######## pc_sequencer ########
pc_sequencer, the metal 2 layer:
Drawn at 4 px/um.
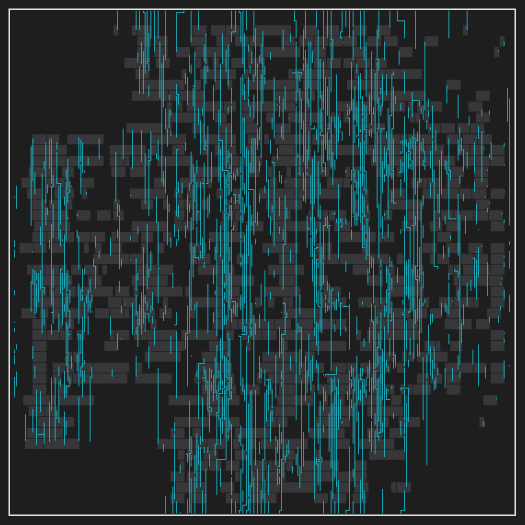

**config.mk**
```make
export PLATFORM = sky130hd
export DESIGN_NAME = pc_sequencer
export DESIGN_NICKNAME = d
export VERILOG_FILES = /design/src/rtl/pc_sequencer_pkg.sv /design/src/rtl/fetch_skid.sv /design/src/rtl/pc_sequencer.sv
export SDC_FILE = /design/constraint.sdc
export NUM_CORES = 1
export LEC_CHECK = 0
export CAP_MARGIN = 20
export CORE_MARGIN = 2
export CORE_UTILIZATION = 35
export DETAILED_ROUTE_END_ITERATION = 8
export PLACE_DENSITY = 0.6
export RECOVER_POWER = 25
export SETUP_SLACK_MARGIN = 0.05
export SKIP_LAST_GASP = 1
export SYNTH_ARGS = -nofsm -noshare
export SYNTH_HDL_FRONTEND = slang
export SYNTH_SLANG_ARGS = --single-unit
```
**constraint.sdc**
```tcl
create_clock -name clk -period 6.8 [get_ports clk]
set_clock_uncertainty 0.1 [all_clocks]
set_input_delay 1.36 -clock clk [delete_from_list [all_inputs] [get_ports clk]]
set_output_delay 1.36 -clock clk [all_outputs]
set_load 0.01 [all_outputs]
```
**src/rtl/pc_sequencer_pkg.sv**
```systemverilog
// Shared defines for the fetch front end: next-PC opcodes, sequencer state
// encoding, the default reset PC and a small PC helper.
package pc_sequencer_pkg;

  // Next-PC unit opcodes (EX stage), kept beside the fetch encodings.
  localparam logic [2:0] NPC_SEQ  = 3'd0;
  localparam logic [2:0] NPC_JAL  = 3'd1;
  localparam logic [2:0] NPC_JALR = 3'd2;
  localparam logic [2:0] NPC_BR   = 3'd3;

  // Fetch sequencer state encoding.
  localparam logic [1:0] ST_IDLE  = 2'd0;
  localparam logic [1:0] ST_FETCH = 2'd1;
  localparam logic [1:0] ST_DROP  = 2'd2;
  localparam logic [1:0] ST_HOLD  = 2'd3;

  // Fetch address used after reset unless overridden.
  localparam logic [31:0] PC_RESET_DEFAULT = 32'h0000_0000;

  // Redirect targets are forced onto a word boundary.
  function automatic logic [31:0] align_pc(input logic [31:0] target);
    return {target[31:2], 2'b00};
  endfunction

endpackage

```
**src/rtl/fetch_skid.sv**
```systemverilog
// One-entry skid buffer holding the PC of an instruction that was accepted
// from memory while decode was stalled.
module fetch_skid (
  input  logic        clk,
  input  logic        rst_n,
  input  logic        load,
  input  logic        clear,
  input  logic [31:0] load_pc,
  output logic        valid,
  output logic [31:0] pc
);

  // Clear wins over load so a redirect always empties the entry.
  always_ff @(posedge clk or negedge rst_n) begin
    if (!rst_n) begin
      valid <= 1'b0;
      pc    <= 32'h0;
    end else if (clear) begin
      valid <= 1'b0;
    end else if (load) begin
      valid <= 1'b1;
      pc    <= load_pc;
    end
  end

endmodule

```
**src/rtl/pc_sequencer.sv**
```systemverilog
// Instruction-fetch PC sequencer: issues fetch requests, advances the PC,
// parks a fetched instruction across load-use stalls, and squashes
// fetches on taken redirects from EX.
//
// Memory handshake: imem_req_o is a request held high (with a stable
// imem_addr_o) until the cycle imem_ack_i is seen; imem_ack_i completes the
// transfer in that cycle. An ack arriving when no live request exists
// (DROP, IDLE) belongs to an abandoned fetch and is discarded.
module pc_sequencer
  import pc_sequencer_pkg::*;
#(
  parameter logic [31:0] RESET_PC = PC_RESET_DEFAULT
) (
  input  logic        clk,
  input  logic        rst_n,
  input  logic        redirect_i,
  input  logic [31:0] redirect_pc_i,
  input  logic        load_use_i,
  output logic        imem_req_o,
  output logic [31:0] imem_addr_o,
  input  logic        imem_ack_i,
  output logic        if_valid_o,
  output logic [31:0] pc_o,
  output logic [31:0] pc4_o,
  output logic        flush_ifid_o,
  output logic        flush_idex_o,
  output logic        stall_ifid_o,
  output logic        misalign_o,
  output logic [15:0] redirect_cnt_o,
  output logic [1:0]  state_dbg_o
);

  logic [1:0]  state_q, state_d;
  logic [31:0] pc_q, pc_d;
  logic [15:0] cnt_q;
  logic        misalign_q;
  logic        skid_load, skid_clear, skid_valid;
  logic [31:0] skid_pc;
  logic        in_fetch, in_hold;

  assign in_fetch = (state_q == ST_FETCH);
  assign in_hold  = (state_q == ST_HOLD);

  fetch_skid u_skid (
    .clk     (clk),
    .rst_n   (rst_n),
    .load    (skid_load),
    .clear   (skid_clear),
    .load_pc (pc_q),
    .valid   (skid_valid),
    .pc      (skid_pc)
  );

  // Next state, next PC and skid control; redirect overrides everything.
  always_comb begin
    state_d    = state_q;
    pc_d       = pc_q;
    skid_load  = 1'b0;
    skid_clear = 1'b0;
    if (redirect_i) begin
      pc_d       = align_pc(redirect_pc_i);
      skid_clear = 1'b1;
      // An unanswered request must still have its ack swallowed.
      if ((in_fetch || state_q == ST_DROP) && !imem_ack_i) state_d = ST_DROP;
      else                                                 state_d = ST_FETCH;
    end else begin
      case (state_q)
        ST_IDLE: state_d = ST_FETCH;
        ST_FETCH: begin
          if (imem_ack_i) begin
            pc_d = pc_q + 32'd4;
            if (load_use_i) begin
              skid_load = 1'b1;
              state_d   = ST_HOLD;
            end
          end
        end
        ST_DROP: if (imem_ack_i) state_d = ST_FETCH;
        default: begin
          if (!load_use_i) begin
            skid_clear = 1'b1;
            state_d    = ST_FETCH;
          end
        end
      endcase
    end
  end

  // State, PC, redirect counter and misalignment flag.
  always_ff @(posedge clk or negedge rst_n) begin
    if (!rst_n) begin
      state_q    <= ST_IDLE;
      pc_q       <= RESET_PC;
      cnt_q      <= 16'h0;
      misalign_q <= 1'b0;
    end else begin
      state_q    <= state_d;
      pc_q       <= pc_d;
      misalign_q <= redirect_i && (redirect_pc_i[1:0] != 2'b00);
      if (redirect_i && cnt_q != 16'hFFFF) cnt_q <= cnt_q + 16'd1;
    end
  end

  // Outputs; combinational flush/stall are masked while reset is held.
  always_comb begin
    pc_o           = (in_hold && skid_valid) ? skid_pc : pc_q;
    pc4_o          = pc_o + 32'd4;
    imem_req_o     = in_fetch;
    imem_addr_o    = pc_q;
    flush_ifid_o   = redirect_i && rst_n;
    flush_idex_o   = redirect_i && rst_n;
    stall_ifid_o   = load_use_i && !redirect_i && rst_n;
    if_valid_o     = !redirect_i &&
                     ((in_fetch && imem_ack_i && !load_use_i) ||
                      (in_hold && skid_valid && !load_use_i));
    misalign_o     = misalign_q;
    redirect_cnt_o = cnt_q;
    state_dbg_o    = state_q;
  end

endmodule

```
######## decode_stage_flat ########
$ cat src/rtl/decode_stage_pkg.sv
// Shared decode definitions: opcodes, ALU operation codes, writeback
// select, stage state encoding and the packed control word.
package riscv_ctrl_pkg;

    localparam logic [6:0] OP_RTYPE  = 7'b0110011;
    localparam logic [6:0] OP_ITYPE  = 7'b0010011;
    localparam logic [6:0] OP_LUI    = 7'b0110111;
    localparam logic [6:0] OP_SYSTEM = 7'b1110011;

    localparam logic [6:0] F7_BASE   = 7'b0000000;
    localparam logic [6:0] F7_ALT    = 7'b0100000;
    localparam logic [6:0] F7_MULDIV = 7'b0000001;

    localparam logic [3:0] ALU_AND   = 4'b0000;
    localparam logic [3:0] ALU_OR    = 4'b0001;
    localparam logic [3:0] ALU_XOR   = 4'b0010;
    localparam logic [3:0] ALU_ADD   = 4'b0011;
    localparam logic [3:0] ALU_SUB   = 4'b0100;
    localparam logic [3:0] ALU_MUL   = 4'b0101;
    localparam logic [3:0] ALU_MULH  = 4'b0110;
    localparam logic [3:0] ALU_MULHU = 4'b0111;
    localparam logic [3:0] ALU_SLL   = 4'b1000;
    localparam logic [3:0] ALU_SRL   = 4'b1001;
    localparam logic [3:0] ALU_SRA   = 4'b1010;
    localparam logic [3:0] ALU_SLT   = 4'b1100;
    localparam logic [3:0] ALU_SLTU  = 4'b1101;

    typedef enum logic [1:0] {
        SEL_GPIO = 2'd0,
        SEL_IMMU = 2'd1,
        SEL_ALU  = 2'd2
    } regsel_t;

    typedef enum logic [1:0] {
        ST_EMPTY   = 2'd0,
        ST_FULL    = 2'd1,
        ST_MULWAIT = 2'd2
    } decode_state_t;

    // Control fields carried through the stage register (imm is kept
    // separately because its width follows XLEN).
    typedef struct packed {
        logic       alusrc;
        logic       regwrite;
        regsel_t    regsel;
        logic [3:0] aluop;
        logic       gpio_we;
        logic [4:0] rd;
        logic [4:0] rs1;
        logic [4:0] rs2;
    } ctrl_word_t;

endpackage

$ cat src/rtl/decode_stage_if.sv
// Upstream/downstream bundle of the decode stage. The stage uses the
// slave modport; the environment (fetch + execute side) uses master.
// Handshake: a word transfers on a rising edge where valid and ready are
// both high; valid must stay high and the word unchanged until then.
interface decode_stage_if #(
    parameter int XLEN = 32
) ();
    import riscv_ctrl_pkg::*;

    logic            in_valid;
    logic            in_ready;
    logic [31:0]     instr;
    logic            out_valid;
    logic            out_ready;
    logic            alusrc;
    logic            regwrite;
    logic [1:0]      regsel;
    logic [3:0]      aluop;
    logic            gpio_we;
    logic [4:0]      rd;
    logic [4:0]      rs1;
    logic [4:0]      rs2;
    logic [XLEN-1:0] imm;
    logic            illegal;
    logic            busy;
    decode_state_t   dbg_state;

    modport slave (
        input  in_valid, instr, out_ready,
        output in_ready, out_valid, alusrc, regwrite, regsel, aluop,
               gpio_we, rd, rs1, rs2, imm, illegal, busy, dbg_state
    );

    modport master (
        output in_valid, instr, out_ready,
        input  in_ready, out_valid, alusrc, regwrite, regsel, aluop,
               gpio_we, rd, rs1, rs2, imm, illegal, busy, dbg_state
    );
endinterface

$ cat src/rtl/decode_stage_instr_decode.sv
// Combinational RV32 control decode for the supported subset. Anything
// outside the subset is flagged illegal with side-effect-free controls.
module instr_decode
    import riscv_ctrl_pkg::*;
#(
    parameter int XLEN     = 32,
    parameter bit ENABLE_M = 1'b1
) (
    input  logic [31:0]     instr,
    output ctrl_word_t      ctrl,
    output logic [XLEN-1:0] imm,
    output logic            is_mul,
    output logic            illegal
);
    logic [6:0]  opcode;
    logic [2:0]  funct3;
    logic [6:0]  funct7;
    logic [31:0] u_imm;
    logic        bad;

    assign opcode = instr[6:0];
    assign funct3 = instr[14:12];
    assign funct7 = instr[31:25];
    assign u_imm  = {instr[31:12], 12'h000};

    // Field decode; illegal words are scrubbed at the end so they can
    // travel through the pipe without writing any state.
    always_comb begin
        ctrl     = '0;
        ctrl.rd  = instr[11:7];
        ctrl.rs1 = instr[19:15];
        ctrl.rs2 = instr[24:20];
        imm      = XLEN'($signed(instr[31:20]));
        is_mul   = 1'b0;
        bad      = 1'b0;
        case (opcode)
            OP_RTYPE: begin
                ctrl.regwrite = 1'b1;
                ctrl.regsel   = SEL_ALU;
                case (funct7)
                    F7_BASE: begin
                        case (funct3)
                            3'b000:  ctrl.aluop = ALU_ADD;
                            3'b001:  ctrl.aluop = ALU_SLL;
                            3'b010:  ctrl.aluop = ALU_SLT;
                            3'b011:  ctrl.aluop = ALU_SLTU;
                            3'b100:  ctrl.aluop = ALU_XOR;
                            3'b101:  ctrl.aluop = ALU_SRL;
                            3'b110:  ctrl.aluop = ALU_OR;
                            default: ctrl.aluop = ALU_AND;
                        endcase
                    end
                    F7_ALT: begin
                        case (funct3)
                            3'b000:  ctrl.aluop = ALU_SUB;
                            3'b101:  ctrl.aluop = ALU_SRA;
                            default: bad = 1'b1;
                        endcase
                    end
                    F7_MULDIV: begin
                        if (ENABLE_M) begin
                            case (funct3)
                                3'b000: begin ctrl.aluop = ALU_MUL;   is_mul = 1'b1; end
                                3'b001: begin ctrl.aluop = ALU_MULH;  is_mul = 1'b1; end
                                3'b011: begin ctrl.aluop = ALU_MULHU; is_mul = 1'b1; end
                                default: bad = 1'b1;
                            endcase
                        end else begin
                            bad = 1'b1;
                        end
                    end
                    default: bad = 1'b1;
                endcase
            end
            OP_ITYPE: begin
                ctrl.regwrite = 1'b1;
                ctrl.alusrc   = 1'b1;
                ctrl.regsel   = SEL_ALU;
                case (funct3)
                    3'b000:  ctrl.aluop = ALU_ADD;
                    3'b001:  ctrl.aluop = ALU_SLL;
                    3'b100:  ctrl.aluop = ALU_XOR;
                    3'b110:  ctrl.aluop = ALU_OR;
                    3'b111:  ctrl.aluop = ALU_AND;
                    3'b101:  ctrl.aluop = instr[30] ? ALU_SRA : ALU_SRL;
                    default: bad = 1'b1;
                endcase
            end
            OP_LUI: begin
                ctrl.regwrite = 1'b1;
                ctrl.regsel   = SEL_IMMU;
                imm           = XLEN'($signed(u_imm));
            end
            OP_SYSTEM: begin
                if (funct3 == 3'b001) begin
                    ctrl.regwrite = 1'b1;
                    ctrl.gpio_we  = 1'b1;
                    ctrl.regsel   = SEL_GPIO;
                end else begin
                    bad = 1'b1;
                end
            end
            default: bad = 1'b1;
        endcase
        if (bad) begin
            ctrl.regwrite = 1'b0;
            ctrl.gpio_we  = 1'b0;
            ctrl.alusrc   = 1'b0;
            ctrl.aluop    = ALU_AND;
            ctrl.regsel   = SEL_GPIO;
            is_mul        = 1'b0;
        end
        illegal = bad;
    end

endmodule

$ cat src/rtl/decode_stage.sv
// Single-entry registered decode stage. Holds one decoded word, passes it
// downstream on a valid/ready handshake, and blocks new input for
// MUL_LATENCY cycles after a multiply leaves the stage.
module decode_stage
    import riscv_ctrl_pkg::*;
#(
    parameter int XLEN        = 32,
    parameter int MUL_LATENCY = 3,
    parameter bit ENABLE_M    = 1'b1
) (
    input  logic          clk,
    input  logic          rst,
    decode_stage_if.slave bus
);
    localparam int             CNT_W      = (MUL_LATENCY > 1) ? $clog2(MUL_LATENCY + 1) : 1;
    localparam logic [CNT_W-1:0] CNT_LOAD = CNT_W'(MUL_LATENCY);
    localparam bit             MUL_STALLS = (MUL_LATENCY > 0);

    decode_state_t   state;
    logic [CNT_W-1:0] cnt;
    logic            out_valid_q;
    logic            busy_q;

    ctrl_word_t      ctrl_q;
    logic [XLEN-1:0] imm_q;
    logic            illegal_q;
    logic            held_is_mul;

    ctrl_word_t      dec_ctrl;
    logic [XLEN-1:0] dec_imm;
    logic            dec_is_mul;
    logic            dec_illegal;

    logic            in_ready_c;
    logic            load;

    instr_decode #(
        .XLEN     (XLEN),
        .ENABLE_M (ENABLE_M)
    ) u_decode (
        .instr    (bus.instr),
        .ctrl     (dec_ctrl),
        .imm      (dec_imm),
        .is_mul   (dec_is_mul),
        .illegal  (dec_illegal)
    );

    // A held multiply never lets a follower in on its handoff cycle; the
    // follower waits out the stall instead.
    assign in_ready_c = (state == ST_EMPTY) ||
                        ((state == ST_FULL) && bus.out_ready && !held_is_mul);
    assign load       = bus.in_valid && in_ready_c;

    // Stage control: occupancy, multiply stall counter, valid and busy.
    always_ff @(posedge clk or posedge rst) begin
        if (rst) begin
            state       <= ST_EMPTY;
            cnt         <= '0;
            out_valid_q <= 1'b0;
            busy_q      <= 1'b0;
        end else begin
            case (state)
                ST_EMPTY: begin
                    if (bus.in_valid) begin
                        state       <= ST_FULL;
                        out_valid_q <= 1'b1;
                    end
                end
                ST_FULL: begin
                    if (bus.out_ready) begin
                        if (held_is_mul) begin
                            state       <= ST_MULWAIT;
                            cnt         <= CNT_LOAD;
                            out_valid_q <= 1'b0;
                            busy_q      <= 1'b1;
                        end else if (!bus.in_valid) begin
                            state       <= ST_EMPTY;
                            out_valid_q <= 1'b0;
                        end
                    end
                end
                ST_MULWAIT: begin
                    if (cnt <= CNT_W'(1)) begin
                        state  <= ST_EMPTY;
                        cnt    <= '0;
                        busy_q <= 1'b0;
                    end else begin
                        cnt <= cnt - CNT_W'(1);
                    end
                end
                default: begin
                    state       <= ST_EMPTY;
                    cnt         <= '0;
                    out_valid_q <= 1'b0;
                    busy_q      <= 1'b0;
                end
            endcase
        end
    end

    // Output word register: changes only when a new instruction is taken.
    always_ff @(posedge clk or posedge rst) begin
        if (rst) begin
            ctrl_q      <= '0;
            imm_q       <= '0;
            illegal_q   <= 1'b0;
            held_is_mul <= 1'b0;
        end else if (load) begin
            ctrl_q      <= dec_ctrl;
            imm_q       <= dec_imm;
            illegal_q   <= dec_illegal;
            held_is_mul <= dec_is_mul && MUL_STALLS;
        end
    end

    assign bus.in_ready  = in_ready_c;
    assign bus.out_valid = out_valid_q;
    assign bus.busy      = busy_q;
    assign bus.alusrc    = ctrl_q.alusrc;
    assign bus.regwrite  = ctrl_q.regwrite;
    assign bus.regsel    = ctrl_q.regsel;
    assign bus.aluop     = ctrl_q.aluop;
    assign bus.gpio_we   = ctrl_q.gpio_we;
    assign bus.rd        = ctrl_q.rd;
    assign bus.rs1       = ctrl_q.rs1;
    assign bus.rs2       = ctrl_q.rs2;
    assign bus.imm       = imm_q;
    assign bus.illegal   = illegal_q;
    assign bus.dbg_state = state;

endmodule

$ cat src/flat_wrapper.sv
// flat-port wrapper written by rule: the top's interface ports become plain ports
module decode_stage_flat import riscv_ctrl_pkg::*;
#(
    parameter int XLEN        = 32,
    parameter int MUL_LATENCY = 3,
    parameter bit ENABLE_M    = 1'b1
)
  (clk, rst, bus_in_valid, bus_instr, bus_out_ready, bus_in_ready, bus_out_valid, bus_alusrc, bus_regwrite, bus_regsel, bus_aluop, bus_gpio_we, bus_rd, bus_rs1, bus_rs2, bus_imm, bus_illegal, bus_busy, bus_dbg_state);
  decode_stage_if #(.XLEN(XLEN)) bus_i ();
  input  logic clk;
  input  logic rst;
  input wire logic [$bits(bus_i.in_valid)-1:0] bus_in_valid;
  input wire logic [$bits(bus_i.instr)-1:0] bus_instr;
  input wire logic [$bits(bus_i.out_ready)-1:0] bus_out_ready;
  output wire logic [$bits(bus_i.in_ready)-1:0] bus_in_ready;
  output wire logic [$bits(bus_i.out_valid)-1:0] bus_out_valid;
  output wire logic [$bits(bus_i.alusrc)-1:0] bus_alusrc;
  output wire logic [$bits(bus_i.regwrite)-1:0] bus_regwrite;
  output wire logic [$bits(bus_i.regsel)-1:0] bus_regsel;
  output wire logic [$bits(bus_i.aluop)-1:0] bus_aluop;
  output wire logic [$bits(bus_i.gpio_we)-1:0] bus_gpio_we;
  output wire logic [$bits(bus_i.rd)-1:0] bus_rd;
  output wire logic [$bits(bus_i.rs1)-1:0] bus_rs1;
  output wire logic [$bits(bus_i.rs2)-1:0] bus_rs2;
  output wire logic [$bits(bus_i.imm)-1:0] bus_imm;
  output wire logic [$bits(bus_i.illegal)-1:0] bus_illegal;
  output wire logic [$bits(bus_i.busy)-1:0] bus_busy;
  output wire logic [$bits(bus_i.dbg_state)-1:0] bus_dbg_state;
  assign bus_i.in_valid = bus_in_valid;
  assign bus_i.instr = bus_instr;
  assign bus_i.out_ready = bus_out_ready;
  assign bus_in_ready = bus_i.in_ready;
  assign bus_out_valid = bus_i.out_valid;
  assign bus_alusrc = bus_i.alusrc;
  assign bus_regwrite = bus_i.regwrite;
  assign bus_regsel = bus_i.regsel;
  assign bus_aluop = bus_i.aluop;
  assign bus_gpio_we = bus_i.gpio_we;
  assign bus_rd = bus_i.rd;
  assign bus_rs1 = bus_i.rs1;
  assign bus_rs2 = bus_i.rs2;
  assign bus_imm = bus_i.imm;
  assign bus_illegal = bus_i.illegal;
  assign bus_busy = bus_i.busy;
  assign bus_dbg_state = bus_i.dbg_state;
  decode_stage #(.XLEN(XLEN), .MUL_LATENCY(MUL_LATENCY), .ENABLE_M(ENABLE_M)) u_core (.clk(clk), .rst(rst), .bus(bus_i));
endmodule
$ cat config.mk
export PLATFORM = sky130hd
export DESIGN_NAME = decode_stage_flat
export DESIGN_NICKNAME = d
export VERILOG_FILES = /design/src/rtl/decode_stage_pkg.sv /design/src/rtl/decode_stage_if.sv /design/src/rtl/decode_stage_instr_decode.sv /design/src/rtl/decode_stage.sv /design/src/flat_wrapper.sv
export SDC_FILE = /design/constraint.sdc
export NUM_CORES = 1
export LEC_CHECK = 0
export ABC_AREA = 1
export CAP_MARGIN = 20
export CORE_ASPECT_RATIO = 0.6
export CORE_MARGIN = 3
export CORE_UTILIZATION = 46
export CTS_CLUSTER_DIAMETER = 80
export DETAILED_ROUTE_END_ITERATION = 6
export GPL_ROUTABILITY_DRIVEN = 1
export PLACE_DENSITY = 0.8
export SLEW_MARGIN = 0
export SYNTH_ARGS = -nofsm -noshare
export SYNTH_HDL_FRONTEND = slang
export SYNTH_SLANG_ARGS = --single-unit
$ cat constraint.sdc
create_clock -name clk -period 2.42 [get_ports clk]
set_clock_uncertainty 0.15 [all_clocks]
set_input_delay 0.242 -clock clk [delete_from_list [all_inputs] [get_ports clk]]
set_output_delay 0.242 -clock clk [all_outputs]
set_load 0.05 [all_outputs]
######## uart_packet_rx ########
===== config.mk =====
export PLATFORM = sky130hd
export DESIGN_NAME = uart_packet_rx
export DESIGN_NICKNAME = d
export VERILOG_FILES = /design/src/rtl/uart_packet_rx.sv
export SDC_FILE = /design/constraint.sdc
export NUM_CORES = 1
export LEC_CHECK = 0
export CELL_PAD_IN_SITES_DETAIL_PLACEMENT = 1
export CELL_PAD_IN_SITES_GLOBAL_PLACEMENT = 1
export CORE_ASPECT_RATIO = 0.9
export CORE_MARGIN = 10
export CORE_UTILIZATION = 35
export DETAILED_ROUTE_END_ITERATION = 16
export PLACE_DENSITY_LB_ADDON = 0.1
export SETUP_SLACK_MARGIN = 0.02
export SYNTH_ARGS = -nofsm -noshare
export SYNTH_HDL_FRONTEND = slang
export SYNTH_SLANG_ARGS = --single-unit

===== constraint.sdc =====
create_clock -name ipClk -period 3.9 [get_ports ipClk]
set_input_delay 0.78 -clock ipClk [delete_from_list [all_inputs] [get_ports ipClk]]
set_output_delay 0.78 -clock ipClk [all_outputs]
set_load 0.05 [all_outputs]

===== src/rtl/uart_packet_rx.sv =====
// Byte-stream frame parser behind the UART receiver: SYNC, destination, source,
// length, then length payload bytes, with an inter-byte timeout inside a frame.
module uart_packet_rx #(
    parameter logic [7:0]  SYNC_BYTE      = 8'h55,
    parameter logic [7:0]  LOCAL_ADDRESS  = 8'h00,
    parameter int unsigned TIMEOUT_CYCLES = 50_000
) (
    input  logic       ipClk,
    input  logic       ipReset,
    input  logic [7:0] ipRxData,
    input  logic       ipRxValid,
    output logic [7:0] opDestination,
    output logic [7:0] opSource,
    output logic [7:0] opLength,
    output logic [7:0] opData,
    output logic [7:0] opDataIndex,
    output logic       opDataValid,
    output logic       opPacketDone,
    output logic       opError
);

    localparam int unsigned CW = $clog2(TIMEOUT_CYCLES + 1);
    localparam logic [CW-1:0] TIMEOUT_LAST = CW'(TIMEOUT_CYCLES - 1);

    typedef enum logic [2:0] {
        IDLE = 3'd0,
        DEST = 3'd1,
        SRC  = 3'd2,
        LEN  = 3'd3,
        DATA = 3'd4
    } state_t;

    state_t        state;
    logic [CW-1:0] gap_count;
    logic          match;
    logic [7:0]    remaining;
    logic [7:0]    index;

    always_ff @(posedge ipClk) begin
        if (!ipReset) begin
            state         <= IDLE;
            gap_count     <= '0;
            match         <= 1'b0;
            remaining     <= 8'd0;
            index         <= 8'd0;
            opDestination <= 8'd0;
            opSource      <= 8'd0;
            opLength      <= 8'd0;
            opData        <= 8'd0;
            opDataIndex   <= 8'd0;
            opDataValid   <= 1'b0;
            opPacketDone  <= 1'b0;
            opError       <= 1'b0;
        end else begin
            opDataValid  <= 1'b0;
            opPacketDone <= 1'b0;
            opError      <= 1'b0;

            if (state == IDLE) begin
                gap_count <= '0;
                if (ipRxValid && (ipRxData == SYNC_BYTE)) begin
                    state <= DEST;
                end
            end else if (ipRxValid) begin
                // A byte always beats a timeout landing in the same cycle.
                gap_count <= '0;
                case (state)
                    DEST: begin
                        opDestination <= ipRxData;
                        match         <= (ipRxData == LOCAL_ADDRESS) || (ipRxData == 8'hFF);
                        state         <= SRC;
                    end
                    SRC: begin
                        opSource <= ipRxData;
                        state    <= LEN;
                    end
                    LEN: begin
                        opLength  <= ipRxData;
                        remaining <= ipRxData;
                        index     <= 8'd0;
                        if (ipRxData == 8'd0) begin
                            opPacketDone <= match;
                            state        <= IDLE;
                        end else begin
                            state <= DATA;
                        end
                    end
                    DATA: begin
                        // Non-matching frames are still walked byte by byte to stay aligned.
                        opData      <= ipRxData;
                        opDataIndex <= index;
                        opDataValid <= match;
                        index       <= index + 8'd1;
                        remaining   <= remaining - 8'd1;
                        if (remaining == 8'd1) begin
                            opPacketDone <= match;
                            state        <= IDLE;
                        end
                    end
                    default: state <= IDLE;
                endcase
            end else if (gap_count == TIMEOUT_LAST) begin
                gap_count <= '0;
                opError   <= 1'b1;
                state     <= IDLE;
            end else begin
                gap_count <= gap_count + 1'b1;
            end
        end
    end

endmodule


pc_sequencer, placement by cell class:
Drawn at 3 px/um. Fill, decap, tap and diode cells in grey.
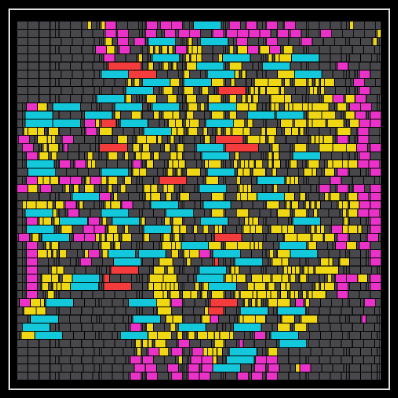
[sequential cells] cyan | cells: 80
[clock drivers and dummy loads] red | cells: 15
[combinational and other logic] yellow | cells: 465
[remaining buffers and delay cells] magenta | cells: 154
total core area: 14500 um2
number of rows in the core area: 44

About 'the metal 2 layer' of pc_sequencer:
longest straight run: 78.5 um
share of all routed wire: 45%
nets with wire on the layer: 626
wire length on this layer: 6950 um
routed vias: 4699
GR Layer Usage met2: 30.1%

==> run summary, pc_sequencer <==
The following summarizes the physical implementation.

Placement
The placement stage leaves a total instance area of 6780 um2.

Timing
Checking max transition, the worst relative margin is -80.6%. The transition time recorded at the tightest slew-check pin is 2710 ps. The count of final hold-check violations is 0. The max-slew violation count is around 130. Per the timing report, the achievable frequency comes out to ~170 MHz.

Clock network
The H-tree depth reported by CTS is 3. The insertion delay of the later-clocked pin in the worst-skew pair is 330 ps. The number of hold buffers added after CTS was 0.

Layout
The final antenna diode tally reported by the flow is 0. The number of multi-input combinational cells in the layout is 454. The sequential portion of the cell area is 28.2%. For this run, the number of standard cells in the final layout without fillers is 898.

GRT
The met3 track demand over resource in global routing is 6.24%. The first-pass GRT wire length is 25200 um.

Worst setup path
The critical path depth is 8. The report lists the cells along the critical path as ha_1 > and2_4 > mux2_4 > ha_1 > nand4_1 > nor4_2 > xor2_1 > clkdlybuf4s50_1. The setup path with the least slack is of type flop to output port.

Yosys
The synthesized-area fraction occupied by and/or/nand/nor cells is 26.1%. The synth_stat.txt file lists the number of cells as 581. The proportion of synthesized flip-flops having asynchronous set or reset is 100%.

Counting flops with a built-in enable in the synthesized netlist gives 0. The share of synthesized area in the top cell type comes to 38.3%. The part of the Yosys area used for sequential elements is a little under two fifths. Post-synthesis, Yosys gives the total cell area as 5220 um2.

Routing
Per the detail_route log, met3 wirelength is about 1200 um. The via density per instance is 5.23. Wire segments on met2 add up to 6950 um in the final route. For this run, design rule violations remaining after detail routing come to 0.

Pwr
Of the total power, the share spent switching nets is 33.5%. The total sequential power is 0.775 mW. The group drawing the most power is registers. Looking at the power breakdown, sequential logic takes 38.9% of the total.

Hold path
The end of the worst hold path is redirect_cnt_o[15].

Outcome
The run finished, with violations left. The final reports fail on max-capacitance violations, max-slew violations.

Flow run
The logs give a warning total of 30. In this run the maximum-capacitance check reported violations numbering 3.
==> pc_sequencer: synthesized netlist by cell type, drive strengths merged (2+ instances only) <==
master and n:
nor4 13, xor2 45, nand2 131, inv 11, a211oi 2, mux2i 8, nand3 14, o21ai 53
nor3b 5, nor3 10, buf 21, xnor2 23, a21oi 2, nand4b 3, ha 8, mux2 37
nor2 15, nor4b 2, and4 2, and3 7, and2 5, a31oi 2, nand4 47, clkbuf 20
nand3b 3, dfrtp 80
uart_packet_rx, the metal 2 layer:
Drawn at 4 px/um.
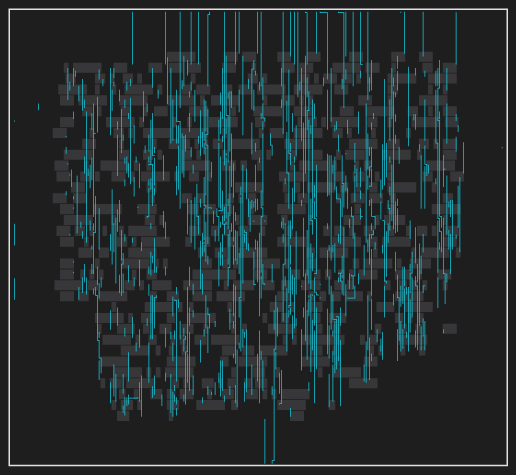
main direction: vertical
nets with wire on the layer: 403
routed vias: 2901
GR Layer Usage met2: 21.9%
routed wire length: 9540 um

==> run summary, uart_packet_rx <==
The following summarizes the physical implementation.

Outcome
The flow ran to the end, and the final reports show no timing, DRC or antenna violations.

Hold path
The cell depth of the worst hold path is 2.

Clock network
CTS reports a maximum clock tree buffer depth of 2. The clock drives 79 sinks. In this run, post-CTS repair resized a total of 0 instances.

Yosys
The multiplexer area fraction after synthesis is 0%. Counting flops with a built-in enable in the synthesized netlist gives 0. Counting every instance in the synthesized netlist gives approximately 400. The share of synthesized cell area in and-or and or-and compound cells is 16.1%.

Layout
The combined flip-flop and latch cell area is about 1600 um2. The post-layout instance count excluding filler cells is 577.

Timing
Setup repair after global routing left no endpoint under its margin. Per the timing report, the achievable frequency comes out to 423 MHz.

Pwr
The total power after layout is 1.63 mW. The script extracted a total leakage power of 1.40 nW.

Worst setup path
The endpoint of the worst-slack reg-to-reg timing path is state[0]. The category of cells accounting for the largest share of critical-path delay is simple AND/OR/NAND/NOR gates. STA lists the startpoint of the worst register-to-register path as state[1].

Placement
The post-place instance area is 4010 um2.

Routing
The number of search-and-repair iterations in the first detailed-routing pass is 4. The count of nets left with antenna violations once routing finished came out at 0.

Floorplanning
The width of the die is 124 um.

GRT
The via count of the first global-routing pass is 2974.
uart_packet_rx: per-layer routing:
| layer | up-vias | wire (um) | global-route usage (%) |
|---|---|---|---|
| met1 | 1397 | 4520 | 17.4 |
| met2 | 47 | 4400 | 21.9 |
| met5 | - | 0 | 0 |
| met4 | 0 | 86 | 2.91 |
| met3 | 11 | 526 | 5.48 |
| li1 | 1446 | - | - |
uart_packet_rx: cells by family after synthesis:
logic type	Yosys count
AND-OR/OR-AND	76
adder cells (fa/ha/maj)	4
flip-flops	79
buffers and inverters	25
XOR/XNOR	19
AND/OR/NAND/NOR	201
decode_stage_flat, placement by cell class:
Drawn at 4 px/um. Fill, decap, tap and diode cells in grey.
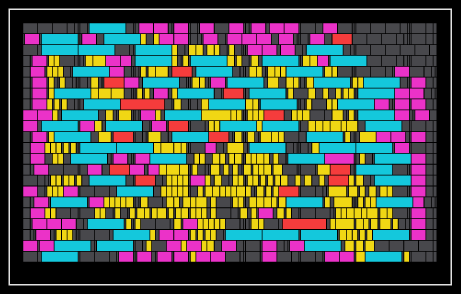
[combinational and other logic] yellow | cells: 281
[sequential cells] cyan | cells: 64
[remaining buffers and delay cells] magenta | cells: 102
[clock drivers and dummy loads] red | cells: 15
final standard cell utilization of the core: 68.9%
total core area: 6190 um2
flip-flop and latch share of the layout cell area: 37.5%
final design area excluding fillers: 4270 um2
number of rows in the core area: 22

==> run summary, decode_stage_flat <==
The following summarizes the physical implementation.

Placement
The placement summary gives the final routability congestion estimate as about 0.93. The number of placed instances, taps included, is 531.

Pwr
The script computed the net switching share of total power as 48.1%. The clock network is responsible for approximately 17% of the overall power. The total power after layout is about 6.3 mW. In this run, power in the clock network comes to 1.07 mW. Cell internal power was estimated by the tool at 3.29 mW.

The group drawing the most power is combinational logic.

Timing
The max-slew violation count is 0. The slew of the pin with the lowest slew margin is between 500 and 600 ps. The setup TNS is 0 ps. The max-slew headroom at the worst pin is 62.6%. The count of final hold-check violations is 0. Setup repair after global routing left no endpoint under its margin.

GRT
The met1 global-route usage is 30.6%. The via count of the first global-routing pass is 2723. In this run the most used layer during global routing was met2. Global routing used 23.1% of the available tracks. The initial antenna violation count is 0.

Layout
0 antenna diodes ended up in the layout. The layout has 26 inverters outside the clock class. The number of multi-input combinational cells in the layout is 255.

The most frequent logic cell in the layout is sky130_fd_sc_hd__nand2_1. The synthesis-to-finish area growth is 42.6%.

Yosys
The cell area after technology mapping is 2990 um2. The proportion of netlist area held by the largest area contributor is 53.5%. The proportion of synthesized flip-flops having asynchronous set or reset is 100%. The synthesis stat section lists a flop and latch total of 64.

The number of synthesis warnings is 0. The part of the Yosys area used for sequential elements is 53.5%. The number of standard cells reported by yosys is 357.

Routing
The detailed router reports a met2 wire length of roughly 3400 um. The detailed router reports a met3 wire length of about 1100 um. The antenna violation net count after detailed routing is 0. For this run, the detailed router's first-pass iteration total came to 4. The initial DRC count is 207.

Worst setup path
Per STA, the worst path is made up of inv_1 > ha_1 > nand3_1 > nand2_2 > nand2_4 > clkinv_4 > nand2_4 > nor2_8 > a21oi_1 > o21ai_1. OpenSTA lists the critical path startpoint as u_core.bus.dbg_state[1]. The top fanout value on the critical path is 24. The report puts the cell count of the worst reg-to-reg path at 10. The setup slack of the most critical reg-to-reg path is around 290 ps. The worst path required time is 2520 ps.

Floorplanning
In this run the count of I/O pins placed on the die edge is 98. According to the tapcell log, the count of inserted taps is 84. According to the floorplan report, the die width is roughly 110 um.

Outcome
The run finished with clean final reports.

Flow run
The count of tool warnings is 28.

Clock network
The number of post-CTS setup repair buffers is 0. Gates resized during post-CTS repair numbered 0.
## decode_stage_flat: kinds of logic after synthesis
group | count (synthesis) | synth area share, %
fa+ha+maj | 3 | 1.25
compound gates | 60 | 11.8
flops | 64 | 53.5
simple gates | 192 | 27.0
buf+inv | 38 | 6.40
## decode_stage_flat: registers in the layout, summed over array words and instances (netlist names), 2 cells and up
| name | cells |
|---|---|
| u_core.bus.imm | 32 |
| u_core.bus.rd | 5 |
| u_core.bus.rs1 | 5 |
| u_core.bus.rs2 | 5 |
| u_core.bus.aluop | 4 |
| u_core.bus.dbg_state | 2 |
| u_core.bus.regsel | 2 |
| u_core.cnt | 2 |

==> notes/layouts.md <==
Pictures saved along the way, in no particular order.

The clock network.
picture 1
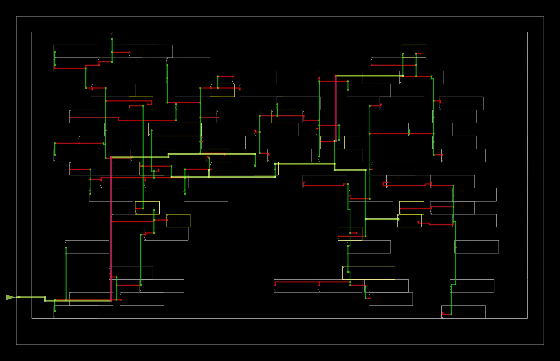
picture 2
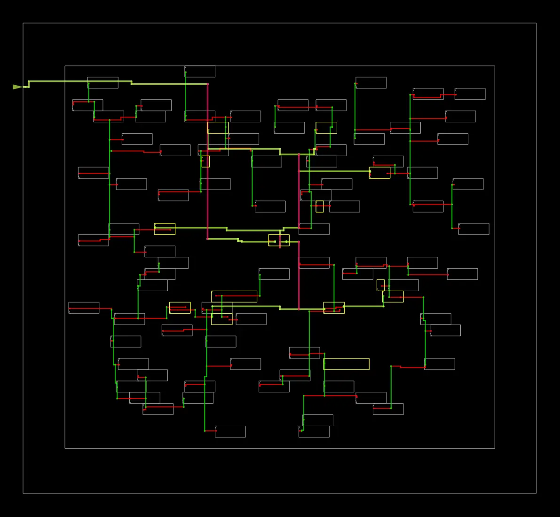
picture 3
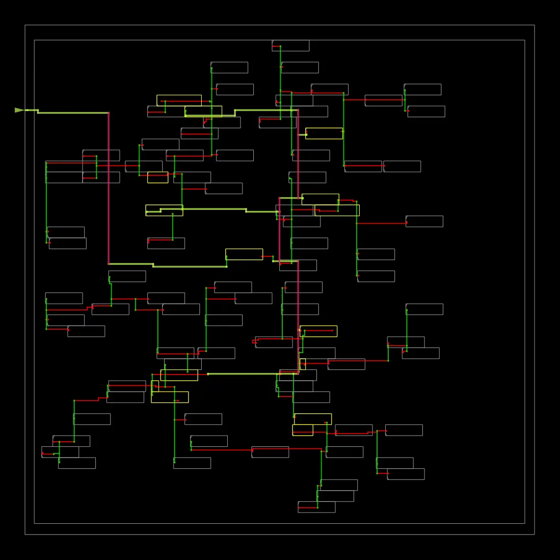
picture 1 -> decode_stage_flat
picture 3 -> pc_sequencer
picture 2 -> uart_packet_rx


######## mem_bus_arbiter_flat ########
mem_bus_arbiter_flat, the clock network:
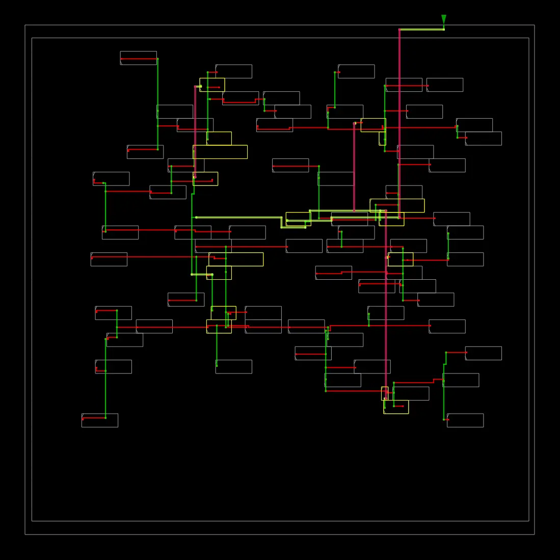

[src/rtl/mem_bus_arbiter_pkg.sv]
// ---------------------------------------------------------------------------
// mem_bus_pkg
// Shared encodings for the two-master memory/IO bus arbiter:
//   - requester command encodings (MNONE / MREAD / MWRITE; 2'b11 acts as NONE)
//   - ownership FSM state encoding (IDLE / OWN0 / OWN1)
//   - default IO-space register addresses (LED write-only, switch read-only)
// ---------------------------------------------------------------------------
package mem_bus_pkg;

  typedef enum logic [1:0] {
    MNONE  = 2'b00,
    MREAD  = 2'b01,
    MWRITE = 2'b10
  } cmd_e;

  typedef enum logic [1:0] {
    IDLE = 2'b00,
    OWN0 = 2'b01,
    OWN1 = 2'b10
  } state_e;

  localparam logic [8:0] LED_ADDR = 9'h100;
  localparam logic [8:0] SW_ADDR  = 9'h140;

  // Only READ and WRITE request the bus; the spare encoding 2'b11 is idle.
  function automatic logic cmd_active(input logic [1:0] cmd);
    return (cmd == MREAD) || (cmd == MWRITE);
  endfunction

endpackage

[src/rtl/mem_bus_arbiter_if.sv]
// ---------------------------------------------------------------------------
// mem_bus_arbiter_if
// Bundles both requester ports and the RAM-side signals of the arbiter.
//   cmdX/addrX/wdataX   : requester X command, address, write data
//   gntX/rdataX/rvalidX : ownership grant, read data, read-data valid
//   ram_addr/ram_write/ram_din : RAM word address, write enable, write data
//   ram_dout            : RAM read data, valid one cycle after ram_addr
// Modports:
//   slave  - the arbiter
//   master - the environment (requesters plus the RAM)
// ---------------------------------------------------------------------------
interface mem_bus_arbiter_if #(
  parameter int AW = 9,
  parameter int DW = 16
);

  logic [1:0]    cmd0,   cmd1;
  logic [AW-1:0] addr0,  addr1;
  logic [DW-1:0] wdata0, wdata1;
  logic          gnt0,   gnt1;
  logic [DW-1:0] rdata0, rdata1;
  logic          rvalid0, rvalid1;

  logic [7:0]    ram_addr;
  logic          ram_write;
  logic [DW-1:0] ram_din;
  logic [DW-1:0] ram_dout;

  modport slave (
    input  cmd0, addr0, wdata0, cmd1, addr1, wdata1, ram_dout,
    output gnt0, rdata0, rvalid0, gnt1, rdata1, rvalid1,
           ram_addr, ram_write, ram_din
  );

  modport master (
    output cmd0, addr0, wdata0, cmd1, addr1, wdata1, ram_dout,
    input  gnt0, rdata0, rvalid0, gnt1, rdata1, rvalid1,
           ram_addr, ram_write, ram_din
  );

endinterface

[src/rtl/mem_bus_arbiter_io_regs.sv]
// ---------------------------------------------------------------------------
// mem_io_regs
// IO-space decode for the arbiter: the write-only LED register and the
// read-only switch port.
//   clk, reset  : clock, synchronous active-high reset
//   issue_i     : an access is being issued by the current owner this cycle
//   is_write_i  : the issued access is a WRITE
//   addr_i      : owner address (MSB set selects IO space)
//   wdata_i     : low byte of the owner's write data
//   sw_in_i     : switch inputs
//   io_sel_o    : address lies in IO space
//   io_rdata_o  : IO read data for the current address
//   led_o       : LED register
// ---------------------------------------------------------------------------
module mem_io_regs
  import mem_bus_pkg::*;
#(
  parameter int            AW       = 9,
  parameter int            DW       = 16,
  parameter logic [AW-1:0] LED_ADDR = mem_bus_pkg::LED_ADDR,
  parameter logic [AW-1:0] SW_ADDR  = mem_bus_pkg::SW_ADDR
) (
  input  logic          clk,
  input  logic          reset,
  input  logic          issue_i,
  input  logic          is_write_i,
  input  logic [AW-1:0] addr_i,
  input  logic [7:0]    wdata_i,
  input  logic [7:0]    sw_in_i,
  output logic          io_sel_o,
  output logic [DW-1:0] io_rdata_o,
  output logic [7:0]    led_o
);

  logic [7:0] led_q;

  assign io_sel_o = addr_i[AW-1];

  // Only the switch address returns data; every other IO read yields zero.
  assign io_rdata_o = (addr_i == SW_ADDR) ? {{(DW-8){1'b0}}, sw_in_i} : '0;

  // Writes to IO addresses other than the LED register are silently dropped.
  always_ff @(posedge clk) begin
    if (reset) begin
      led_q <= '0;
    end else if (issue_i && is_write_i && (addr_i == LED_ADDR)) begin
      led_q <= wdata_i;
    end
  end

  assign led_o = led_q;

endmodule

[src/rtl/mem_bus_arbiter.sv]
// ---------------------------------------------------------------------------
// mem_bus_arbiter
// Shares one single-port 256-word RAM plus memory-mapped IO (LEDs, switches)
// between two requesters. Port 0 is the CPU, port 1 a secondary master.
// A round-robin ownership FSM grants the bus; the owner issues one access per
// cycle while its command is active; read data returns with 1-cycle latency.
//   clk, reset : clock, synchronous active-high reset
//   bus        : mem_bus_arbiter_if.slave (both requesters and the RAM port)
//   sw_in      : switch inputs (readable at SW_ADDR)
//   led_out    : LED register (writable at LED_ADDR)
// Optional build macro MEM_ARB_BURST_LIMIT_EN: force an ownership hand-over
// after BURST_MAX accesses when the other port is waiting.
// ---------------------------------------------------------------------------
module mem_bus_arbiter
  import mem_bus_pkg::*;
#(
  parameter int            AW        = 9,
  parameter int            DW        = 16,
`ifdef MEM_ARB_BURST_LIMIT_EN
  parameter int            BURST_MAX = 8,
`endif
  parameter logic [AW-1:0] LED_ADDR  = mem_bus_pkg::LED_ADDR,
  parameter logic [AW-1:0] SW_ADDR   = mem_bus_pkg::SW_ADDR
) (
  input  logic                    clk,
  input  logic                    reset,
  mem_bus_arbiter_if.slave        bus,
  input  logic [7:0]              sw_in,
  output logic [7:0]              led_out
);

  state_e        state_q;
  logic          last_owner_q;   // 0: port 0 owned last, 1: port 1 owned last
`ifdef MEM_ARB_BURST_LIMIT_EN
  logic [3:0]    cnt_q;
  logic          burst_done;
`endif

  logic          act0, act1;
  logic          own1;
  logic [1:0]    own_cmd;
  logic [AW-1:0] own_addr;
  logic [DW-1:0] own_wdata;
  logic          issue, is_read, is_write;
  logic          io_sel;
  logic [DW-1:0] io_rdata;

  logic          rd_pend_q, rd_port_q, io_sel_q;
  logic [DW-1:0] io_data_q, rdata0_q, rdata1_q;
  logic [DW-1:0] rd_result;
  logic          rvalid0, rvalid1;

  assign act0 = cmd_active(bus.cmd0);
  assign act1 = cmd_active(bus.cmd1);

  // The owner's inputs drive the shared bus; the non-owner is ignored.
  assign own1      = (state_q == OWN1);
  assign own_cmd   = own1 ? bus.cmd1   : bus.cmd0;
  assign own_addr  = own1 ? bus.addr1  : bus.addr0;
  assign own_wdata = own1 ? bus.wdata1 : bus.wdata0;

  // NOTE: reset gates the issue strobe so a write presented in the reset cycle
  // never reaches the RAM or the LED register.
  assign issue    = (state_q != IDLE) && cmd_active(own_cmd) && !reset;
  assign is_read  = (own_cmd == MREAD);
  assign is_write = (own_cmd == MWRITE);

  assign bus.ram_write = issue && is_write && !own_addr[AW-1];
  assign bus.ram_addr  = issue ? own_addr[7:0] : '0;
  assign bus.ram_din   = issue ? own_wdata     : '0;

  assign bus.gnt0 = (state_q == OWN0);
  assign bus.gnt1 = (state_q == OWN1);

`ifdef MEM_ARB_BURST_LIMIT_EN
  // True when the access issued this cycle is the BURST_MAX-th (or later).
  assign burst_done = ({1'b0, cnt_q} + 5'd1) >= 5'(BURST_MAX);
`endif

  // NOTE: all sequential state uses non-blocking assignments so every
  // register samples the pre-edge values of its peers.
  always_ff @(posedge clk) begin
    if (reset) begin
      state_q      <= IDLE;
      last_owner_q <= 1'b1;
`ifdef MEM_ARB_BURST_LIMIT_EN
      cnt_q        <= '0;
`endif
    end else begin
      case (state_q)
        IDLE: begin
`ifdef MEM_ARB_BURST_LIMIT_EN
          cnt_q <= '0;
`endif
          if (act0 && act1) state_q <= last_owner_q ? OWN0 : OWN1;
          else if (act0)    state_q <= OWN0;
          else if (act1)    state_q <= OWN1;
        end
        OWN0: begin
          if (!act0) begin
            state_q      <= IDLE;
            last_owner_q <= 1'b0;
`ifdef MEM_ARB_BURST_LIMIT_EN
          end else if (burst_done && act1) begin
            state_q      <= OWN1;
            last_owner_q <= 1'b0;
            cnt_q        <= '0;
          end else if (cnt_q != 4'hF) begin
            cnt_q <= cnt_q + 4'd1;
`endif
          end
        end
        OWN1: begin
          if (!act1) begin
            state_q      <= IDLE;
            last_owner_q <= 1'b1;
`ifdef MEM_ARB_BURST_LIMIT_EN
          end else if (burst_done && act0) begin
            state_q      <= OWN0;
            last_owner_q <= 1'b1;
            cnt_q        <= '0;
          end else if (cnt_q != 4'hF) begin
            cnt_q <= cnt_q + 4'd1;
`endif
          end
        end
        default: state_q <= IDLE;
      endcase
    end
  end

  mem_io_regs #(
    .AW       (AW),
    .DW       (DW),
    .LED_ADDR (LED_ADDR),
    .SW_ADDR  (SW_ADDR)
  ) u_io_regs (
    .clk        (clk),
    .reset      (reset),
    .issue_i    (issue),
    .is_write_i (is_write),
    .addr_i     (own_addr),
    .wdata_i    (own_wdata[7:0]),
    .sw_in_i    (sw_in),
    .io_sel_o   (io_sel),
    .io_rdata_o (io_rdata),
    .led_o      (led_out)
  );

  // Read return: the issue edge records which port asked and whether the
  // data comes from IO (captured now) or the RAM (arriving next cycle).
  assign rd_result = io_sel_q ? io_data_q : bus.ram_dout;
  assign rvalid0   = rd_pend_q && !rd_port_q && !reset;
  assign rvalid1   = rd_pend_q &&  rd_port_q && !reset;

  always_ff @(posedge clk) begin
    if (reset) begin
      rd_pend_q <= 1'b0;
      rd_port_q <= 1'b0;
      io_sel_q  <= 1'b0;
      io_data_q <= '0;
      rdata0_q  <= '0;
      rdata1_q  <= '0;
    end else begin
      rd_pend_q <= issue && is_read;
      if (issue && is_read) begin
        rd_port_q <= own1;
        io_sel_q  <= io_sel;
        io_data_q <= io_rdata;
      end
      if (rvalid0) rdata0_q <= rd_result;
      if (rvalid1) rdata1_q <= rd_result;
    end
  end

  // Each port's read data holds its last delivered value between returns.
  assign bus.rvalid0 = rvalid0;
  assign bus.rvalid1 = rvalid1;
  assign bus.rdata0  = rvalid0 ? rd_result : rdata0_q;
  assign bus.rdata1  = rvalid1 ? rd_result : rdata1_q;

endmodule

[src/flat_wrapper.sv]
// flat-port wrapper written by rule: the top's interface ports become plain ports
module mem_bus_arbiter_flat import mem_bus_pkg::*;
#(
  parameter int            AW        = 9,
  parameter int            DW        = 16,

  parameter logic [AW-1:0] LED_ADDR  = mem_bus_pkg::LED_ADDR,
  parameter logic [AW-1:0] SW_ADDR   = mem_bus_pkg::SW_ADDR
)
  (clk, reset, sw_in, led_out, bus_cmd0, bus_addr0, bus_wdata0, bus_cmd1, bus_addr1, bus_wdata1, bus_ram_dout, bus_gnt0, bus_rdata0, bus_rvalid0, bus_gnt1, bus_rdata1, bus_rvalid1, bus_ram_addr, bus_ram_write, bus_ram_din);
  mem_bus_arbiter_if #(.AW(AW), .DW(DW)) bus_i ();
  input  logic clk;
  input  logic reset;
  input  logic [7:0] sw_in;
  output logic [7:0] led_out;
  input wire logic [$bits(bus_i.cmd0)-1:0] bus_cmd0;
  input wire logic [$bits(bus_i.addr0)-1:0] bus_addr0;
  input wire logic [$bits(bus_i.wdata0)-1:0] bus_wdata0;
  input wire logic [$bits(bus_i.cmd1)-1:0] bus_cmd1;
  input wire logic [$bits(bus_i.addr1)-1:0] bus_addr1;
  input wire logic [$bits(bus_i.wdata1)-1:0] bus_wdata1;
  input wire logic [$bits(bus_i.ram_dout)-1:0] bus_ram_dout;
  output wire logic [$bits(bus_i.gnt0)-1:0] bus_gnt0;
  output wire logic [$bits(bus_i.rdata0)-1:0] bus_rdata0;
  output wire logic [$bits(bus_i.rvalid0)-1:0] bus_rvalid0;
  output wire logic [$bits(bus_i.gnt1)-1:0] bus_gnt1;
  output wire logic [$bits(bus_i.rdata1)-1:0] bus_rdata1;
  output wire logic [$bits(bus_i.rvalid1)-1:0] bus_rvalid1;
  output wire logic [$bits(bus_i.ram_addr)-1:0] bus_ram_addr;
  output wire logic [$bits(bus_i.ram_write)-1:0] bus_ram_write;
  output wire logic [$bits(bus_i.ram_din)-1:0] bus_ram_din;
  assign bus_i.cmd0 = bus_cmd0;
  assign bus_i.addr0 = bus_addr0;
  assign bus_i.wdata0 = bus_wdata0;
  assign bus_i.cmd1 = bus_cmd1;
  assign bus_i.addr1 = bus_addr1;
  assign bus_i.wdata1 = bus_wdata1;
  assign bus_i.ram_dout = bus_ram_dout;
  assign bus_gnt0 = bus_i.gnt0;
  assign bus_rdata0 = bus_i.rdata0;
  assign bus_rvalid0 = bus_i.rvalid0;
  assign bus_gnt1 = bus_i.gnt1;
  assign bus_rdata1 = bus_i.rdata1;
  assign bus_rvalid1 = bus_i.rvalid1;
  assign bus_ram_addr = bus_i.ram_addr;
  assign bus_ram_write = bus_i.ram_write;
  assign bus_ram_din = bus_i.ram_din;
  mem_bus_arbiter #(.AW(AW), .DW(DW), .LED_ADDR(LED_ADDR), .SW_ADDR(SW_ADDR)) u_core (.clk(clk), .reset(reset), .bus(bus_i), .sw_in(sw_in), .led_out(led_out));
endmodule
[config.mk]
export PLATFORM = sky130hd
export DESIGN_NAME = mem_bus_arbiter_flat
export DESIGN_NICKNAME = d
export VERILOG_FILES = /design/src/rtl/mem_bus_arbiter_pkg.sv /design/src/rtl/mem_bus_arbiter_if.sv /design/src/rtl/mem_bus_arbiter_io_regs.sv /design/src/rtl/mem_bus_arbiter.sv /design/src/flat_wrapper.sv
export SDC_FILE = /design/constraint.sdc
export NUM_CORES = 1
export LEC_CHECK = 0
export CAP_MARGIN = 20
export CELL_PAD_IN_SITES_DETAIL_PLACEMENT = 1
export CELL_PAD_IN_SITES_GLOBAL_PLACEMENT = 1
export CORE_MARGIN = 1
export CORE_UTILIZATION = 33
export CTS_CLUSTER_DIAMETER = 150
export DETAILED_ROUTE_END_ITERATION = 7
export PLACE_DENSITY = 0.88
export RECOVER_POWER = 100
export SYNTH_ARGS = -nofsm -noshare
export SYNTH_HDL_FRONTEND = slang
export SYNTH_HIERARCHICAL = 1
export SYNTH_SLANG_ARGS = --single-unit
[constraint.sdc]
create_clock -name clk -period 5 [get_ports clk]
set_input_delay 1 -clock clk [delete_from_list [all_inputs] [get_ports clk]]
set_output_delay 1 -clock clk [all_outputs]
set_load 0.02 [all_outputs]
######## fetch_unit ########
$ cat config.mk
export PLATFORM = sky130hd
export DESIGN_NAME = fetch_unit
export DESIGN_NICKNAME = d
export VERILOG_FILES = /design/src/rtl/fetch_unit.sv
export SDC_FILE = /design/constraint.sdc
export NUM_CORES = 1
export LEC_CHECK = 0
export CAP_MARGIN = 20
export CORE_UTILIZATION = 45
export CTS_BUF_LIST = sky130_fd_sc_hd__clkbuf_16
export DETAILED_ROUTE_END_ITERATION = 8
export DONT_BUFFER_PORTS = 1
export SETUP_SLACK_MARGIN = 0.02
export SLEW_MARGIN = 15
export SYNTH_ARGS = -nofsm -noshare
export SYNTH_HDL_FRONTEND = slang
export SYNTH_SLANG_ARGS = --single-unit
$ cat constraint.sdc
create_clock -name clk -period 6.05 [get_ports clk]
set_input_delay 0.9075 -clock clk [delete_from_list [all_inputs] [get_ports clk]]
set_output_delay 0.9075 -clock clk [all_outputs]
set_load 0.01 [all_outputs]
$ cat src/rtl/fetch_unit.sv
// -----------------------------------------------------------------------------
// fetch_unit
//
// Purpose:
//   This is the program-counter and next-address stage that sits directly in
//   front of the word-addressed instruction memory. It holds the PC and drives
//   it out as the memory address every cycle. It picks the next PC from four
//   sources: sequential, branch, jump and jump-register. It also supports
//   stall, detects a self-loop jump as HALT, keeps a saturating count of
//   retired fetches, and passes the fetched word downstream with a valid flag.
//
// Optional feature (macro FETCH_MISALIGN_TRAP_EN):
//   Defined   : reg_target is used unmasked. An advance that would load a
//               misaligned PC enters FAULT instead. FAULT raises fault, drops
//               instr_valid and freezes the unit until reset.
//   Undefined : reg_target[1:0] is forced to 2'b00. There is no FAULT state,
//               and fault is tied to 0.
//
// Ports:
//   clk           rising-edge clock
//   reset_n       asynchronous active-low reset
//   stall         hold PC and counter this cycle
//   branch_taken  take PC-relative branch (imm_ext words past pc+4)
//   imm_ext       sign-extended branch offset, in words
//   jump          take absolute jump to {pc_plus4[31:28], jump_index, 2'b00}
//   jump_index    jump word index
//   jump_reg      take register jump
//   reg_target    register jump target, byte address
//   instr_in      instruction memory read data
//   pc            current PC, which is also the instruction memory address
//   pc_plus4      pc + 4 (combinational, wraps modulo 2^32)
//   instr         instr_in passed through
//   instr_valid   fetched word is live this cycle
//   halted        unit is in HALT
//   fetch_count   PC advances since reset (saturating)
//   fault         misaligned target trapped (0 without the feature)
//   state         FSM state for observation: 0 RUN, 1 HALT, 2 FAULT
// -----------------------------------------------------------------------------
module fetch_unit #(
  parameter logic [31:0] RESET_PC = 32'h0000_0000,
  parameter int          COUNT_W  = 16
) (
  input  logic               clk,
  input  logic               reset_n,
  input  logic               stall,
  input  logic               branch_taken,
  input  logic [31:0]        imm_ext,
  input  logic               jump,
  input  logic [25:0]        jump_index,
  input  logic               jump_reg,
  input  logic [31:0]        reg_target,
  input  logic [31:0]        instr_in,
  output logic [31:0]        pc,
  output logic [31:0]        pc_plus4,
  output logic [31:0]        instr,
  output logic               instr_valid,
  output logic               halted,
  output logic [COUNT_W-1:0] fetch_count,
  output logic               fault,
  output logic [1:0]         state
);

  localparam logic [1:0] ST_RUN   = 2'd0;
  localparam logic [1:0] ST_HALT  = 2'd1;
`ifdef FETCH_MISALIGN_TRAP_EN
  localparam logic [1:0] ST_FAULT = 2'd2;
`endif

  localparam logic [COUNT_W-1:0] CNT_ONE = {{(COUNT_W-1){1'b0}}, 1'b1};

  logic [31:0]        pc_q;
  logic [COUNT_W-1:0] cnt_q;
  logic [1:0]         state_q;

  logic [31:0]        branch_tgt;
  logic [31:0]        jump_tgt;
  logic [31:0]        reg_tgt;
  logic [31:0]        next_pc;
  logic               advance;
  logic               halt_hit;
  logic [COUNT_W-1:0] cnt_inc;

  assign pc_plus4   = pc_q + 32'd4;
  // imm_ext is in words. Its top two bits fall off the shift, matching
  // modulo-2^32 arithmetic.
  assign branch_tgt = pc_plus4 + {imm_ext[29:0], 2'b00};
  assign jump_tgt   = {pc_plus4[31:28], jump_index, 2'b00};

`ifdef FETCH_MISALIGN_TRAP_EN
  assign reg_tgt = reg_target;
`else
  assign reg_tgt = {reg_target[31:2], 2'b00};
`endif

  // Bits that do not affect the result in every build. They are gathered here
  // so it is obvious they are ignored on purpose.
  logic [3:0] unused_bits;
  assign unused_bits = {imm_ext[31:30], reg_target[1:0]};

  always_comb begin
    next_pc = pc_plus4;
    if (jump_reg)          next_pc = reg_tgt;
    else if (jump)         next_pc = jump_tgt;
    else if (branch_taken) next_pc = branch_tgt;
  end

  assign advance  = (state_q == ST_RUN) && !stall;
  // A jump back onto itself is the end-of-program idiom. A register jump has
  // priority over jump, so a register jump can never be treated as a halt.
  assign halt_hit = jump && !jump_reg && (jump_tgt == pc_q);
  assign cnt_inc  = (&cnt_q) ? cnt_q : cnt_q + CNT_ONE;

  always_ff @(posedge clk or negedge reset_n) begin
    if (!reset_n) begin
      pc_q    <= RESET_PC;
      cnt_q   <= '0;
      state_q <= ST_RUN;
    end else if (advance) begin
`ifdef FETCH_MISALIGN_TRAP_EN
      // The trap takes the place of the advance: the PC and the counter
      // both keep their current values.
      if (next_pc[1:0] != 2'b00) begin
        state_q <= ST_FAULT;
      end else
`endif
      begin
        pc_q  <= next_pc;
        cnt_q <= cnt_inc;
        if (halt_hit) state_q <= ST_HALT;
      end
    end
  end

  // instr_valid is a plain qualifier with no handshake. Downstream must
  // consume instr in any cycle where instr_valid is 1; there is no ready
  // signal, and stall is the only form of backpressure.
  assign pc          = pc_q;
  assign fetch_count = cnt_q;
  assign instr       = instr_in;
  assign instr_valid = advance;
  assign halted      = (state_q == ST_HALT);
  assign state       = state_q;
`ifdef FETCH_MISALIGN_TRAP_EN
  assign fault       = (state_q == ST_FAULT);
`else
  assign fault       = 1'b0;
`endif

endmodule

######## dma_desc_sched ########
## config.mk

```make
export PLATFORM = sky130hd
export DESIGN_NAME = dma_desc_sched
export DESIGN_NICKNAME = d
export VERILOG_FILES = /design/src/rtl/dma_desc_sched.sv
export SDC_FILE = /design/constraint.sdc
export NUM_CORES = 1
export LEC_CHECK = 0
export CORE_UTILIZATION = 23
export CTS_CLUSTER_SIZE = 8
export DETAILED_ROUTE_END_ITERATION = 12
export PLACE_DENSITY = 0.83
export SYNTH_ARGS = -nofsm -noshare
export SYNTH_HDL_FRONTEND = slang
export SYNTH_SLANG_ARGS = --single-unit
```

## constraint.sdc

```tcl
create_clock -name clk -period 2.3 [get_ports clk]
set_input_delay 0.575 -clock clk [delete_from_list [all_inputs] [get_ports clk]]
set_output_delay 0.575 -clock clk [all_outputs]
set_load 0.03 [all_outputs]
```

## src/rtl/dma_desc_sched.sv

```systemverilog
// Descriptor scan/launch scheduler driving paired read/write DMA streamers.
// Optional DMA_ERR_STOP_EN: an AXI error stops the scan the same way an abort does.
`ifndef DMA_NUM_DESC
`define DMA_NUM_DESC 4
`endif

package dma_pkg;
  localparam int DMA_IDX_W = 8;

  typedef struct packed {
    logic        enable;
    logic [31:0] num_bytes;
  } s_dma_desc_t;

  typedef struct packed {
    logic                 valid;
    logic [DMA_IDX_W-1:0] idx;
  } s_dma_str_in_t;
endpackage

module dma_desc_sched
  import dma_pkg::*;
#(
  parameter int NUM_DESC = `DMA_NUM_DESC,
  parameter int IDX_W = (NUM_DESC > 1) ? $clog2(NUM_DESC) : 1
) (
  input  logic          clk,
  input  logic          rst,
  input  s_dma_desc_t   dma_desc_i [NUM_DESC],
  input  logic          dma_go_i,
  input  logic          dma_abort_i,
  input  logic          dma_err_i,
  output s_dma_str_in_t dma_rd_str_o,
  output s_dma_str_in_t dma_wr_str_o,
  input  logic          dma_rd_done_i,
  input  logic          dma_wr_done_i,
  output logic          dma_active_o,
  output logic          dma_done_o,
  output logic          dma_error_o,
  output logic [IDX_W-1:0] dma_err_idx_o
);

  typedef enum logic [2:0] {
    IDLE, SEL, LAUNCH, RUN, DRAIN, DONE
  } state_t;

  state_t state;
  state_t nxt;

  logic [IDX_W-1:0] cur_idx;
  logic rd_seen;
  logic wr_seen;
  logic err_stop;
  logic stop;
  logic last;
  logic desc_ok;
  logic rd_all;
  logic wr_all;
  logic both;
  logic start;

`ifdef DMA_ERR_STOP_EN
  assign err_stop = dma_err_i;
`else
  assign err_stop = 1'b0;
`endif

  assign stop    = dma_abort_i | err_stop;
  assign last    = (cur_idx == IDX_W'(NUM_DESC - 1));
  assign desc_ok = dma_desc_i[cur_idx].enable
                 & (|dma_desc_i[cur_idx].num_bytes);
  // Same-cycle done pulses count together with earlier ones.
  assign rd_all  = rd_seen | dma_rd_done_i;
  assign wr_all  = wr_seen | dma_wr_done_i;
  assign both    = rd_all & wr_all;
  assign start   = (state == IDLE) & dma_go_i & ~dma_abort_i;

  always_ff @(posedge clk or posedge rst) begin
    if (rst) state <= IDLE;
    else     state <= nxt;
  end

  always_comb begin
    nxt = state;
    unique case (state)
      IDLE:   if (start) nxt = SEL;
      SEL: begin
        if (stop)         nxt = DONE;
        else if (desc_ok) nxt = LAUNCH;
        else if (last)    nxt = DONE;
      end
      LAUNCH: nxt = stop ? DONE : RUN;
      RUN: begin
        if (stop)      nxt = DRAIN;
        else if (both) nxt = last ? DONE : SEL;
      end
      DRAIN:  if (both) nxt = DONE;
      DONE:   nxt = IDLE;
      default: nxt = IDLE;
    endcase
  end

  always_comb begin
    dma_active_o       = (state != IDLE);
    dma_done_o         = (state == DONE);
    dma_rd_str_o.valid = (state == LAUNCH) & ~stop;
    dma_rd_str_o.idx   = DMA_IDX_W'(cur_idx);
    dma_wr_str_o.valid = dma_rd_str_o.valid;
    dma_wr_str_o.idx   = DMA_IDX_W'(cur_idx);
  end

  always_ff @(posedge clk or posedge rst) begin
    if (rst) begin
      cur_idx <= '0;
    end else if (start) begin
      cur_idx <= '0;
    end else if (state == SEL && !stop && !desc_ok && !last) begin
      cur_idx <= cur_idx + IDX_W'(1);
    end else if (state == RUN && !stop && both && !last) begin
      cur_idx <= cur_idx + IDX_W'(1);
    end
  end

  always_ff @(posedge clk or posedge rst) begin
    if (rst) begin
      rd_seen <= 1'b0;
      wr_seen <= 1'b0;
    end else if ((state == RUN && !stop && both)
              || (state == DRAIN && both)) begin
      rd_seen <= 1'b0;
      wr_seen <= 1'b0;
    end else if (state == RUN || state == DRAIN) begin
      rd_seen <= rd_all;
      wr_seen <= wr_all;
    end else begin
      rd_seen <= 1'b0;
      wr_seen <= 1'b0;
    end
  end

  // Only the first error of a run records its descriptor index.
  always_ff @(posedge clk or posedge rst) begin
    if (rst) begin
      dma_error_o   <= 1'b0;
      dma_err_idx_o <= '0;
    end else if (start) begin
      dma_error_o   <= 1'b0;
      dma_err_idx_o <= '0;
    end else if (dma_err_i && dma_active_o && !dma_error_o) begin
      dma_error_o   <= 1'b1;
      dma_err_idx_o <= cur_idx;
    end
  end

endmodule
```

dma_desc_sched, the metal 2 layer:
Drawn at 6 px/um.
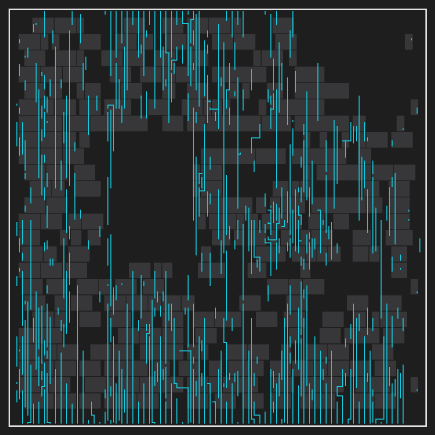
longest straight run: 35.0 um
nets with wire on the layer: 365
wire length on this layer: 2410 um
share of all routed wire: 54%
routed wire length: 4440 um
routed vias: 1613

==> run summary, dma_desc_sched <==
The following summarizes the physical implementation.

Yosys
The count of flip-flops with a built-in enable after synthesis is 0. Yosys reported that registers with async set or reset make up 100%.

Layout
The final core utilization is 59.5%. The flip-flop count of the largest register, all copies and words added is 3.

Pwr
Per the summary, power density relative to cell area is ~570 nW/um2.

Worst setup path
The critical path launch point is cur_idx[0]. The kind of cell with the highest combined delay along the critical path is buffers and inverters. The worst path buffer plus inverter count is 1.

Routing
Signal nets in the final route climb as high as met4.

Outcome
The flow ran to the end, and the final reports show no timing, DRC or antenna violations.

GRT
Routing resource usage on met2 recorded by global route was between 30% and 40%. Looking at the global route congestion table, the highest-usage layer is met2.

Placement
Per the placement log, port buffering inserted ~150 buffers.

Floorplanning
The number of placed I/O pins is 162. The cell row count is 24.
-- dma_desc_sched: logic make-up (layout without fill, tap and decap cells) --
group | count (synthesis) | in the layout | share of synthesized area [%]
buffers and inverters | 21 | 159 | 13.7
AND/OR/NAND/NOR | 81 | 81 | 42.8
other | 1 | 12 | 0.361
flip-flops | 10 | 10 | 24.1
AND-OR/OR-AND | 19 | 19 | 13.4
adder cells (fa/ha/maj) | 1 | 1 | 1.20
multiplexers | 3 | 3 | 4.45
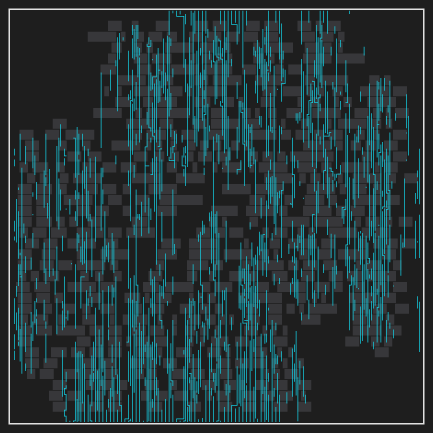
mem_bus_arbiter_flat: the metal 2 layer
Drawn at 4 px/um.
nets with wire on the layer: 536
share of all routed wire: 51%
routed vias: 3144
GR Layer Usage met2: 37.6%
routed wire length: 10800 um

About 'the clock network' of mem_bus_arbiter_flat:
clock buffers: 13
flop count: 62
clk sink count: 62

==> run summary, mem_bus_arbiter_flat <==
The following summarizes the physical implementation.

Pwr
The net switching component of the power is 0.297 mW. The total power after layout is 1.27 mW. The total internal power is 0.972 mW.

The fraction of power spent switching nets is 23.4%. The power report attributes to the clock group a share of 43.9%. The total sequential power is 0.505 mW.

The power density normalized to cell area is approximately 250 nW/um2.

Clock network
The hold-fix buffer count after cts is 0. The CTS report gives the tree buffer count as 9. The TritonCTS clock tree is built. The number of post-CTS setup repair buffers is 0. In this run the deepest clock path goes through 2 buffers.

Post-CTS repair ended up resizing 0 cells.

Outcome
The final reports fail on max-capacitance violations, max-slew violations. The flow ran to the end, but the final reports show violations.

Routing
After detailed routing, the met3 layer carries ~600 um of wire. The routed layout reports a DRC error count of 0. In the per-layer summary, the met1 wirelength comes to 4540 um. The met2 wire length is 5550 um.

The number of search-and-repair iterations in the first detailed-routing pass is 4.

GRT
The first global-routing pass estimated ~17000 um of wire. Routing resource usage on met3 recorded by global route was under 10%. met2 is the most crowded layer. The pin count of the biggest net entering global routing is 50. The aggregate global-route resource usage is a little over a fifth. The aggregate global routing overflow is 0.

Timing
The max-slew violation count is 9. The count of final hold-check violations is 0. The fraction of the cycle the final worst path needs is about 92%.

Floorplanning
The cell row count is 36. 149 I/O pins were placed. The total area inside the core boundary comes to about 9900 um2.

Placement
The number of port buffers is 148. The detailed placement HPWL is 8090 um. The setup slack at placement is 474 ps.

Hold path
The cell depth of the worst hold path is 2.

Worst setup path
The largest single stage delay on the critical path is 660 ps. The setup slack of the most critical reg-to-reg path is 870 ps. The worst register-to-register path begins at u_core/state_q[0]. Per STA, the startpoint of the critical path is bus_cmd0[1]. The arrival time reported for the critical path endpoint is 3620 ps. Per the OpenROAD timing report, the critical path contains 9 cells.

Layout
Summing all multi-input logic gate instances after layout gives around 1900 um2. In the final layout, the share of cells above drive strength 1 is 9.73%. The fraction of cell area in multi-input combinational cells is reported as 37.0%.

Yosys
For this run, the chip area from Yosys synthesis comes to ~3400 um2. The number of standard cells after synthesis is 367.

Flow run
The tool flagged a number of max-cap violations equal to 1.
==> mem_bus_arbiter_flat: kinds of logic (layout without fill, tap and decap cells) <==
group | after synthesis | in the layout | synth area share (%)
simple gates | 125 | 125 | 21.3
other cells | 1 | 8 | 0.111
compound gates | 74 | 74 | 13.6
xor+xnor | 2 | 2 | 0.518
fa+ha+maj | 2 | 2 | 0.740
buf+inv | 40 | 180 | 6.88
mux | 61 | 61 | 20.2
flops | 62 | 62 | 36.7
fetch_unit, the clock network:
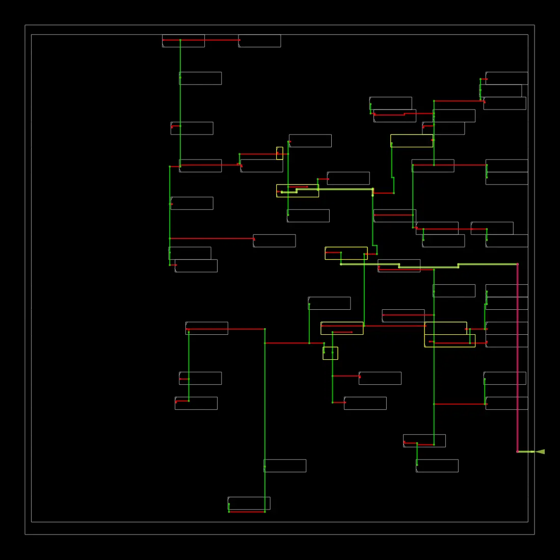
clk sink count: 47
power dissipated in the clock network: 0.321 mW

fetch_unit, the metal 2 layer:
Drawn at 4 px/um.
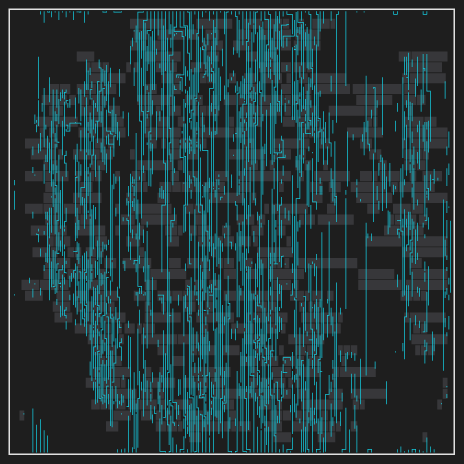
share of all routed wire: 46%
main direction: vertical
wire length on this layer: 7840 um
nets with wire on the layer: 644
longest straight run: 83.0 um
routed vias: 4959
GR Layer Usage met2: 44.4%
routed wire length: 17100 um

==> run summary, fetch_unit <==
The following summarizes the physical implementation.

Outcome
The run finished with clean final reports.

Placement
The detailed placement HPWL is 13400 um.

Worst setup path
The most numerous cell type found on the critical path is sky130_fd_sc_hd__a31oi_1. The startpoint-to-endpoint class of the critical path is flop to flop. The number of buffers and inverters on the critical path is 0. The critical path capture point is pc[29].

Layout
The number of sequential storage elements is 47. The final core utilization is 46.4%. The sequential cells in the finished layout cover a total of between 1000 and 1500 um2. The total of fill cells in the finished design is between 1000 and 1500. Non-clock buffers make up 0.636% of the layout cell area. The number of ordinary inverters in the final layout is 13. In the final layout, multi-input gates take up 69.8% of the cell area. The total of plain and repair buffers excluding clock buffers is 4.

Yosys
Summing the sequential cell areas from Yosys gives 22.0% of the chip area. The number of synthesis warnings is 0.

Pwr
The total leakage power is 2.20 nW. Power comes to ~1.4 mW. For this design the ratio of total power to cell area is around 270 nW/um2.

Timing
On the final layout, the worst hold slack is 312 ps. For this run, the top clock speed supported by timing is 211 MHz.
==> fetch_unit: flip-flops by register name, indices dropped and copies added, names as in the netlist <==
name         count
fetch_count     16
pc              30
state            1
==> fetch_unit: layer usage <==
metal / track usage (%) / wire [um] / up-vias
met2: 44.4 / 7840 / 268
met4: 8.27 / 395 / 0
met5: 0 / 0 / -
li1: - / - / 2304
met1: 35.7 / 7200 / 2360
met3: 8.53 / 1630 / 27

==> screenshots <==
Clock distribution.
panel A
Drawn at 6 px/um.
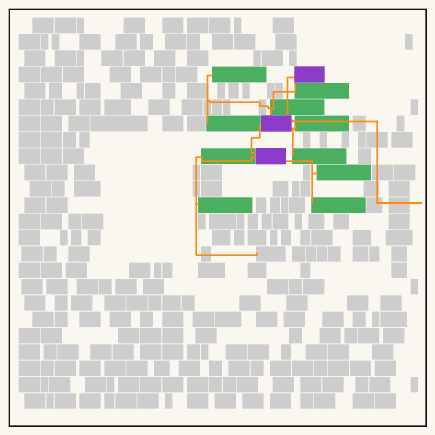
panel B
Drawn at 4 px/um.
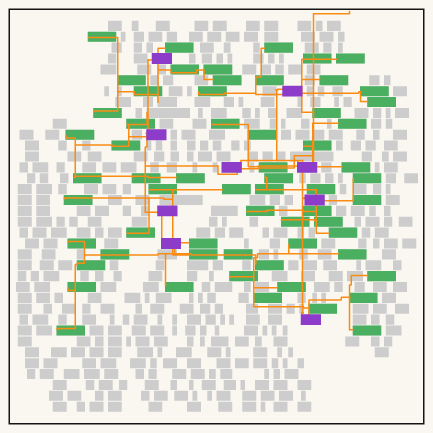
panel C
Drawn at 4 px/um.
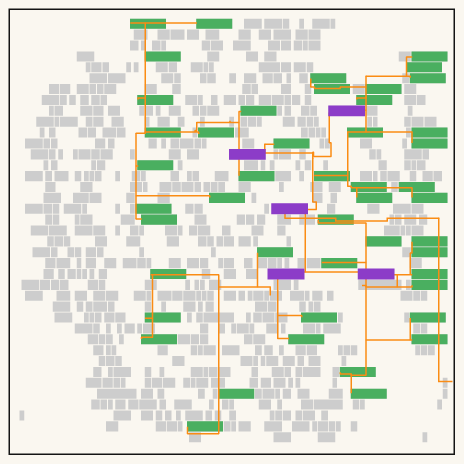
mem_bus_arbiter_flat -> panel B
fetch_unit -> panel C
dma_desc_sched -> panel A
The one with the fewest sequential cells is panel A.
The one with the largest die is panel C.

Key to panel C:
[clock wires] orange | length: 700 um
[clock drivers] purple | count: 5
[flip-flops] green | count: 47
routed clock nets: 6


######## mem_arbiter ########
### src/rtl/mem_arbiter.sv
// Instruction/data arbiter in front of one single-port, read-latency-1 memory.
// Define ARB_STARVE_GUARD_EN to bound data-grant streaks while a fetch waits.
module mem_arbiter #(
  parameter int ADDR_W      = 32,
  parameter int DATA_W      = 32,
  parameter int MAX_D_STREAK = 4
) (
  input  logic                clk,
  input  logic                rst,
  input  logic                i_req,
  input  logic [ADDR_W-1:0]   i_addr,
  output logic                i_gnt,
  output logic                i_rvalid,
  output logic [DATA_W-1:0]   i_rdata,
  input  logic                d_req,
  input  logic                d_we,
  input  logic [DATA_W/8-1:0] d_be,
  input  logic [ADDR_W-1:0]   d_addr,
  input  logic [DATA_W-1:0]   d_wdata,
  output logic                d_gnt,
  output logic                d_rvalid,
  output logic [DATA_W-1:0]   d_rdata,
  output logic                mem_en,
  output logic [DATA_W/8-1:0] mem_we,
  output logic [ADDR_W-1:0]   mem_addr,
  output logic [DATA_W-1:0]   mem_wdata,
  input  logic [DATA_W-1:0]   mem_rdata
);

  typedef enum logic [1:0] {IDLE, RESP_I, RESP_D} state_t;

  state_t state_q, state_d;
  logic   force_i;

`ifdef ARB_STARVE_GUARD_EN
  localparam int SW = $clog2(MAX_D_STREAK + 1);
  logic [SW-1:0] streak;

  // Counts data wins that happened while a fetch was left waiting.
  always_ff @(posedge clk or posedge rst) begin
    if (rst)                  streak <= '0;
    else if (i_gnt || !i_req) streak <= '0;
    else if (d_gnt)           streak <= streak + 1'b1;
  end

  assign force_i = i_req && d_req && (streak == SW'(MAX_D_STREAK));
`else
  assign force_i = 1'b0;
`endif

  always_comb begin
    i_gnt = 1'b0;
    d_gnt = 1'b0;
    if (!rst) begin
      if (d_req && !force_i) d_gnt = 1'b1;
      else if (i_req)        i_gnt = 1'b1;
    end
  end

  assign mem_en    = i_gnt | d_gnt;
  assign mem_addr  = d_gnt ? d_addr : i_addr;
  assign mem_we    = (d_gnt && d_we) ? d_be : '0;
  assign mem_wdata = d_wdata;

  always_ff @(posedge clk or posedge rst) begin
    if (rst) state_q <= IDLE;
    else     state_q <= state_d;
  end

  // Owner of the response arriving next cycle; arbitration never stalls on it.
  always_comb begin
    state_d  = IDLE;
    i_rvalid = 1'b0;
    d_rvalid = 1'b0;
    if (d_gnt)      state_d = RESP_D;
    else if (i_gnt) state_d = RESP_I;
    case (state_q)
      RESP_I:  i_rvalid = 1'b1;
      RESP_D:  d_rvalid = 1'b1;
      default: ;
    endcase
  end

  assign i_rdata = mem_rdata;
  assign d_rdata = mem_rdata;

endmodule

### config.mk
export PLATFORM = sky130hd
export DESIGN_NAME = mem_arbiter
export DESIGN_NICKNAME = d
export VERILOG_FILES = /design/src/rtl/mem_arbiter.sv
export SDC_FILE = /design/constraint.sdc
export NUM_CORES = 1
export LEC_CHECK = 0
export CAP_MARGIN = 20
export CORE_AREA = 2 2 106 108
export CTS_CLUSTER_SIZE = 10
export DETAILED_ROUTE_END_ITERATION = 10
export DIE_AREA = 0 0 108 110
export PLACE_DENSITY = 0.65
export SYNTH_ARGS = -nofsm -noshare
export SYNTH_HDL_FRONTEND = slang
export SYNTH_SLANG_ARGS = --single-unit
### constraint.sdc
create_clock -name clk -period 0.9 [get_ports clk]
set_clock_uncertainty 0.05 [all_clocks]
set_input_delay 0.09 -clock clk [delete_from_list [all_inputs] [get_ports clk]]
set_output_delay 0.09 -clock clk [all_outputs]
set_load 0.05 [all_outputs]
######## lsu_mem_bridge ########
--- config.mk ---
export PLATFORM = sky130hd
export DESIGN_NAME = lsu_mem_bridge
export DESIGN_NICKNAME = d
export VERILOG_FILES = /design/src/rtl/lsu_pkg.sv /design/src/rtl/lsu_align.sv /design/src/rtl/lsu_mem_bridge.sv
export SDC_FILE = /design/constraint.sdc
export NUM_CORES = 1
export LEC_CHECK = 0
export CAP_MARGIN = 20
export CORE_ASPECT_RATIO = 0.8
export CORE_UTILIZATION = 25
export CTS_BUF_LIST = sky130_fd_sc_hd__clkbuf_4 sky130_fd_sc_hd__clkbuf_8
export CTS_CLUSTER_SIZE = 20
export DETAILED_ROUTE_END_ITERATION = 12
export DONT_BUFFER_PORTS = 1
export PLACE_DENSITY = 0.38
export SLEW_MARGIN = 40
export SYNTH_ARGS = -nofsm -noshare
export SYNTH_HDL_FRONTEND = slang
export SYNTH_SLANG_ARGS = --single-unit
--- constraint.sdc ---
create_clock -name clk -period 5 [get_ports clk]
set_input_delay 1 -clock clk [delete_from_list [all_inputs] [get_ports clk]]
set_output_delay 1 -clock clk [all_outputs]
set_load 0.01 [all_outputs]
--- src/rtl/lsu_pkg.sv ---
// Shared types and constants for the load/store memory bridge.
package lsu_pkg;

  typedef enum logic [1:0] {
    IDLE = 2'd0,
    REQ  = 2'd1,
    WAIT = 2'd2,
    DONE = 2'd3
  } state_t;

  localparam logic [2:0] F3_B  = 3'b000;
  localparam logic [2:0] F3_H  = 3'b001;
  localparam logic [2:0] F3_W  = 3'b010;
  localparam logic [2:0] F3_BU = 3'b100;
  localparam logic [2:0] F3_HU = 3'b101;

  localparam int TIMEOUT_DEF = 16;

endpackage

--- src/rtl/lsu_align.sv ---
// Byte-lane steering for stores, access legality, and load lane select with
// sign/zero extension. Purely combinational.
module lsu_align
  import lsu_pkg::*;
(
  input  logic [2:0]  funct3,
  input  logic [1:0]  addr_lo,
  input  logic        we,
  input  logic [31:0] wdata,
  output logic [3:0]  be,
  output logic [31:0] wdata_steer,
  output logic        misalign,
  input  logic [2:0]  ld_funct3,
  input  logic [1:0]  ld_addr_lo,
  input  logic [31:0] bus_rdata,
  output logic [31:0] load_data
);

  logic [7:0]  lane_byte_s;
  logic [15:0] lane_half_s;

  // Request decode: enables, replicated store data, and fault detection.
  always_comb begin
    be          = 4'b0000;
    wdata_steer = 32'h0000_0000;
    misalign    = 1'b0;
    case (funct3)
      F3_B: begin
        be          = 4'b0001 << addr_lo;
        wdata_steer = {4{wdata[7:0]}};
      end
      F3_H: begin
        be          = addr_lo[1] ? 4'b1100 : 4'b0011;
        wdata_steer = {2{wdata[15:0]}};
        misalign    = addr_lo[0];
      end
      F3_W: begin
        be          = 4'b1111;
        wdata_steer = wdata;
        misalign    = |addr_lo;
      end
      F3_BU: begin
        // Unsigned sizes exist only for loads.
        be       = 4'b0001 << addr_lo;
        misalign = we;
      end
      F3_HU: begin
        be       = addr_lo[1] ? 4'b1100 : 4'b0011;
        misalign = we | addr_lo[0];
      end
      default: begin
        misalign = 1'b1;
      end
    endcase
  end

  // Pick the addressed byte and halfword out of the returned word.
  always_comb begin
    case (ld_addr_lo)
      2'd0:    lane_byte_s = bus_rdata[7:0];
      2'd1:    lane_byte_s = bus_rdata[15:8];
      2'd2:    lane_byte_s = bus_rdata[23:16];
      2'd3:    lane_byte_s = bus_rdata[31:24];
      default: lane_byte_s = 8'h00;
    endcase
    lane_half_s = ld_addr_lo[1] ? bus_rdata[31:16] : bus_rdata[15:0];
  end

  // Extend the selected lane to 32 bits.
  always_comb begin
    case (ld_funct3)
      F3_B:    load_data = {{24{lane_byte_s[7]}}, lane_byte_s};
      F3_H:    load_data = {{16{lane_half_s[15]}}, lane_half_s};
      F3_W:    load_data = bus_rdata;
      F3_BU:   load_data = {24'h00_0000, lane_byte_s};
      F3_HU:   load_data = {16'h0000, lane_half_s};
      default: load_data = 32'h0000_0000;
    endcase
  end

endmodule

--- src/rtl/lsu_mem_bridge.sv ---
// Runs the datapath's load/store as a req/gnt/rvalid bus transaction and
// stalls the core until the result is available in DONE.
module lsu_mem_bridge
  import lsu_pkg::*;
#(
  parameter int TIMEOUT = TIMEOUT_DEF,
  parameter int ADDR_W  = 32
) (
  input  logic              clk,
  input  logic              rst,
  input  logic              rd_en,
  input  logic              wr_en,
  input  logic [2:0]        funct3,
  input  logic [ADDR_W-1:0] addr,
  input  logic [31:0]       wdata,
  output logic [31:0]       rdata,
  output logic              stall,
  output logic              misalign,
  output logic              bus_err,
  output logic              bus_req,
  output logic              bus_we,
  output logic [ADDR_W-1:0] bus_addr,
  output logic [3:0]        bus_be,
  output logic [31:0]       bus_wdata,
  input  logic              bus_gnt,
  input  logic              bus_rvalid,
  input  logic [31:0]       bus_rdata
);

  localparam int CNT_W = $clog2(TIMEOUT + 1);
  localparam logic [CNT_W-1:0] CNT_LAST = CNT_W'(TIMEOUT - 1);
  localparam logic [CNT_W-1:0] CNT_ONE  = CNT_W'(1);

  state_t           state_r;
  logic [CNT_W-1:0] cnt_r;
  logic [2:0]       ld_funct3_r;
  logic [1:0]       ld_addr_lo_r;

  logic             req_s;
  logic [3:0]       be_s;
  logic [31:0]      wdata_s;
  logic             misalign_s;
  logic [31:0]      load_s;

  assign req_s = rd_en | wr_en;
  assign stall = ((state_r == IDLE) & req_s) | (state_r == REQ) | (state_r == WAIT);

  lsu_align u_align (
    .funct3      (funct3),
    .addr_lo     (addr[1:0]),
    .we          (wr_en),
    .wdata       (wdata),
    .be          (be_s),
    .wdata_steer (wdata_s),
    .misalign    (misalign_s),
    .ld_funct3   (ld_funct3_r),
    .ld_addr_lo  (ld_addr_lo_r),
    .bus_rdata   (bus_rdata),
    .load_data   (load_s)
  );

  // Transaction FSM with timeout counter and registered bus/result outputs.
  always_ff @(posedge clk or posedge rst) begin
    if (rst) begin
      state_r      <= IDLE;
      cnt_r        <= '0;
      ld_funct3_r  <= 3'b000;
      ld_addr_lo_r <= 2'b00;
      bus_req      <= 1'b0;
      bus_we       <= 1'b0;
      bus_be       <= 4'b0000;
      bus_addr     <= '0;
      bus_wdata    <= 32'h0000_0000;
      rdata        <= 32'h0000_0000;
      misalign     <= 1'b0;
      bus_err      <= 1'b0;
    end else begin
      case (state_r)
        IDLE: begin
          if (req_s && misalign_s) begin
            misalign <= 1'b1;
            rdata    <= 32'h0000_0000;
            state_r  <= DONE;
          end else if (req_s) begin
            bus_addr     <= {addr[ADDR_W-1:2], 2'b00};
            bus_we       <= wr_en;
            bus_be       <= be_s;
            bus_wdata    <= wdata_s;
            ld_funct3_r  <= funct3;
            ld_addr_lo_r <= addr[1:0];
            bus_req      <= 1'b1;
            cnt_r        <= '0;
            state_r      <= REQ;
          end else begin
            state_r <= IDLE;
          end
        end
        REQ: begin
          if (bus_gnt) begin
            bus_req <= 1'b0;
            cnt_r   <= cnt_r + CNT_ONE;
            state_r <= WAIT;
          end else if (cnt_r >= CNT_LAST) begin
            bus_req <= 1'b0;
            bus_err <= 1'b1;
            rdata   <= 32'h0000_0000;
            cnt_r   <= '0;
            state_r <= DONE;
          end else begin
            cnt_r <= cnt_r + CNT_ONE;
          end
        end
        WAIT: begin
          // A grant on the final REQ cycle lands here past CNT_LAST, hence >=.
          if (bus_rvalid) begin
            rdata   <= bus_we ? 32'h0000_0000 : load_s;
            cnt_r   <= '0;
            state_r <= DONE;
          end else if (cnt_r >= CNT_LAST) begin
            bus_err <= 1'b1;
            rdata   <= 32'h0000_0000;
            cnt_r   <= '0;
            state_r <= DONE;
          end else begin
            cnt_r <= cnt_r + CNT_ONE;
          end
        end
        DONE: begin
          rdata    <= 32'h0000_0000;
          misalign <= 1'b0;
          bus_err  <= 1'b0;
          state_r  <= IDLE;
        end
        default: begin
          bus_req <= 1'b0;
          cnt_r   <= '0;
          state_r <= IDLE;
        end
      endcase
    end
  end

endmodule

######## video_timing_gen ########
<file path="src/rtl/video_timing_pkg.sv">
// Shared timing constants and FSM encoding for the video timing generator
// and the downstream filter controller.
package video_timing_pkg;

  localparam int DEF_HBP = 3;
  localparam int DEF_HAC = 1920;
  localparam int DEF_HFP = 3;
  localparam int DEF_VBP = 3;
  localparam int DEF_VAC = 1080;
  localparam int DEF_VFP = 3;

  localparam int CNT_W   = 12;
  localparam int STATE_W = 3;

  typedef enum logic [STATE_W-1:0] {
    ST_IDLE = 3'b001,
    ST_RUN  = 3'b010,
    ST_STOP = 3'b100
  } vt_state_e;

  // One sync cycle/line plus back porch, active region and front porch.
  function automatic int vt_period(input int bp, input int ac, input int fp);
    return 1 + bp + ac + fp;
  endfunction

endpackage

</file>
<file path="src/rtl/video_wrap_cnt.sv">
// Wrapping counter with clear, enable and terminal-count flag; exposes the
// next value so the parent can register outputs aligned with the count.
module video_wrap_cnt #(
  parameter int           W    = 12,
  parameter logic [W-1:0] LAST = '1
) (
  input  logic         clk,
  input  logic         rst,
  input  logic         i_clr,
  input  logic         i_en,
  output logic [W-1:0] o_nxt,
  output logic         o_tc
);

  logic [W-1:0] r_cnt;
  logic [W-1:0] w_nxt;

  assign o_tc  = (r_cnt == LAST);
  assign o_nxt = w_nxt;

  always_comb begin
    w_nxt = r_cnt;
    if (i_clr) begin
      w_nxt = '0;
    end else if (i_en) begin
      w_nxt = o_tc ? '0 : r_cnt + 1'b1;
    end
  end

  always_ff @(posedge clk or posedge rst) begin
    if (rst) begin
      r_cnt <= '0;
    end else begin
      r_cnt <= w_nxt;
    end
  end

endmodule

</file>
<file path="src/rtl/video_timing_gen.sv">
// Video timing generator: one-cycle hs/vs pulses, data-enable with pixel
// coordinates, frame-done pulse and a run/stop FSM that finishes frames cleanly.
module video_timing_gen
  import video_timing_pkg::*;
#(
  parameter int HBP = DEF_HBP,
  parameter int HAC = DEF_HAC,
  parameter int HFP = DEF_HFP,
  parameter int VBP = DEF_VBP,
  parameter int VAC = DEF_VAC,
  parameter int VFP = DEF_VFP
) (
  input  logic             clk,
  input  logic             rst,
  input  logic             i_en,
  output logic             o_vs,
  output logic             o_hs,
  output logic             o_de,
  output logic [CNT_W-1:0] o_x,
  output logic [CNT_W-1:0] o_y,
  output logic             o_frame_done,
  output logic             o_busy
);

  localparam int HTOT = vt_period(HBP, HAC, HFP);
  localparam int VTOT = vt_period(VBP, VAC, VFP);

  localparam logic [CNT_W-1:0] H_LAST   = CNT_W'(HTOT - 1);
  localparam logic [CNT_W-1:0] V_LAST   = CNT_W'(VTOT - 1);
  localparam logic [CNT_W-1:0] H_ACT_LO = CNT_W'(1 + HBP);
  localparam logic [CNT_W-1:0] H_ACT_HI = CNT_W'(HBP + HAC);
  localparam logic [CNT_W-1:0] V_ACT_LO = CNT_W'(1 + VBP);
  localparam logic [CNT_W-1:0] V_ACT_HI = CNT_W'(VBP + VAC);

  if (HTOT > (1 << CNT_W) || VTOT > (1 << CNT_W)) begin : g_size_check
    $error("video_timing_gen: HTOT or VTOT exceeds the 12-bit counter range");
  end
  if (HBP < 1 || HFP < 1 || VBP < 1 || VFP < 1) begin : g_porch_check
    $error("video_timing_gen: every porch parameter must be at least 1");
  end

  vt_state_e        r_state;
  vt_state_e        w_state_nxt;
  logic             w_busy;
  logic             w_busy_nxt;
  logic             w_frame_end;
  logic             w_clr;
  logic             w_h_tc;
  logic             w_v_tc;
  logic [CNT_W-1:0] w_h_nxt;
  logic [CNT_W-1:0] w_v_nxt;
  logic             w_h_act;
  logic             w_v_act;
  logic             w_de_nxt;

  logic             r_vs;
  logic             r_hs;
  logic             r_de;
  logic [CNT_W-1:0] r_x;
  logic [CNT_W-1:0] r_y;
  logic             r_frame_done;
  logic             r_busy;

  assign w_busy      = (r_state == ST_RUN) || (r_state == ST_STOP);
  assign w_frame_end = w_busy & w_h_tc & w_v_tc;
  assign w_busy_nxt  = (w_state_nxt != ST_IDLE);
  assign w_clr       = ~w_busy_nxt;

  always_ff @(posedge clk or posedge rst) begin
    if (rst) begin
      r_state <= ST_IDLE;
    end else begin
      r_state <= w_state_nxt;
    end
  end

  // A frame in flight always completes; i_en only decides what follows it.
  always_comb begin
    w_state_nxt = r_state;
    unique case (r_state)
      ST_IDLE: begin
        if (i_en) w_state_nxt = ST_RUN;
      end
      ST_RUN, ST_STOP: begin
        if (w_frame_end) w_state_nxt = i_en ? ST_RUN : ST_IDLE;
        else             w_state_nxt = i_en ? ST_RUN : ST_STOP;
      end
      default: w_state_nxt = ST_IDLE;
    endcase
  end

  video_wrap_cnt #(.W(CNT_W), .LAST(H_LAST)) u_h_cnt (
    .clk   (clk),
    .rst   (rst),
    .i_clr (w_clr),
    .i_en  (w_busy),
    .o_nxt (w_h_nxt),
    .o_tc  (w_h_tc)
  );

  video_wrap_cnt #(.W(CNT_W), .LAST(V_LAST)) u_v_cnt (
    .clk   (clk),
    .rst   (rst),
    .i_clr (w_clr),
    .i_en  (w_busy & w_h_tc),
    .o_nxt (w_v_nxt),
    .o_tc  (w_v_tc)
  );

  assign w_h_act  = (w_h_nxt >= H_ACT_LO) && (w_h_nxt <= H_ACT_HI);
  assign w_v_act  = (w_v_nxt >= V_ACT_LO) && (w_v_nxt <= V_ACT_HI);
  assign w_de_nxt = w_busy_nxt & w_h_act & w_v_act;

  // Outputs are decoded from next-cycle counts so they line up with h/v.
  always_ff @(posedge clk or posedge rst) begin
    if (rst) begin
      r_vs         <= 1'b0;
      r_hs         <= 1'b0;
      r_de         <= 1'b0;
      r_x          <= '0;
      r_y          <= '0;
      r_frame_done <= 1'b0;
      r_busy       <= 1'b0;
    end else begin
      r_busy       <= w_busy_nxt;
      r_hs         <= w_busy_nxt & (w_h_nxt == '0);
      r_vs         <= w_busy_nxt & (w_h_nxt == '0) & (w_v_nxt == '0);
      r_de         <= w_de_nxt;
      r_x          <= w_de_nxt ? (w_h_nxt - H_ACT_LO) : '0;
      r_y          <= (w_busy_nxt & w_v_act) ? (w_v_nxt - V_ACT_LO) : '0;
      r_frame_done <= w_busy_nxt & (w_h_nxt == H_LAST) & (w_v_nxt == V_LAST);
    end
  end

  assign o_vs         = r_vs;
  assign o_hs         = r_hs;
  assign o_de         = r_de;
  assign o_x          = r_x;
  assign o_y          = r_y;
  assign o_frame_done = r_frame_done;
  assign o_busy       = r_busy;

endmodule

</file>
<file path="config.mk">
export PLATFORM = sky130hd
export DESIGN_NAME = video_timing_gen
export DESIGN_NICKNAME = d
export VERILOG_FILES = /design/src/rtl/video_timing_pkg.sv /design/src/rtl/video_wrap_cnt.sv /design/src/rtl/video_timing_gen.sv
export SDC_FILE = /design/constraint.sdc
export NUM_CORES = 1
export LEC_CHECK = 0
export CAP_MARGIN = 10
export CORE_MARGIN = 1
export CORE_UTILIZATION = 50
export DETAILED_ROUTE_END_ITERATION = 8
export PLACE_DENSITY_LB_ADDON = 0.1
export SYNTH_ARGS = -nofsm -noshare
export SYNTH_HDL_FRONTEND = slang
export SYNTH_SLANG_ARGS = --single-unit
export TNS_END_PERCENT = 30
</file>
<file path="constraint.sdc">
create_clock -name clk -period 4.1 [get_ports clk]
set_clock_uncertainty 0.15 [all_clocks]
set_input_delay 0.41 -clock clk [delete_from_list [all_inputs] [get_ports clk]]
set_output_delay 0.41 -clock clk [all_outputs]
set_load 0.01 [all_outputs]
</file>
######## ps2_host_tx ########
--- src/rtl/ps2_host_tx.sv ---
// PS/2 host-to-device transmitter: inhibit, request-to-send, shift a
// command byte on the device clock, then check the device ACK.
module ps2_host_tx #(
    parameter int INHIBIT_CYCLES = 5000,
    parameter int TIMEOUT_CYCLES = 1_000_000
) (
    input  logic       CLK,
    input  logic       RESET,
    input  logic       CLK_MOUSE_IN,
    input  logic       DATA_MOUSE_IN,
    output logic       CLK_MOUSE_OUT_EN,
    output logic       DATA_MOUSE_OUT_EN,
    input  logic       SEND_BYTE,
    input  logic [7:0] BYTE_TO_SEND,
    output logic       BUSY,
    output logic       BYTE_SENT,
    output logic       ACK_ERR
);

    localparam int CMAX = (INHIBIT_CYCLES > TIMEOUT_CYCLES) ?
                          INHIBIT_CYCLES : TIMEOUT_CYCLES;
    localparam int CW = $clog2(CMAX + 1);
    localparam logic [CW-1:0] INH_LAST = CW'(INHIBIT_CYCLES - 2);
    localparam logic [CW-1:0] TMO_LAST = CW'(TIMEOUT_CYCLES - 1);

    typedef enum logic [2:0] {
        S_IDLE,
        S_INHIBIT,
        S_RTS,
        S_SHIFT,
        S_ACK,
        S_RELEASE
    } state_t;

    state_t        state_q;
    logic [1:0]    clk_s_q;
    logic [1:0]    data_s_q;
    logic          clk_prev_q;
    logic [9:0]    frame_q;
    logic [3:0]    bits_q;
    logic [CW-1:0] cnt_q;
    logic          fall;
    logic          tmo;

    // Synchronisers idle high so reset release never looks like a fall.
    always_ff @(posedge CLK or posedge RESET) begin
        if (RESET) begin
            clk_s_q    <= 2'b11;
            data_s_q   <= 2'b11;
            clk_prev_q <= 1'b1;
        end else begin
            clk_s_q    <= {clk_s_q[0], CLK_MOUSE_IN};
            data_s_q   <= {data_s_q[0], DATA_MOUSE_IN};
            clk_prev_q <= clk_s_q[1];
        end
    end

    assign fall = clk_prev_q & ~clk_s_q[1];
    assign tmo  = (cnt_q == TMO_LAST);

    always_ff @(posedge CLK or posedge RESET) begin
        if (RESET) begin
            state_q           <= S_IDLE;
            frame_q           <= '0;
            bits_q            <= '0;
            cnt_q             <= '0;
            CLK_MOUSE_OUT_EN  <= 1'b0;
            DATA_MOUSE_OUT_EN <= 1'b0;
            BUSY              <= 1'b0;
            BYTE_SENT         <= 1'b0;
            ACK_ERR           <= 1'b0;
        end else begin
            BYTE_SENT <= 1'b0;
            ACK_ERR   <= 1'b0;
            unique case (state_q)
                S_IDLE: begin
                    if (SEND_BYTE) begin
                        frame_q          <= {1'b1, ~^BYTE_TO_SEND,
                                             BYTE_TO_SEND};
                        bits_q           <= '0;
                        cnt_q            <= '0;
                        BUSY             <= 1'b1;
                        CLK_MOUSE_OUT_EN <= 1'b1;
                        state_q          <= S_INHIBIT;
                    end
                end
                S_INHIBIT: begin
                    if (cnt_q == INH_LAST) begin
                        DATA_MOUSE_OUT_EN <= 1'b1;
                        state_q           <= S_RTS;
                    end else begin
                        cnt_q <= cnt_q + CW'(1);
                    end
                end
                S_RTS: begin
                    CLK_MOUSE_OUT_EN <= 1'b0;
                    cnt_q            <= '0;
                    state_q          <= S_SHIFT;
                end
                S_SHIFT: begin
                    cnt_q <= cnt_q + CW'(1);
                    if (tmo) begin
                        DATA_MOUSE_OUT_EN <= 1'b0;
                        ACK_ERR           <= 1'b1;
                        BUSY              <= 1'b0;
                        state_q           <= S_IDLE;
                    end else if (fall) begin
                        DATA_MOUSE_OUT_EN <= ~frame_q[0];
                        frame_q           <= {1'b1, frame_q[9:1]};
                        bits_q            <= bits_q + 4'd1;
                        if (bits_q == 4'd9) begin
                            state_q <= S_ACK;
                        end
                    end
                end
                S_ACK: begin
                    cnt_q <= cnt_q + CW'(1);
                    if (fall) begin
                        if (data_s_q[1]) begin
                            ACK_ERR <= 1'b1;
                            BUSY    <= 1'b0;
                            state_q <= S_IDLE;
                        end else begin
                            state_q <= S_RELEASE;
                        end
                    end else if (tmo) begin
                        ACK_ERR <= 1'b1;
                        BUSY    <= 1'b0;
                        state_q <= S_IDLE;
                    end
                end
                S_RELEASE: begin
                    cnt_q <= cnt_q + CW'(1);
                    if (clk_s_q[1] && data_s_q[1]) begin
                        BYTE_SENT <= 1'b1;
                        BUSY      <= 1'b0;
                        state_q   <= S_IDLE;
                    end else if (tmo) begin
                        ACK_ERR <= 1'b1;
                        BUSY    <= 1'b0;
                        state_q <= S_IDLE;
                    end
                end
                default: begin
                    CLK_MOUSE_OUT_EN  <= 1'b0;
                    DATA_MOUSE_OUT_EN <= 1'b0;
                    BUSY              <= 1'b0;
                    state_q           <= S_IDLE;
                end
            endcase
        end
    end

endmodule

--- config.mk ---
export PLATFORM = sky130hd
export DESIGN_NAME = ps2_host_tx
export DESIGN_NICKNAME = d
export VERILOG_FILES = /design/src/rtl/ps2_host_tx.sv
export SDC_FILE = /design/constraint.sdc
export NUM_CORES = 1
export LEC_CHECK = 0
export CORE_ASPECT_RATIO = 0.6
export CORE_MARGIN = 2
export CORE_UTILIZATION = 30
export CTS_BUF_LIST = sky130_fd_sc_hd__clkbuf_8
export DETAILED_ROUTE_END_ITERATION = 16
export GPL_TIMING_DRIVEN = 0
export SYNTH_ARGS = -nofsm -noshare
export SYNTH_HDL_FRONTEND = slang
export SYNTH_SLANG_ARGS = --single-unit
--- constraint.sdc ---
create_clock -name CLK -period 4.85 [get_ports CLK]
set_input_delay 0.97 -clock CLK [delete_from_list [all_inputs] [get_ports CLK]]
set_output_delay 0.97 -clock CLK [all_outputs]
set_load 0.01 [all_outputs]
lsu_mem_bridge, the metal 2 layer:
Drawn at 3 px/um.
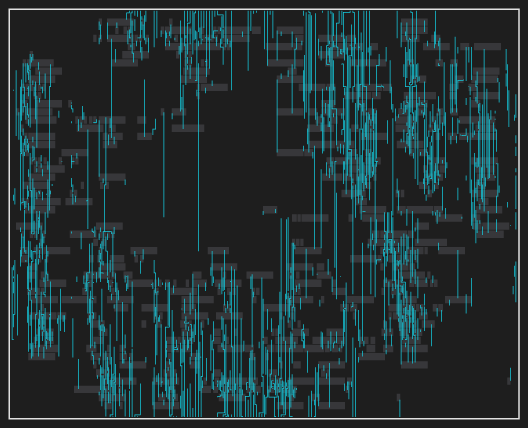
share of all routed wire: 44%
wire length on this layer: 7900 um
nets with wire on the layer: 541
GR Layer Usage met2: 23.2%
routed vias: 4457
routed wire length: 17800 um

lsu_mem_bridge, clock distribution:
Drawn at 3 px/um.
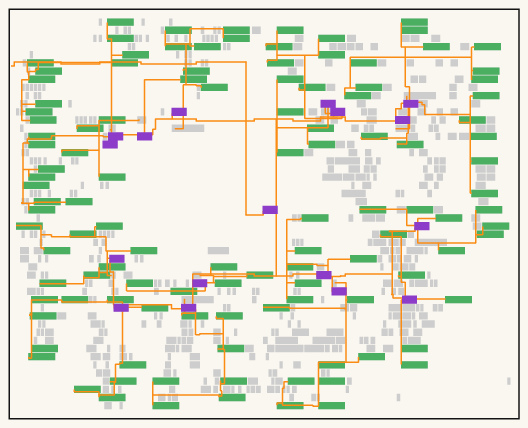
[flip-flops] green | count: 114
[clock wires] orange | length: 1880 um
[clock drivers] purple | count: 17
flops lie: widely spread
setup clock skew after layout: 12.4 ps
clock latency reported for the late side of the worst-skew pair: 440 ps

==> run summary, lsu_mem_bridge <==
The following summarizes the physical implementation.

Clock network
The clock transition time at the flip-flop clock pins of the worst setup and hold paths is 70 ps. TritonCTS built the clock tree. The clock H-tree reported by CTS has 4 levels.

Routing
The antenna violation net count after detailed routing is 0. The number of search-and-repair iterations in the first detailed-routing pass is 4. The routed design uses 1910 um of met3 wire.

Timing
Hold-check failures listed in the final report amount to 0. Measured against its own limit, the worst slew margin works out to a little under half. The fraction of the cycle the final worst path needs is between 50% and 60%. The worst path meets setup with 2200 ps of slack.

Pwr
The script extracted a total leakage power of 2.76 nW. Looking at the power breakdown, combinational cells take 29.8% of the total. In the power breakdown, the internal column shows 2.28 mW. For the sequential group, total power comes out at 1.76 mW.

The power density normalized to cell area is between 600 and 700 nW/um2.

Yosys
The number of library cell types mapped by synthesis is around 52.

GRT
Global routing used between 10% and 20% of the available tracks.

Outcome
The run finished with clean final reports.

Hold path
The end of the worst hold path is cnt_r[4].

Layout
The share of post-route cells with drive strength above 1 is under 10%. The design has 114 sequential cells. In the final layout, the registers with the most flip-flops are bus_wdata: 32 flops, rdata: 32 flops, bus_addr: 30 flops. Leaving out filler cells and counting taps, the final layout contains 875.

Floorplanning
The cell row count is 48. The die boundary height is 136 um. The width of the die is roughly 170 um.

Placement
The setup slack at placement is 2180 ps. The placed instances occupy a cell area of 5830 um2.

Flow run
The tool warning count for the run is 30.
lsu_mem_bridge: logic make-up (layout without fill, tap and decap cells):
family                     after synthesis  after routing
AOI/OAI and AO/OA                      160            160
adders and majority gates                7              7
buffers and inverters                   52             46
DFF                                    114            114
muxes                                   16             16
other                                    1              2
and+or+nand+nor                        230            230
lsu_mem_bridge: worst max-delay path, cell delays in order (launching register included):
cell and delay, ps:
sky130_fd_sc_hd__dfrtp_1 420, sky130_fd_sc_hd__inv_1 140, sky130_fd_sc_hd__ha_1 310, sky130_fd_sc_hd__o21ai_0 280, sky130_fd_sc_hd__nand2_1 220
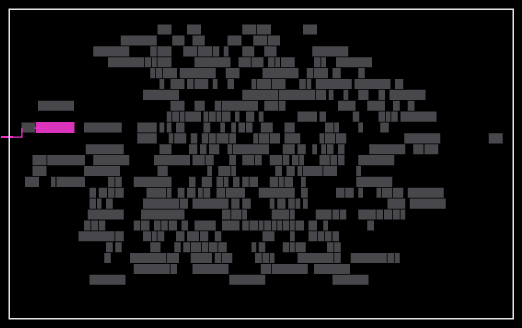
ps2_host_tx: nets reached from selected ports
Drawn at 4 px/um.
[`DATA_MOUSE_IN`] magenta | bits: 1 | direction: input | end cells: 1 | buffers: 1 | wire: 7.00 um
I/O pin count: 18
quantity of I/O buffers inserted on ports: 17

==> run summary, ps2_host_tx <==
The following summarizes the physical implementation.

Outcome
The run finished with clean final reports.

Pwr
The group drawing the most power is registers. The total leakage power is 1.20 nW.

Worst setup path
The worst path buffer plus inverter count is 2. The cell seen most often among critical-path stages is sky130_fd_sc_hd__o21ai_0. The worst setup path is launched from an input port.

GRT
The initial antenna violation count came to 0.

Yosys
The leading register cell type out of synthesis is sky130_fd_sc_hd__dfrtp_1. Of all flip-flops after synthesis, the portion carrying an async set or reset was 100%.

Floorplanning
The core box area is 8560 um2. The width of the die is 126 um.

Clock network
The number of cells upsized or downsized after cts is 0.

Layout
The combined flip-flop and latch cell area is 1180 um2. Multi-input logic gates represent a cell area share of 44.0%. Per the area breakdown, the dominant cell category is multi-input combinational cells.

Placement
The setup slack at placement is 1900 ps.

Routing
After detailed routing, the number of vias per cell comes to 5.47.
-- ps2_host_tx: worst paths after layout --
kind                                   end  slack (ps)  depth (start not counted)
max in group asynchronous       clk_prev_q        3360                          3
worst min-delay path            clk_s_q[1]         360                          0
worst max register to register   cnt_q[17]        2390                          6
worst max-delay path              cnt_q[8]        2120                          7
min in group asynchronous         cnt_q[0]         940                          2
worst min register to register  clk_s_q[1]         360                          0
video_timing_gen, clock distribution:
Drawn at 6 px/um.
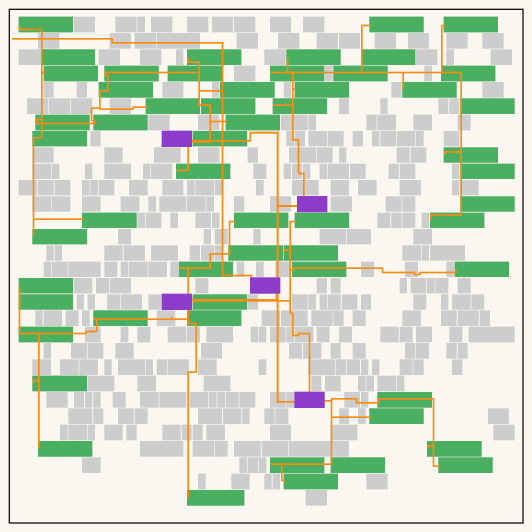
[clock drivers] purple | count: 5
[clock wires] orange | length: 691 um
[flip-flops] green | count: 56
flops lie: widely spread
power dissipated in the clock network: 0.312 mW
clock latency reported for the late side of the worst-skew pair: 320 ps
clock network fraction of total power: 24.3%

==> run summary, video_timing_gen <==
The following summarizes the physical implementation.

Worst setup path
In this run the number of cells on the critical path is 13. The critical path is of the flop to flop type.

Timing
Setup repair after global routing left no endpoint under its margin. Adding up every negative setup slack in the final design gives 0 ps. The count of final hold-check violations is 0. The final tally of setup violations is 0. Timing would allow up to 277 MHz. At the pin with the least slew margin, the transition time is just under 800 ps.

Placement
Once placement finished, the instance area stood at 3780 um2. Input and output buffers added on the ports amount to 31. At the placement stage, the worst setup path has a slack of 569 ps.

GRT
The pin count of the biggest net entering global routing is 54. The met2 usage is 42.3%. Across every metal layer, demand over resource in global routing totals 24.2%.

Floorplanning
The width of the die is 85.4 um. The chip occupies 7290 um2.

Yosys
The leading register cell type out of synthesis is sky130_fd_sc_hd__dfrtp_1. Counting instances in the post-synthesis netlist gives the leading cell types as sky130_fd_sc_hd__dfrtp_1, sky130_fd_sc_hd__nor2_1, sky130_fd_sc_hd__nand2_1. The synthesized design contains 56 register bits. The post-synthesis adder-cell area fraction is under 10%. Yosys reports a chip area of 3480 um2.

Outcome
The flow ran to the end, and the final reports show no timing, DRC or antenna violations.

Clock network
TritonCTS built the clock tree. The clock sink total is about 56.

Routing
For this sky-water flow run, the detailed-routed wirelength per cell is reported as 17.7 um.

Layout
In the final design database the tool counted just under 400 nets.

Hold path
The type of the tightest min-delay check is input port to async pin.
## video_timing_gen: routing by layer
metal  wire length (um)  part of all wire (%)
met5                  0                     0
met4                199                   2.4
met3                203                   2.5
met2               4210                    52
met1               3530                    43
## video_timing_gen: final cells by class
cell class                      count  area (um2)
Clock inverter                      3        22.5
Inverter                           19        71.3
Tap cell                           80         100
Timing Repair Buffer               37         368
Fill cell                         616        2860
Sequential cell                    56        1400
Multi-Input combinational cell    260        1860
Clock buffer                        5        68.8
## video_timing_gen: report_power, final
part           switching [mW]  internal, mW
combinational           0.214         0.121
clock                   0.189         0.123
sequential             0.0513         0.585
total                   0.454         0.830
mem_arbiter, placement by cell class:
Drawn at 3 px/um. Fill, decap, tap and diode cells in grey.
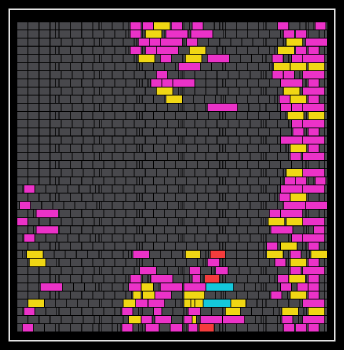
[combinational and other logic] yellow | cells: 45
[clock drivers] red | cells: 3
[remaining buffers and delay cells] magenta | cells: 123
[sequential cells] cyan | cells: 2
total core area: 10700 um2
number of rows in the core area: 38

mem_arbiter, nets reached from selected ports:
Drawn at 3 px/um.
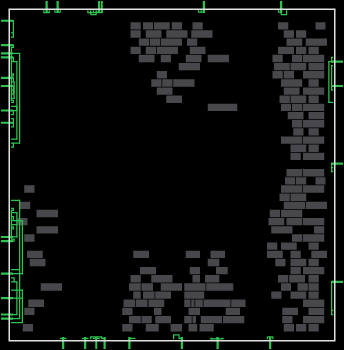
[`d_rdata`] green | bits: 32 | direction: output | end cells: 0 | buffers: 0 | wire: 374 um
quantity of I/O buffers inserted on ports: 113
I/O pin count: 274

==> run summary, mem_arbiter <==
The following summarizes the physical implementation.

Routing
Detailed routing placed a total of 741 um of wire on met3. The met1 routed wirelength after detailed routing is 1010 um. The antenna violation net count after detailed routing is 0. The uppermost layer routed is met4.

Yosys
At floorplan, the net count of the design was reported as 284. The share of synthesized cell area in and-or and or-and compound cells is 0%. The main area contributors are sky130_fd_sc_hd__buf_4, sky130_fd_sc_hd__mux2_4, sky130_fd_sc_hd__buf_12. The cell area after technology mapping is 1400 um2.

The area figure in the yosys stat output is 1400 um2.

Timing
In the final report, the number of endpoints failing setup comes to 39. The final worst-path setup slack is -281 ps.

Worst setup path
The slowest stage cell on the critical path is sky130_fd_sc_hd__mux2_4. The critical path capture point is mem_addr[12]. According to the timing report, the arrival time at the worst endpoint equals 1040 ps.

Layout
Between the synthesized netlist and the finished layout, the area growth was recorded as 80.9%. The final report lists a non-filler cell total of between 300 and 400.

Hold path
The end of the worst hold path is state_q[0].

Clock network
The hold-fix buffer count after cts is 1. The CTS buffer count is 3.

Outcome
The flow ran to the end, but the final reports show violations. The final reports fail on negative setup slack.

GRT
Entering global routing, the biggest net connects 12 pins.

Pwr
For this design the static power due to leakage is 1.12 nW.
mem_arbiter: layout make-up:
cell class	instances	area (um2)
Multi-Input combinational cell	43	603
Clock buffer	3	41.3
Tap cell	140	175
Timing Repair Buffer	123	1650
Inverter	2	11.3
Fill cell	1124	8170
Sequential cell	2	50.0
mem_arbiter: power breakdown:
| group | switching [mW] | leakage [nW] | internal, mW | total, mW |
|---|---|---|---|---|
| logic | 0.741 | 1.07 | 0.986 | 1.73 |
| registers | 0.00412 | 0.0263 | 0.0947 | 0.0989 |
| clock network | 0.0701 | 0.0216 | 0.283 | 0.353 |

==> layout pictures side by side <==
The clock network.
Plate I
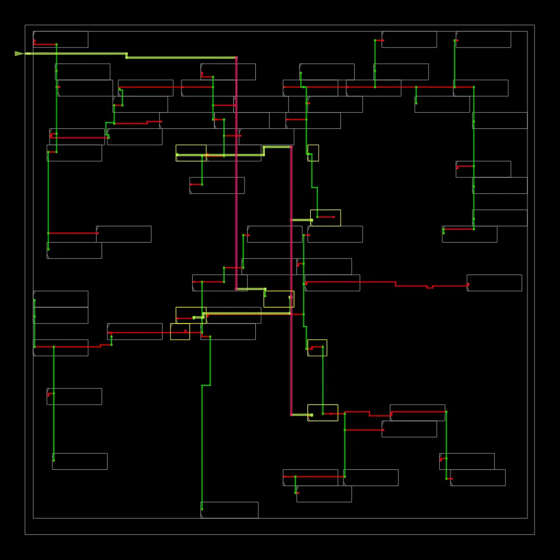
Plate II
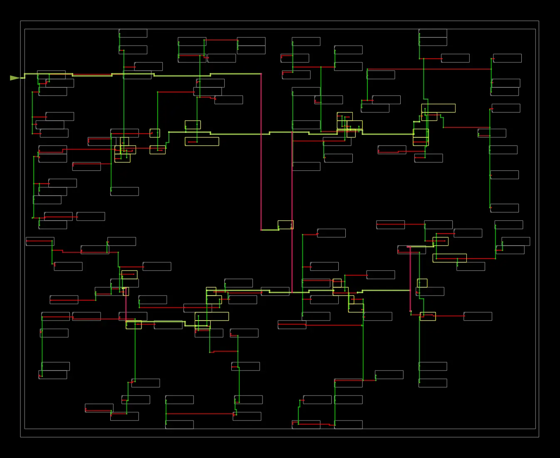
Plate III
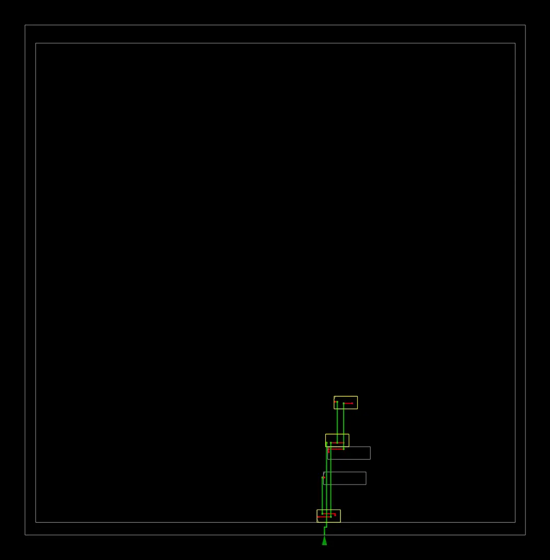
Plate IV
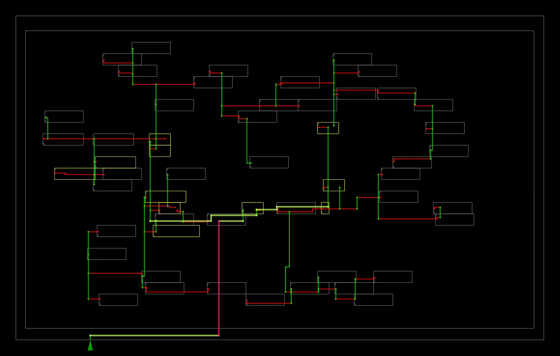
The one with the most sequential cells is Plate II.
The one with the most clock buffers is Plate II.
Plate II is lsu_mem_bridge.
Plate I is video_timing_gen.
Plate III is mem_arbiter.
Plate IV is ps2_host_tx.



==> gallery <==
Clock distribution.
(a)
Drawn at 6 px/um.
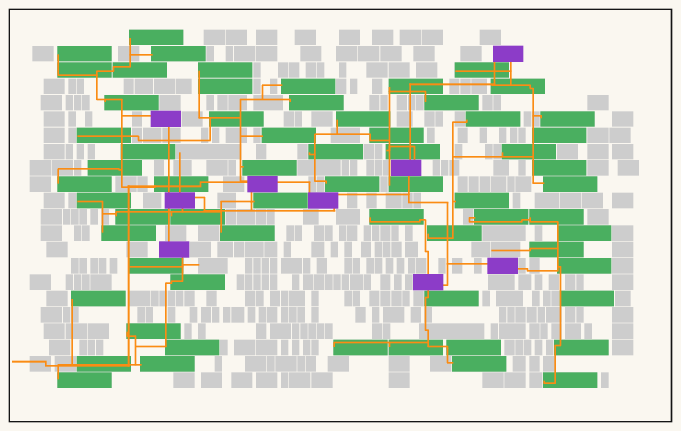
(b)
Drawn at 4 px/um.
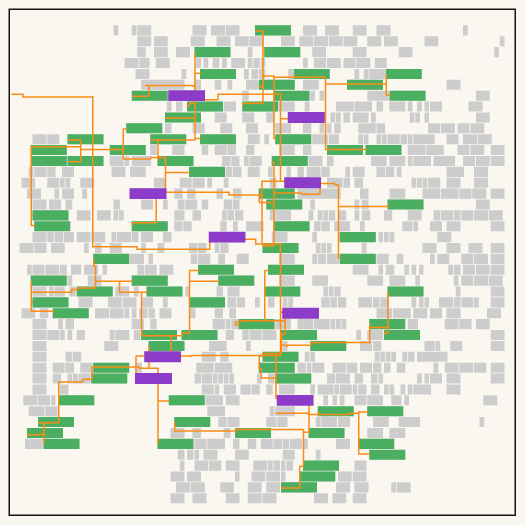
(c)
Drawn at 4 px/um.
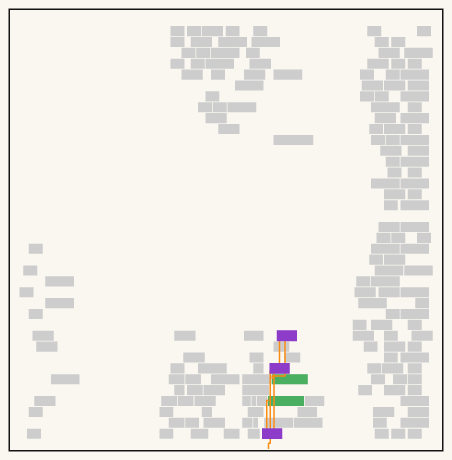
(d)
Drawn at 4 px/um.
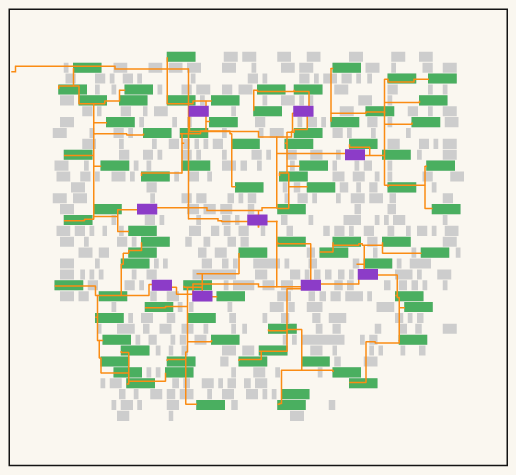
(e)
Drawn at 4 px/um.
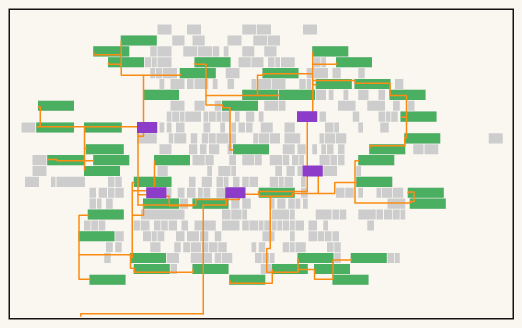
Of these, smallest die: (a)
For pc_sequencer, see (b).
For mem_arbiter, see (c).
For uart_packet_rx, see (d).
For decode_stage_flat, see (a).
For ps2_host_tx, see (e).


==> layout pictures side by side <==
The metal 2 layer.
shot_01.png
Drawn at 6 px/um.
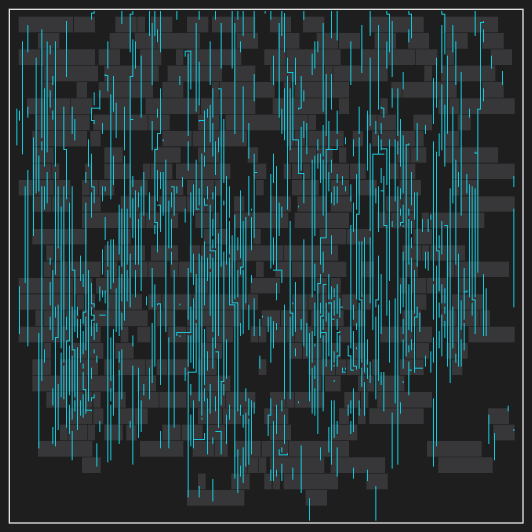
shot_02.png
Drawn at 4 px/um.
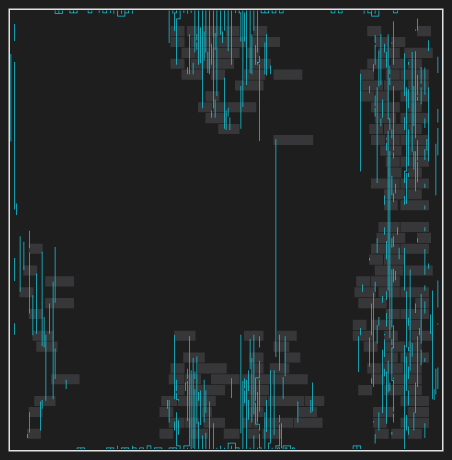
shot_03.png
Drawn at 6 px/um.
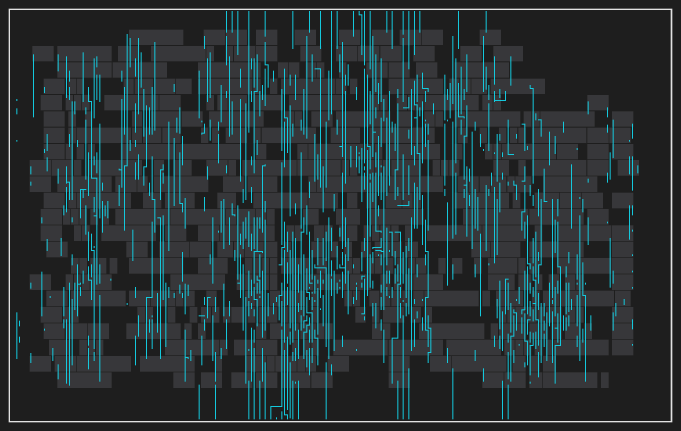
shot_04.png
Drawn at 4 px/um.
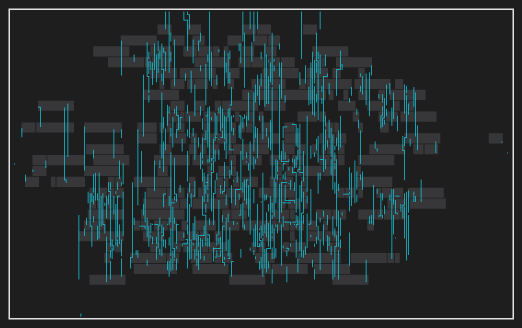
For mem_arbiter, see shot_02.png.
For video_timing_gen, see shot_01.png.
For decode_stage_flat, see shot_03.png.
For ps2_host_tx, see shot_04.png.
The one with the largest die is shot_02.png.

Key to shot_04.png:
wire length on this layer: 2530 um
main direction: vertical
nets with wire on the layer: 272

Power figures rest on the tool's default switching activity, not on a simulated workload.
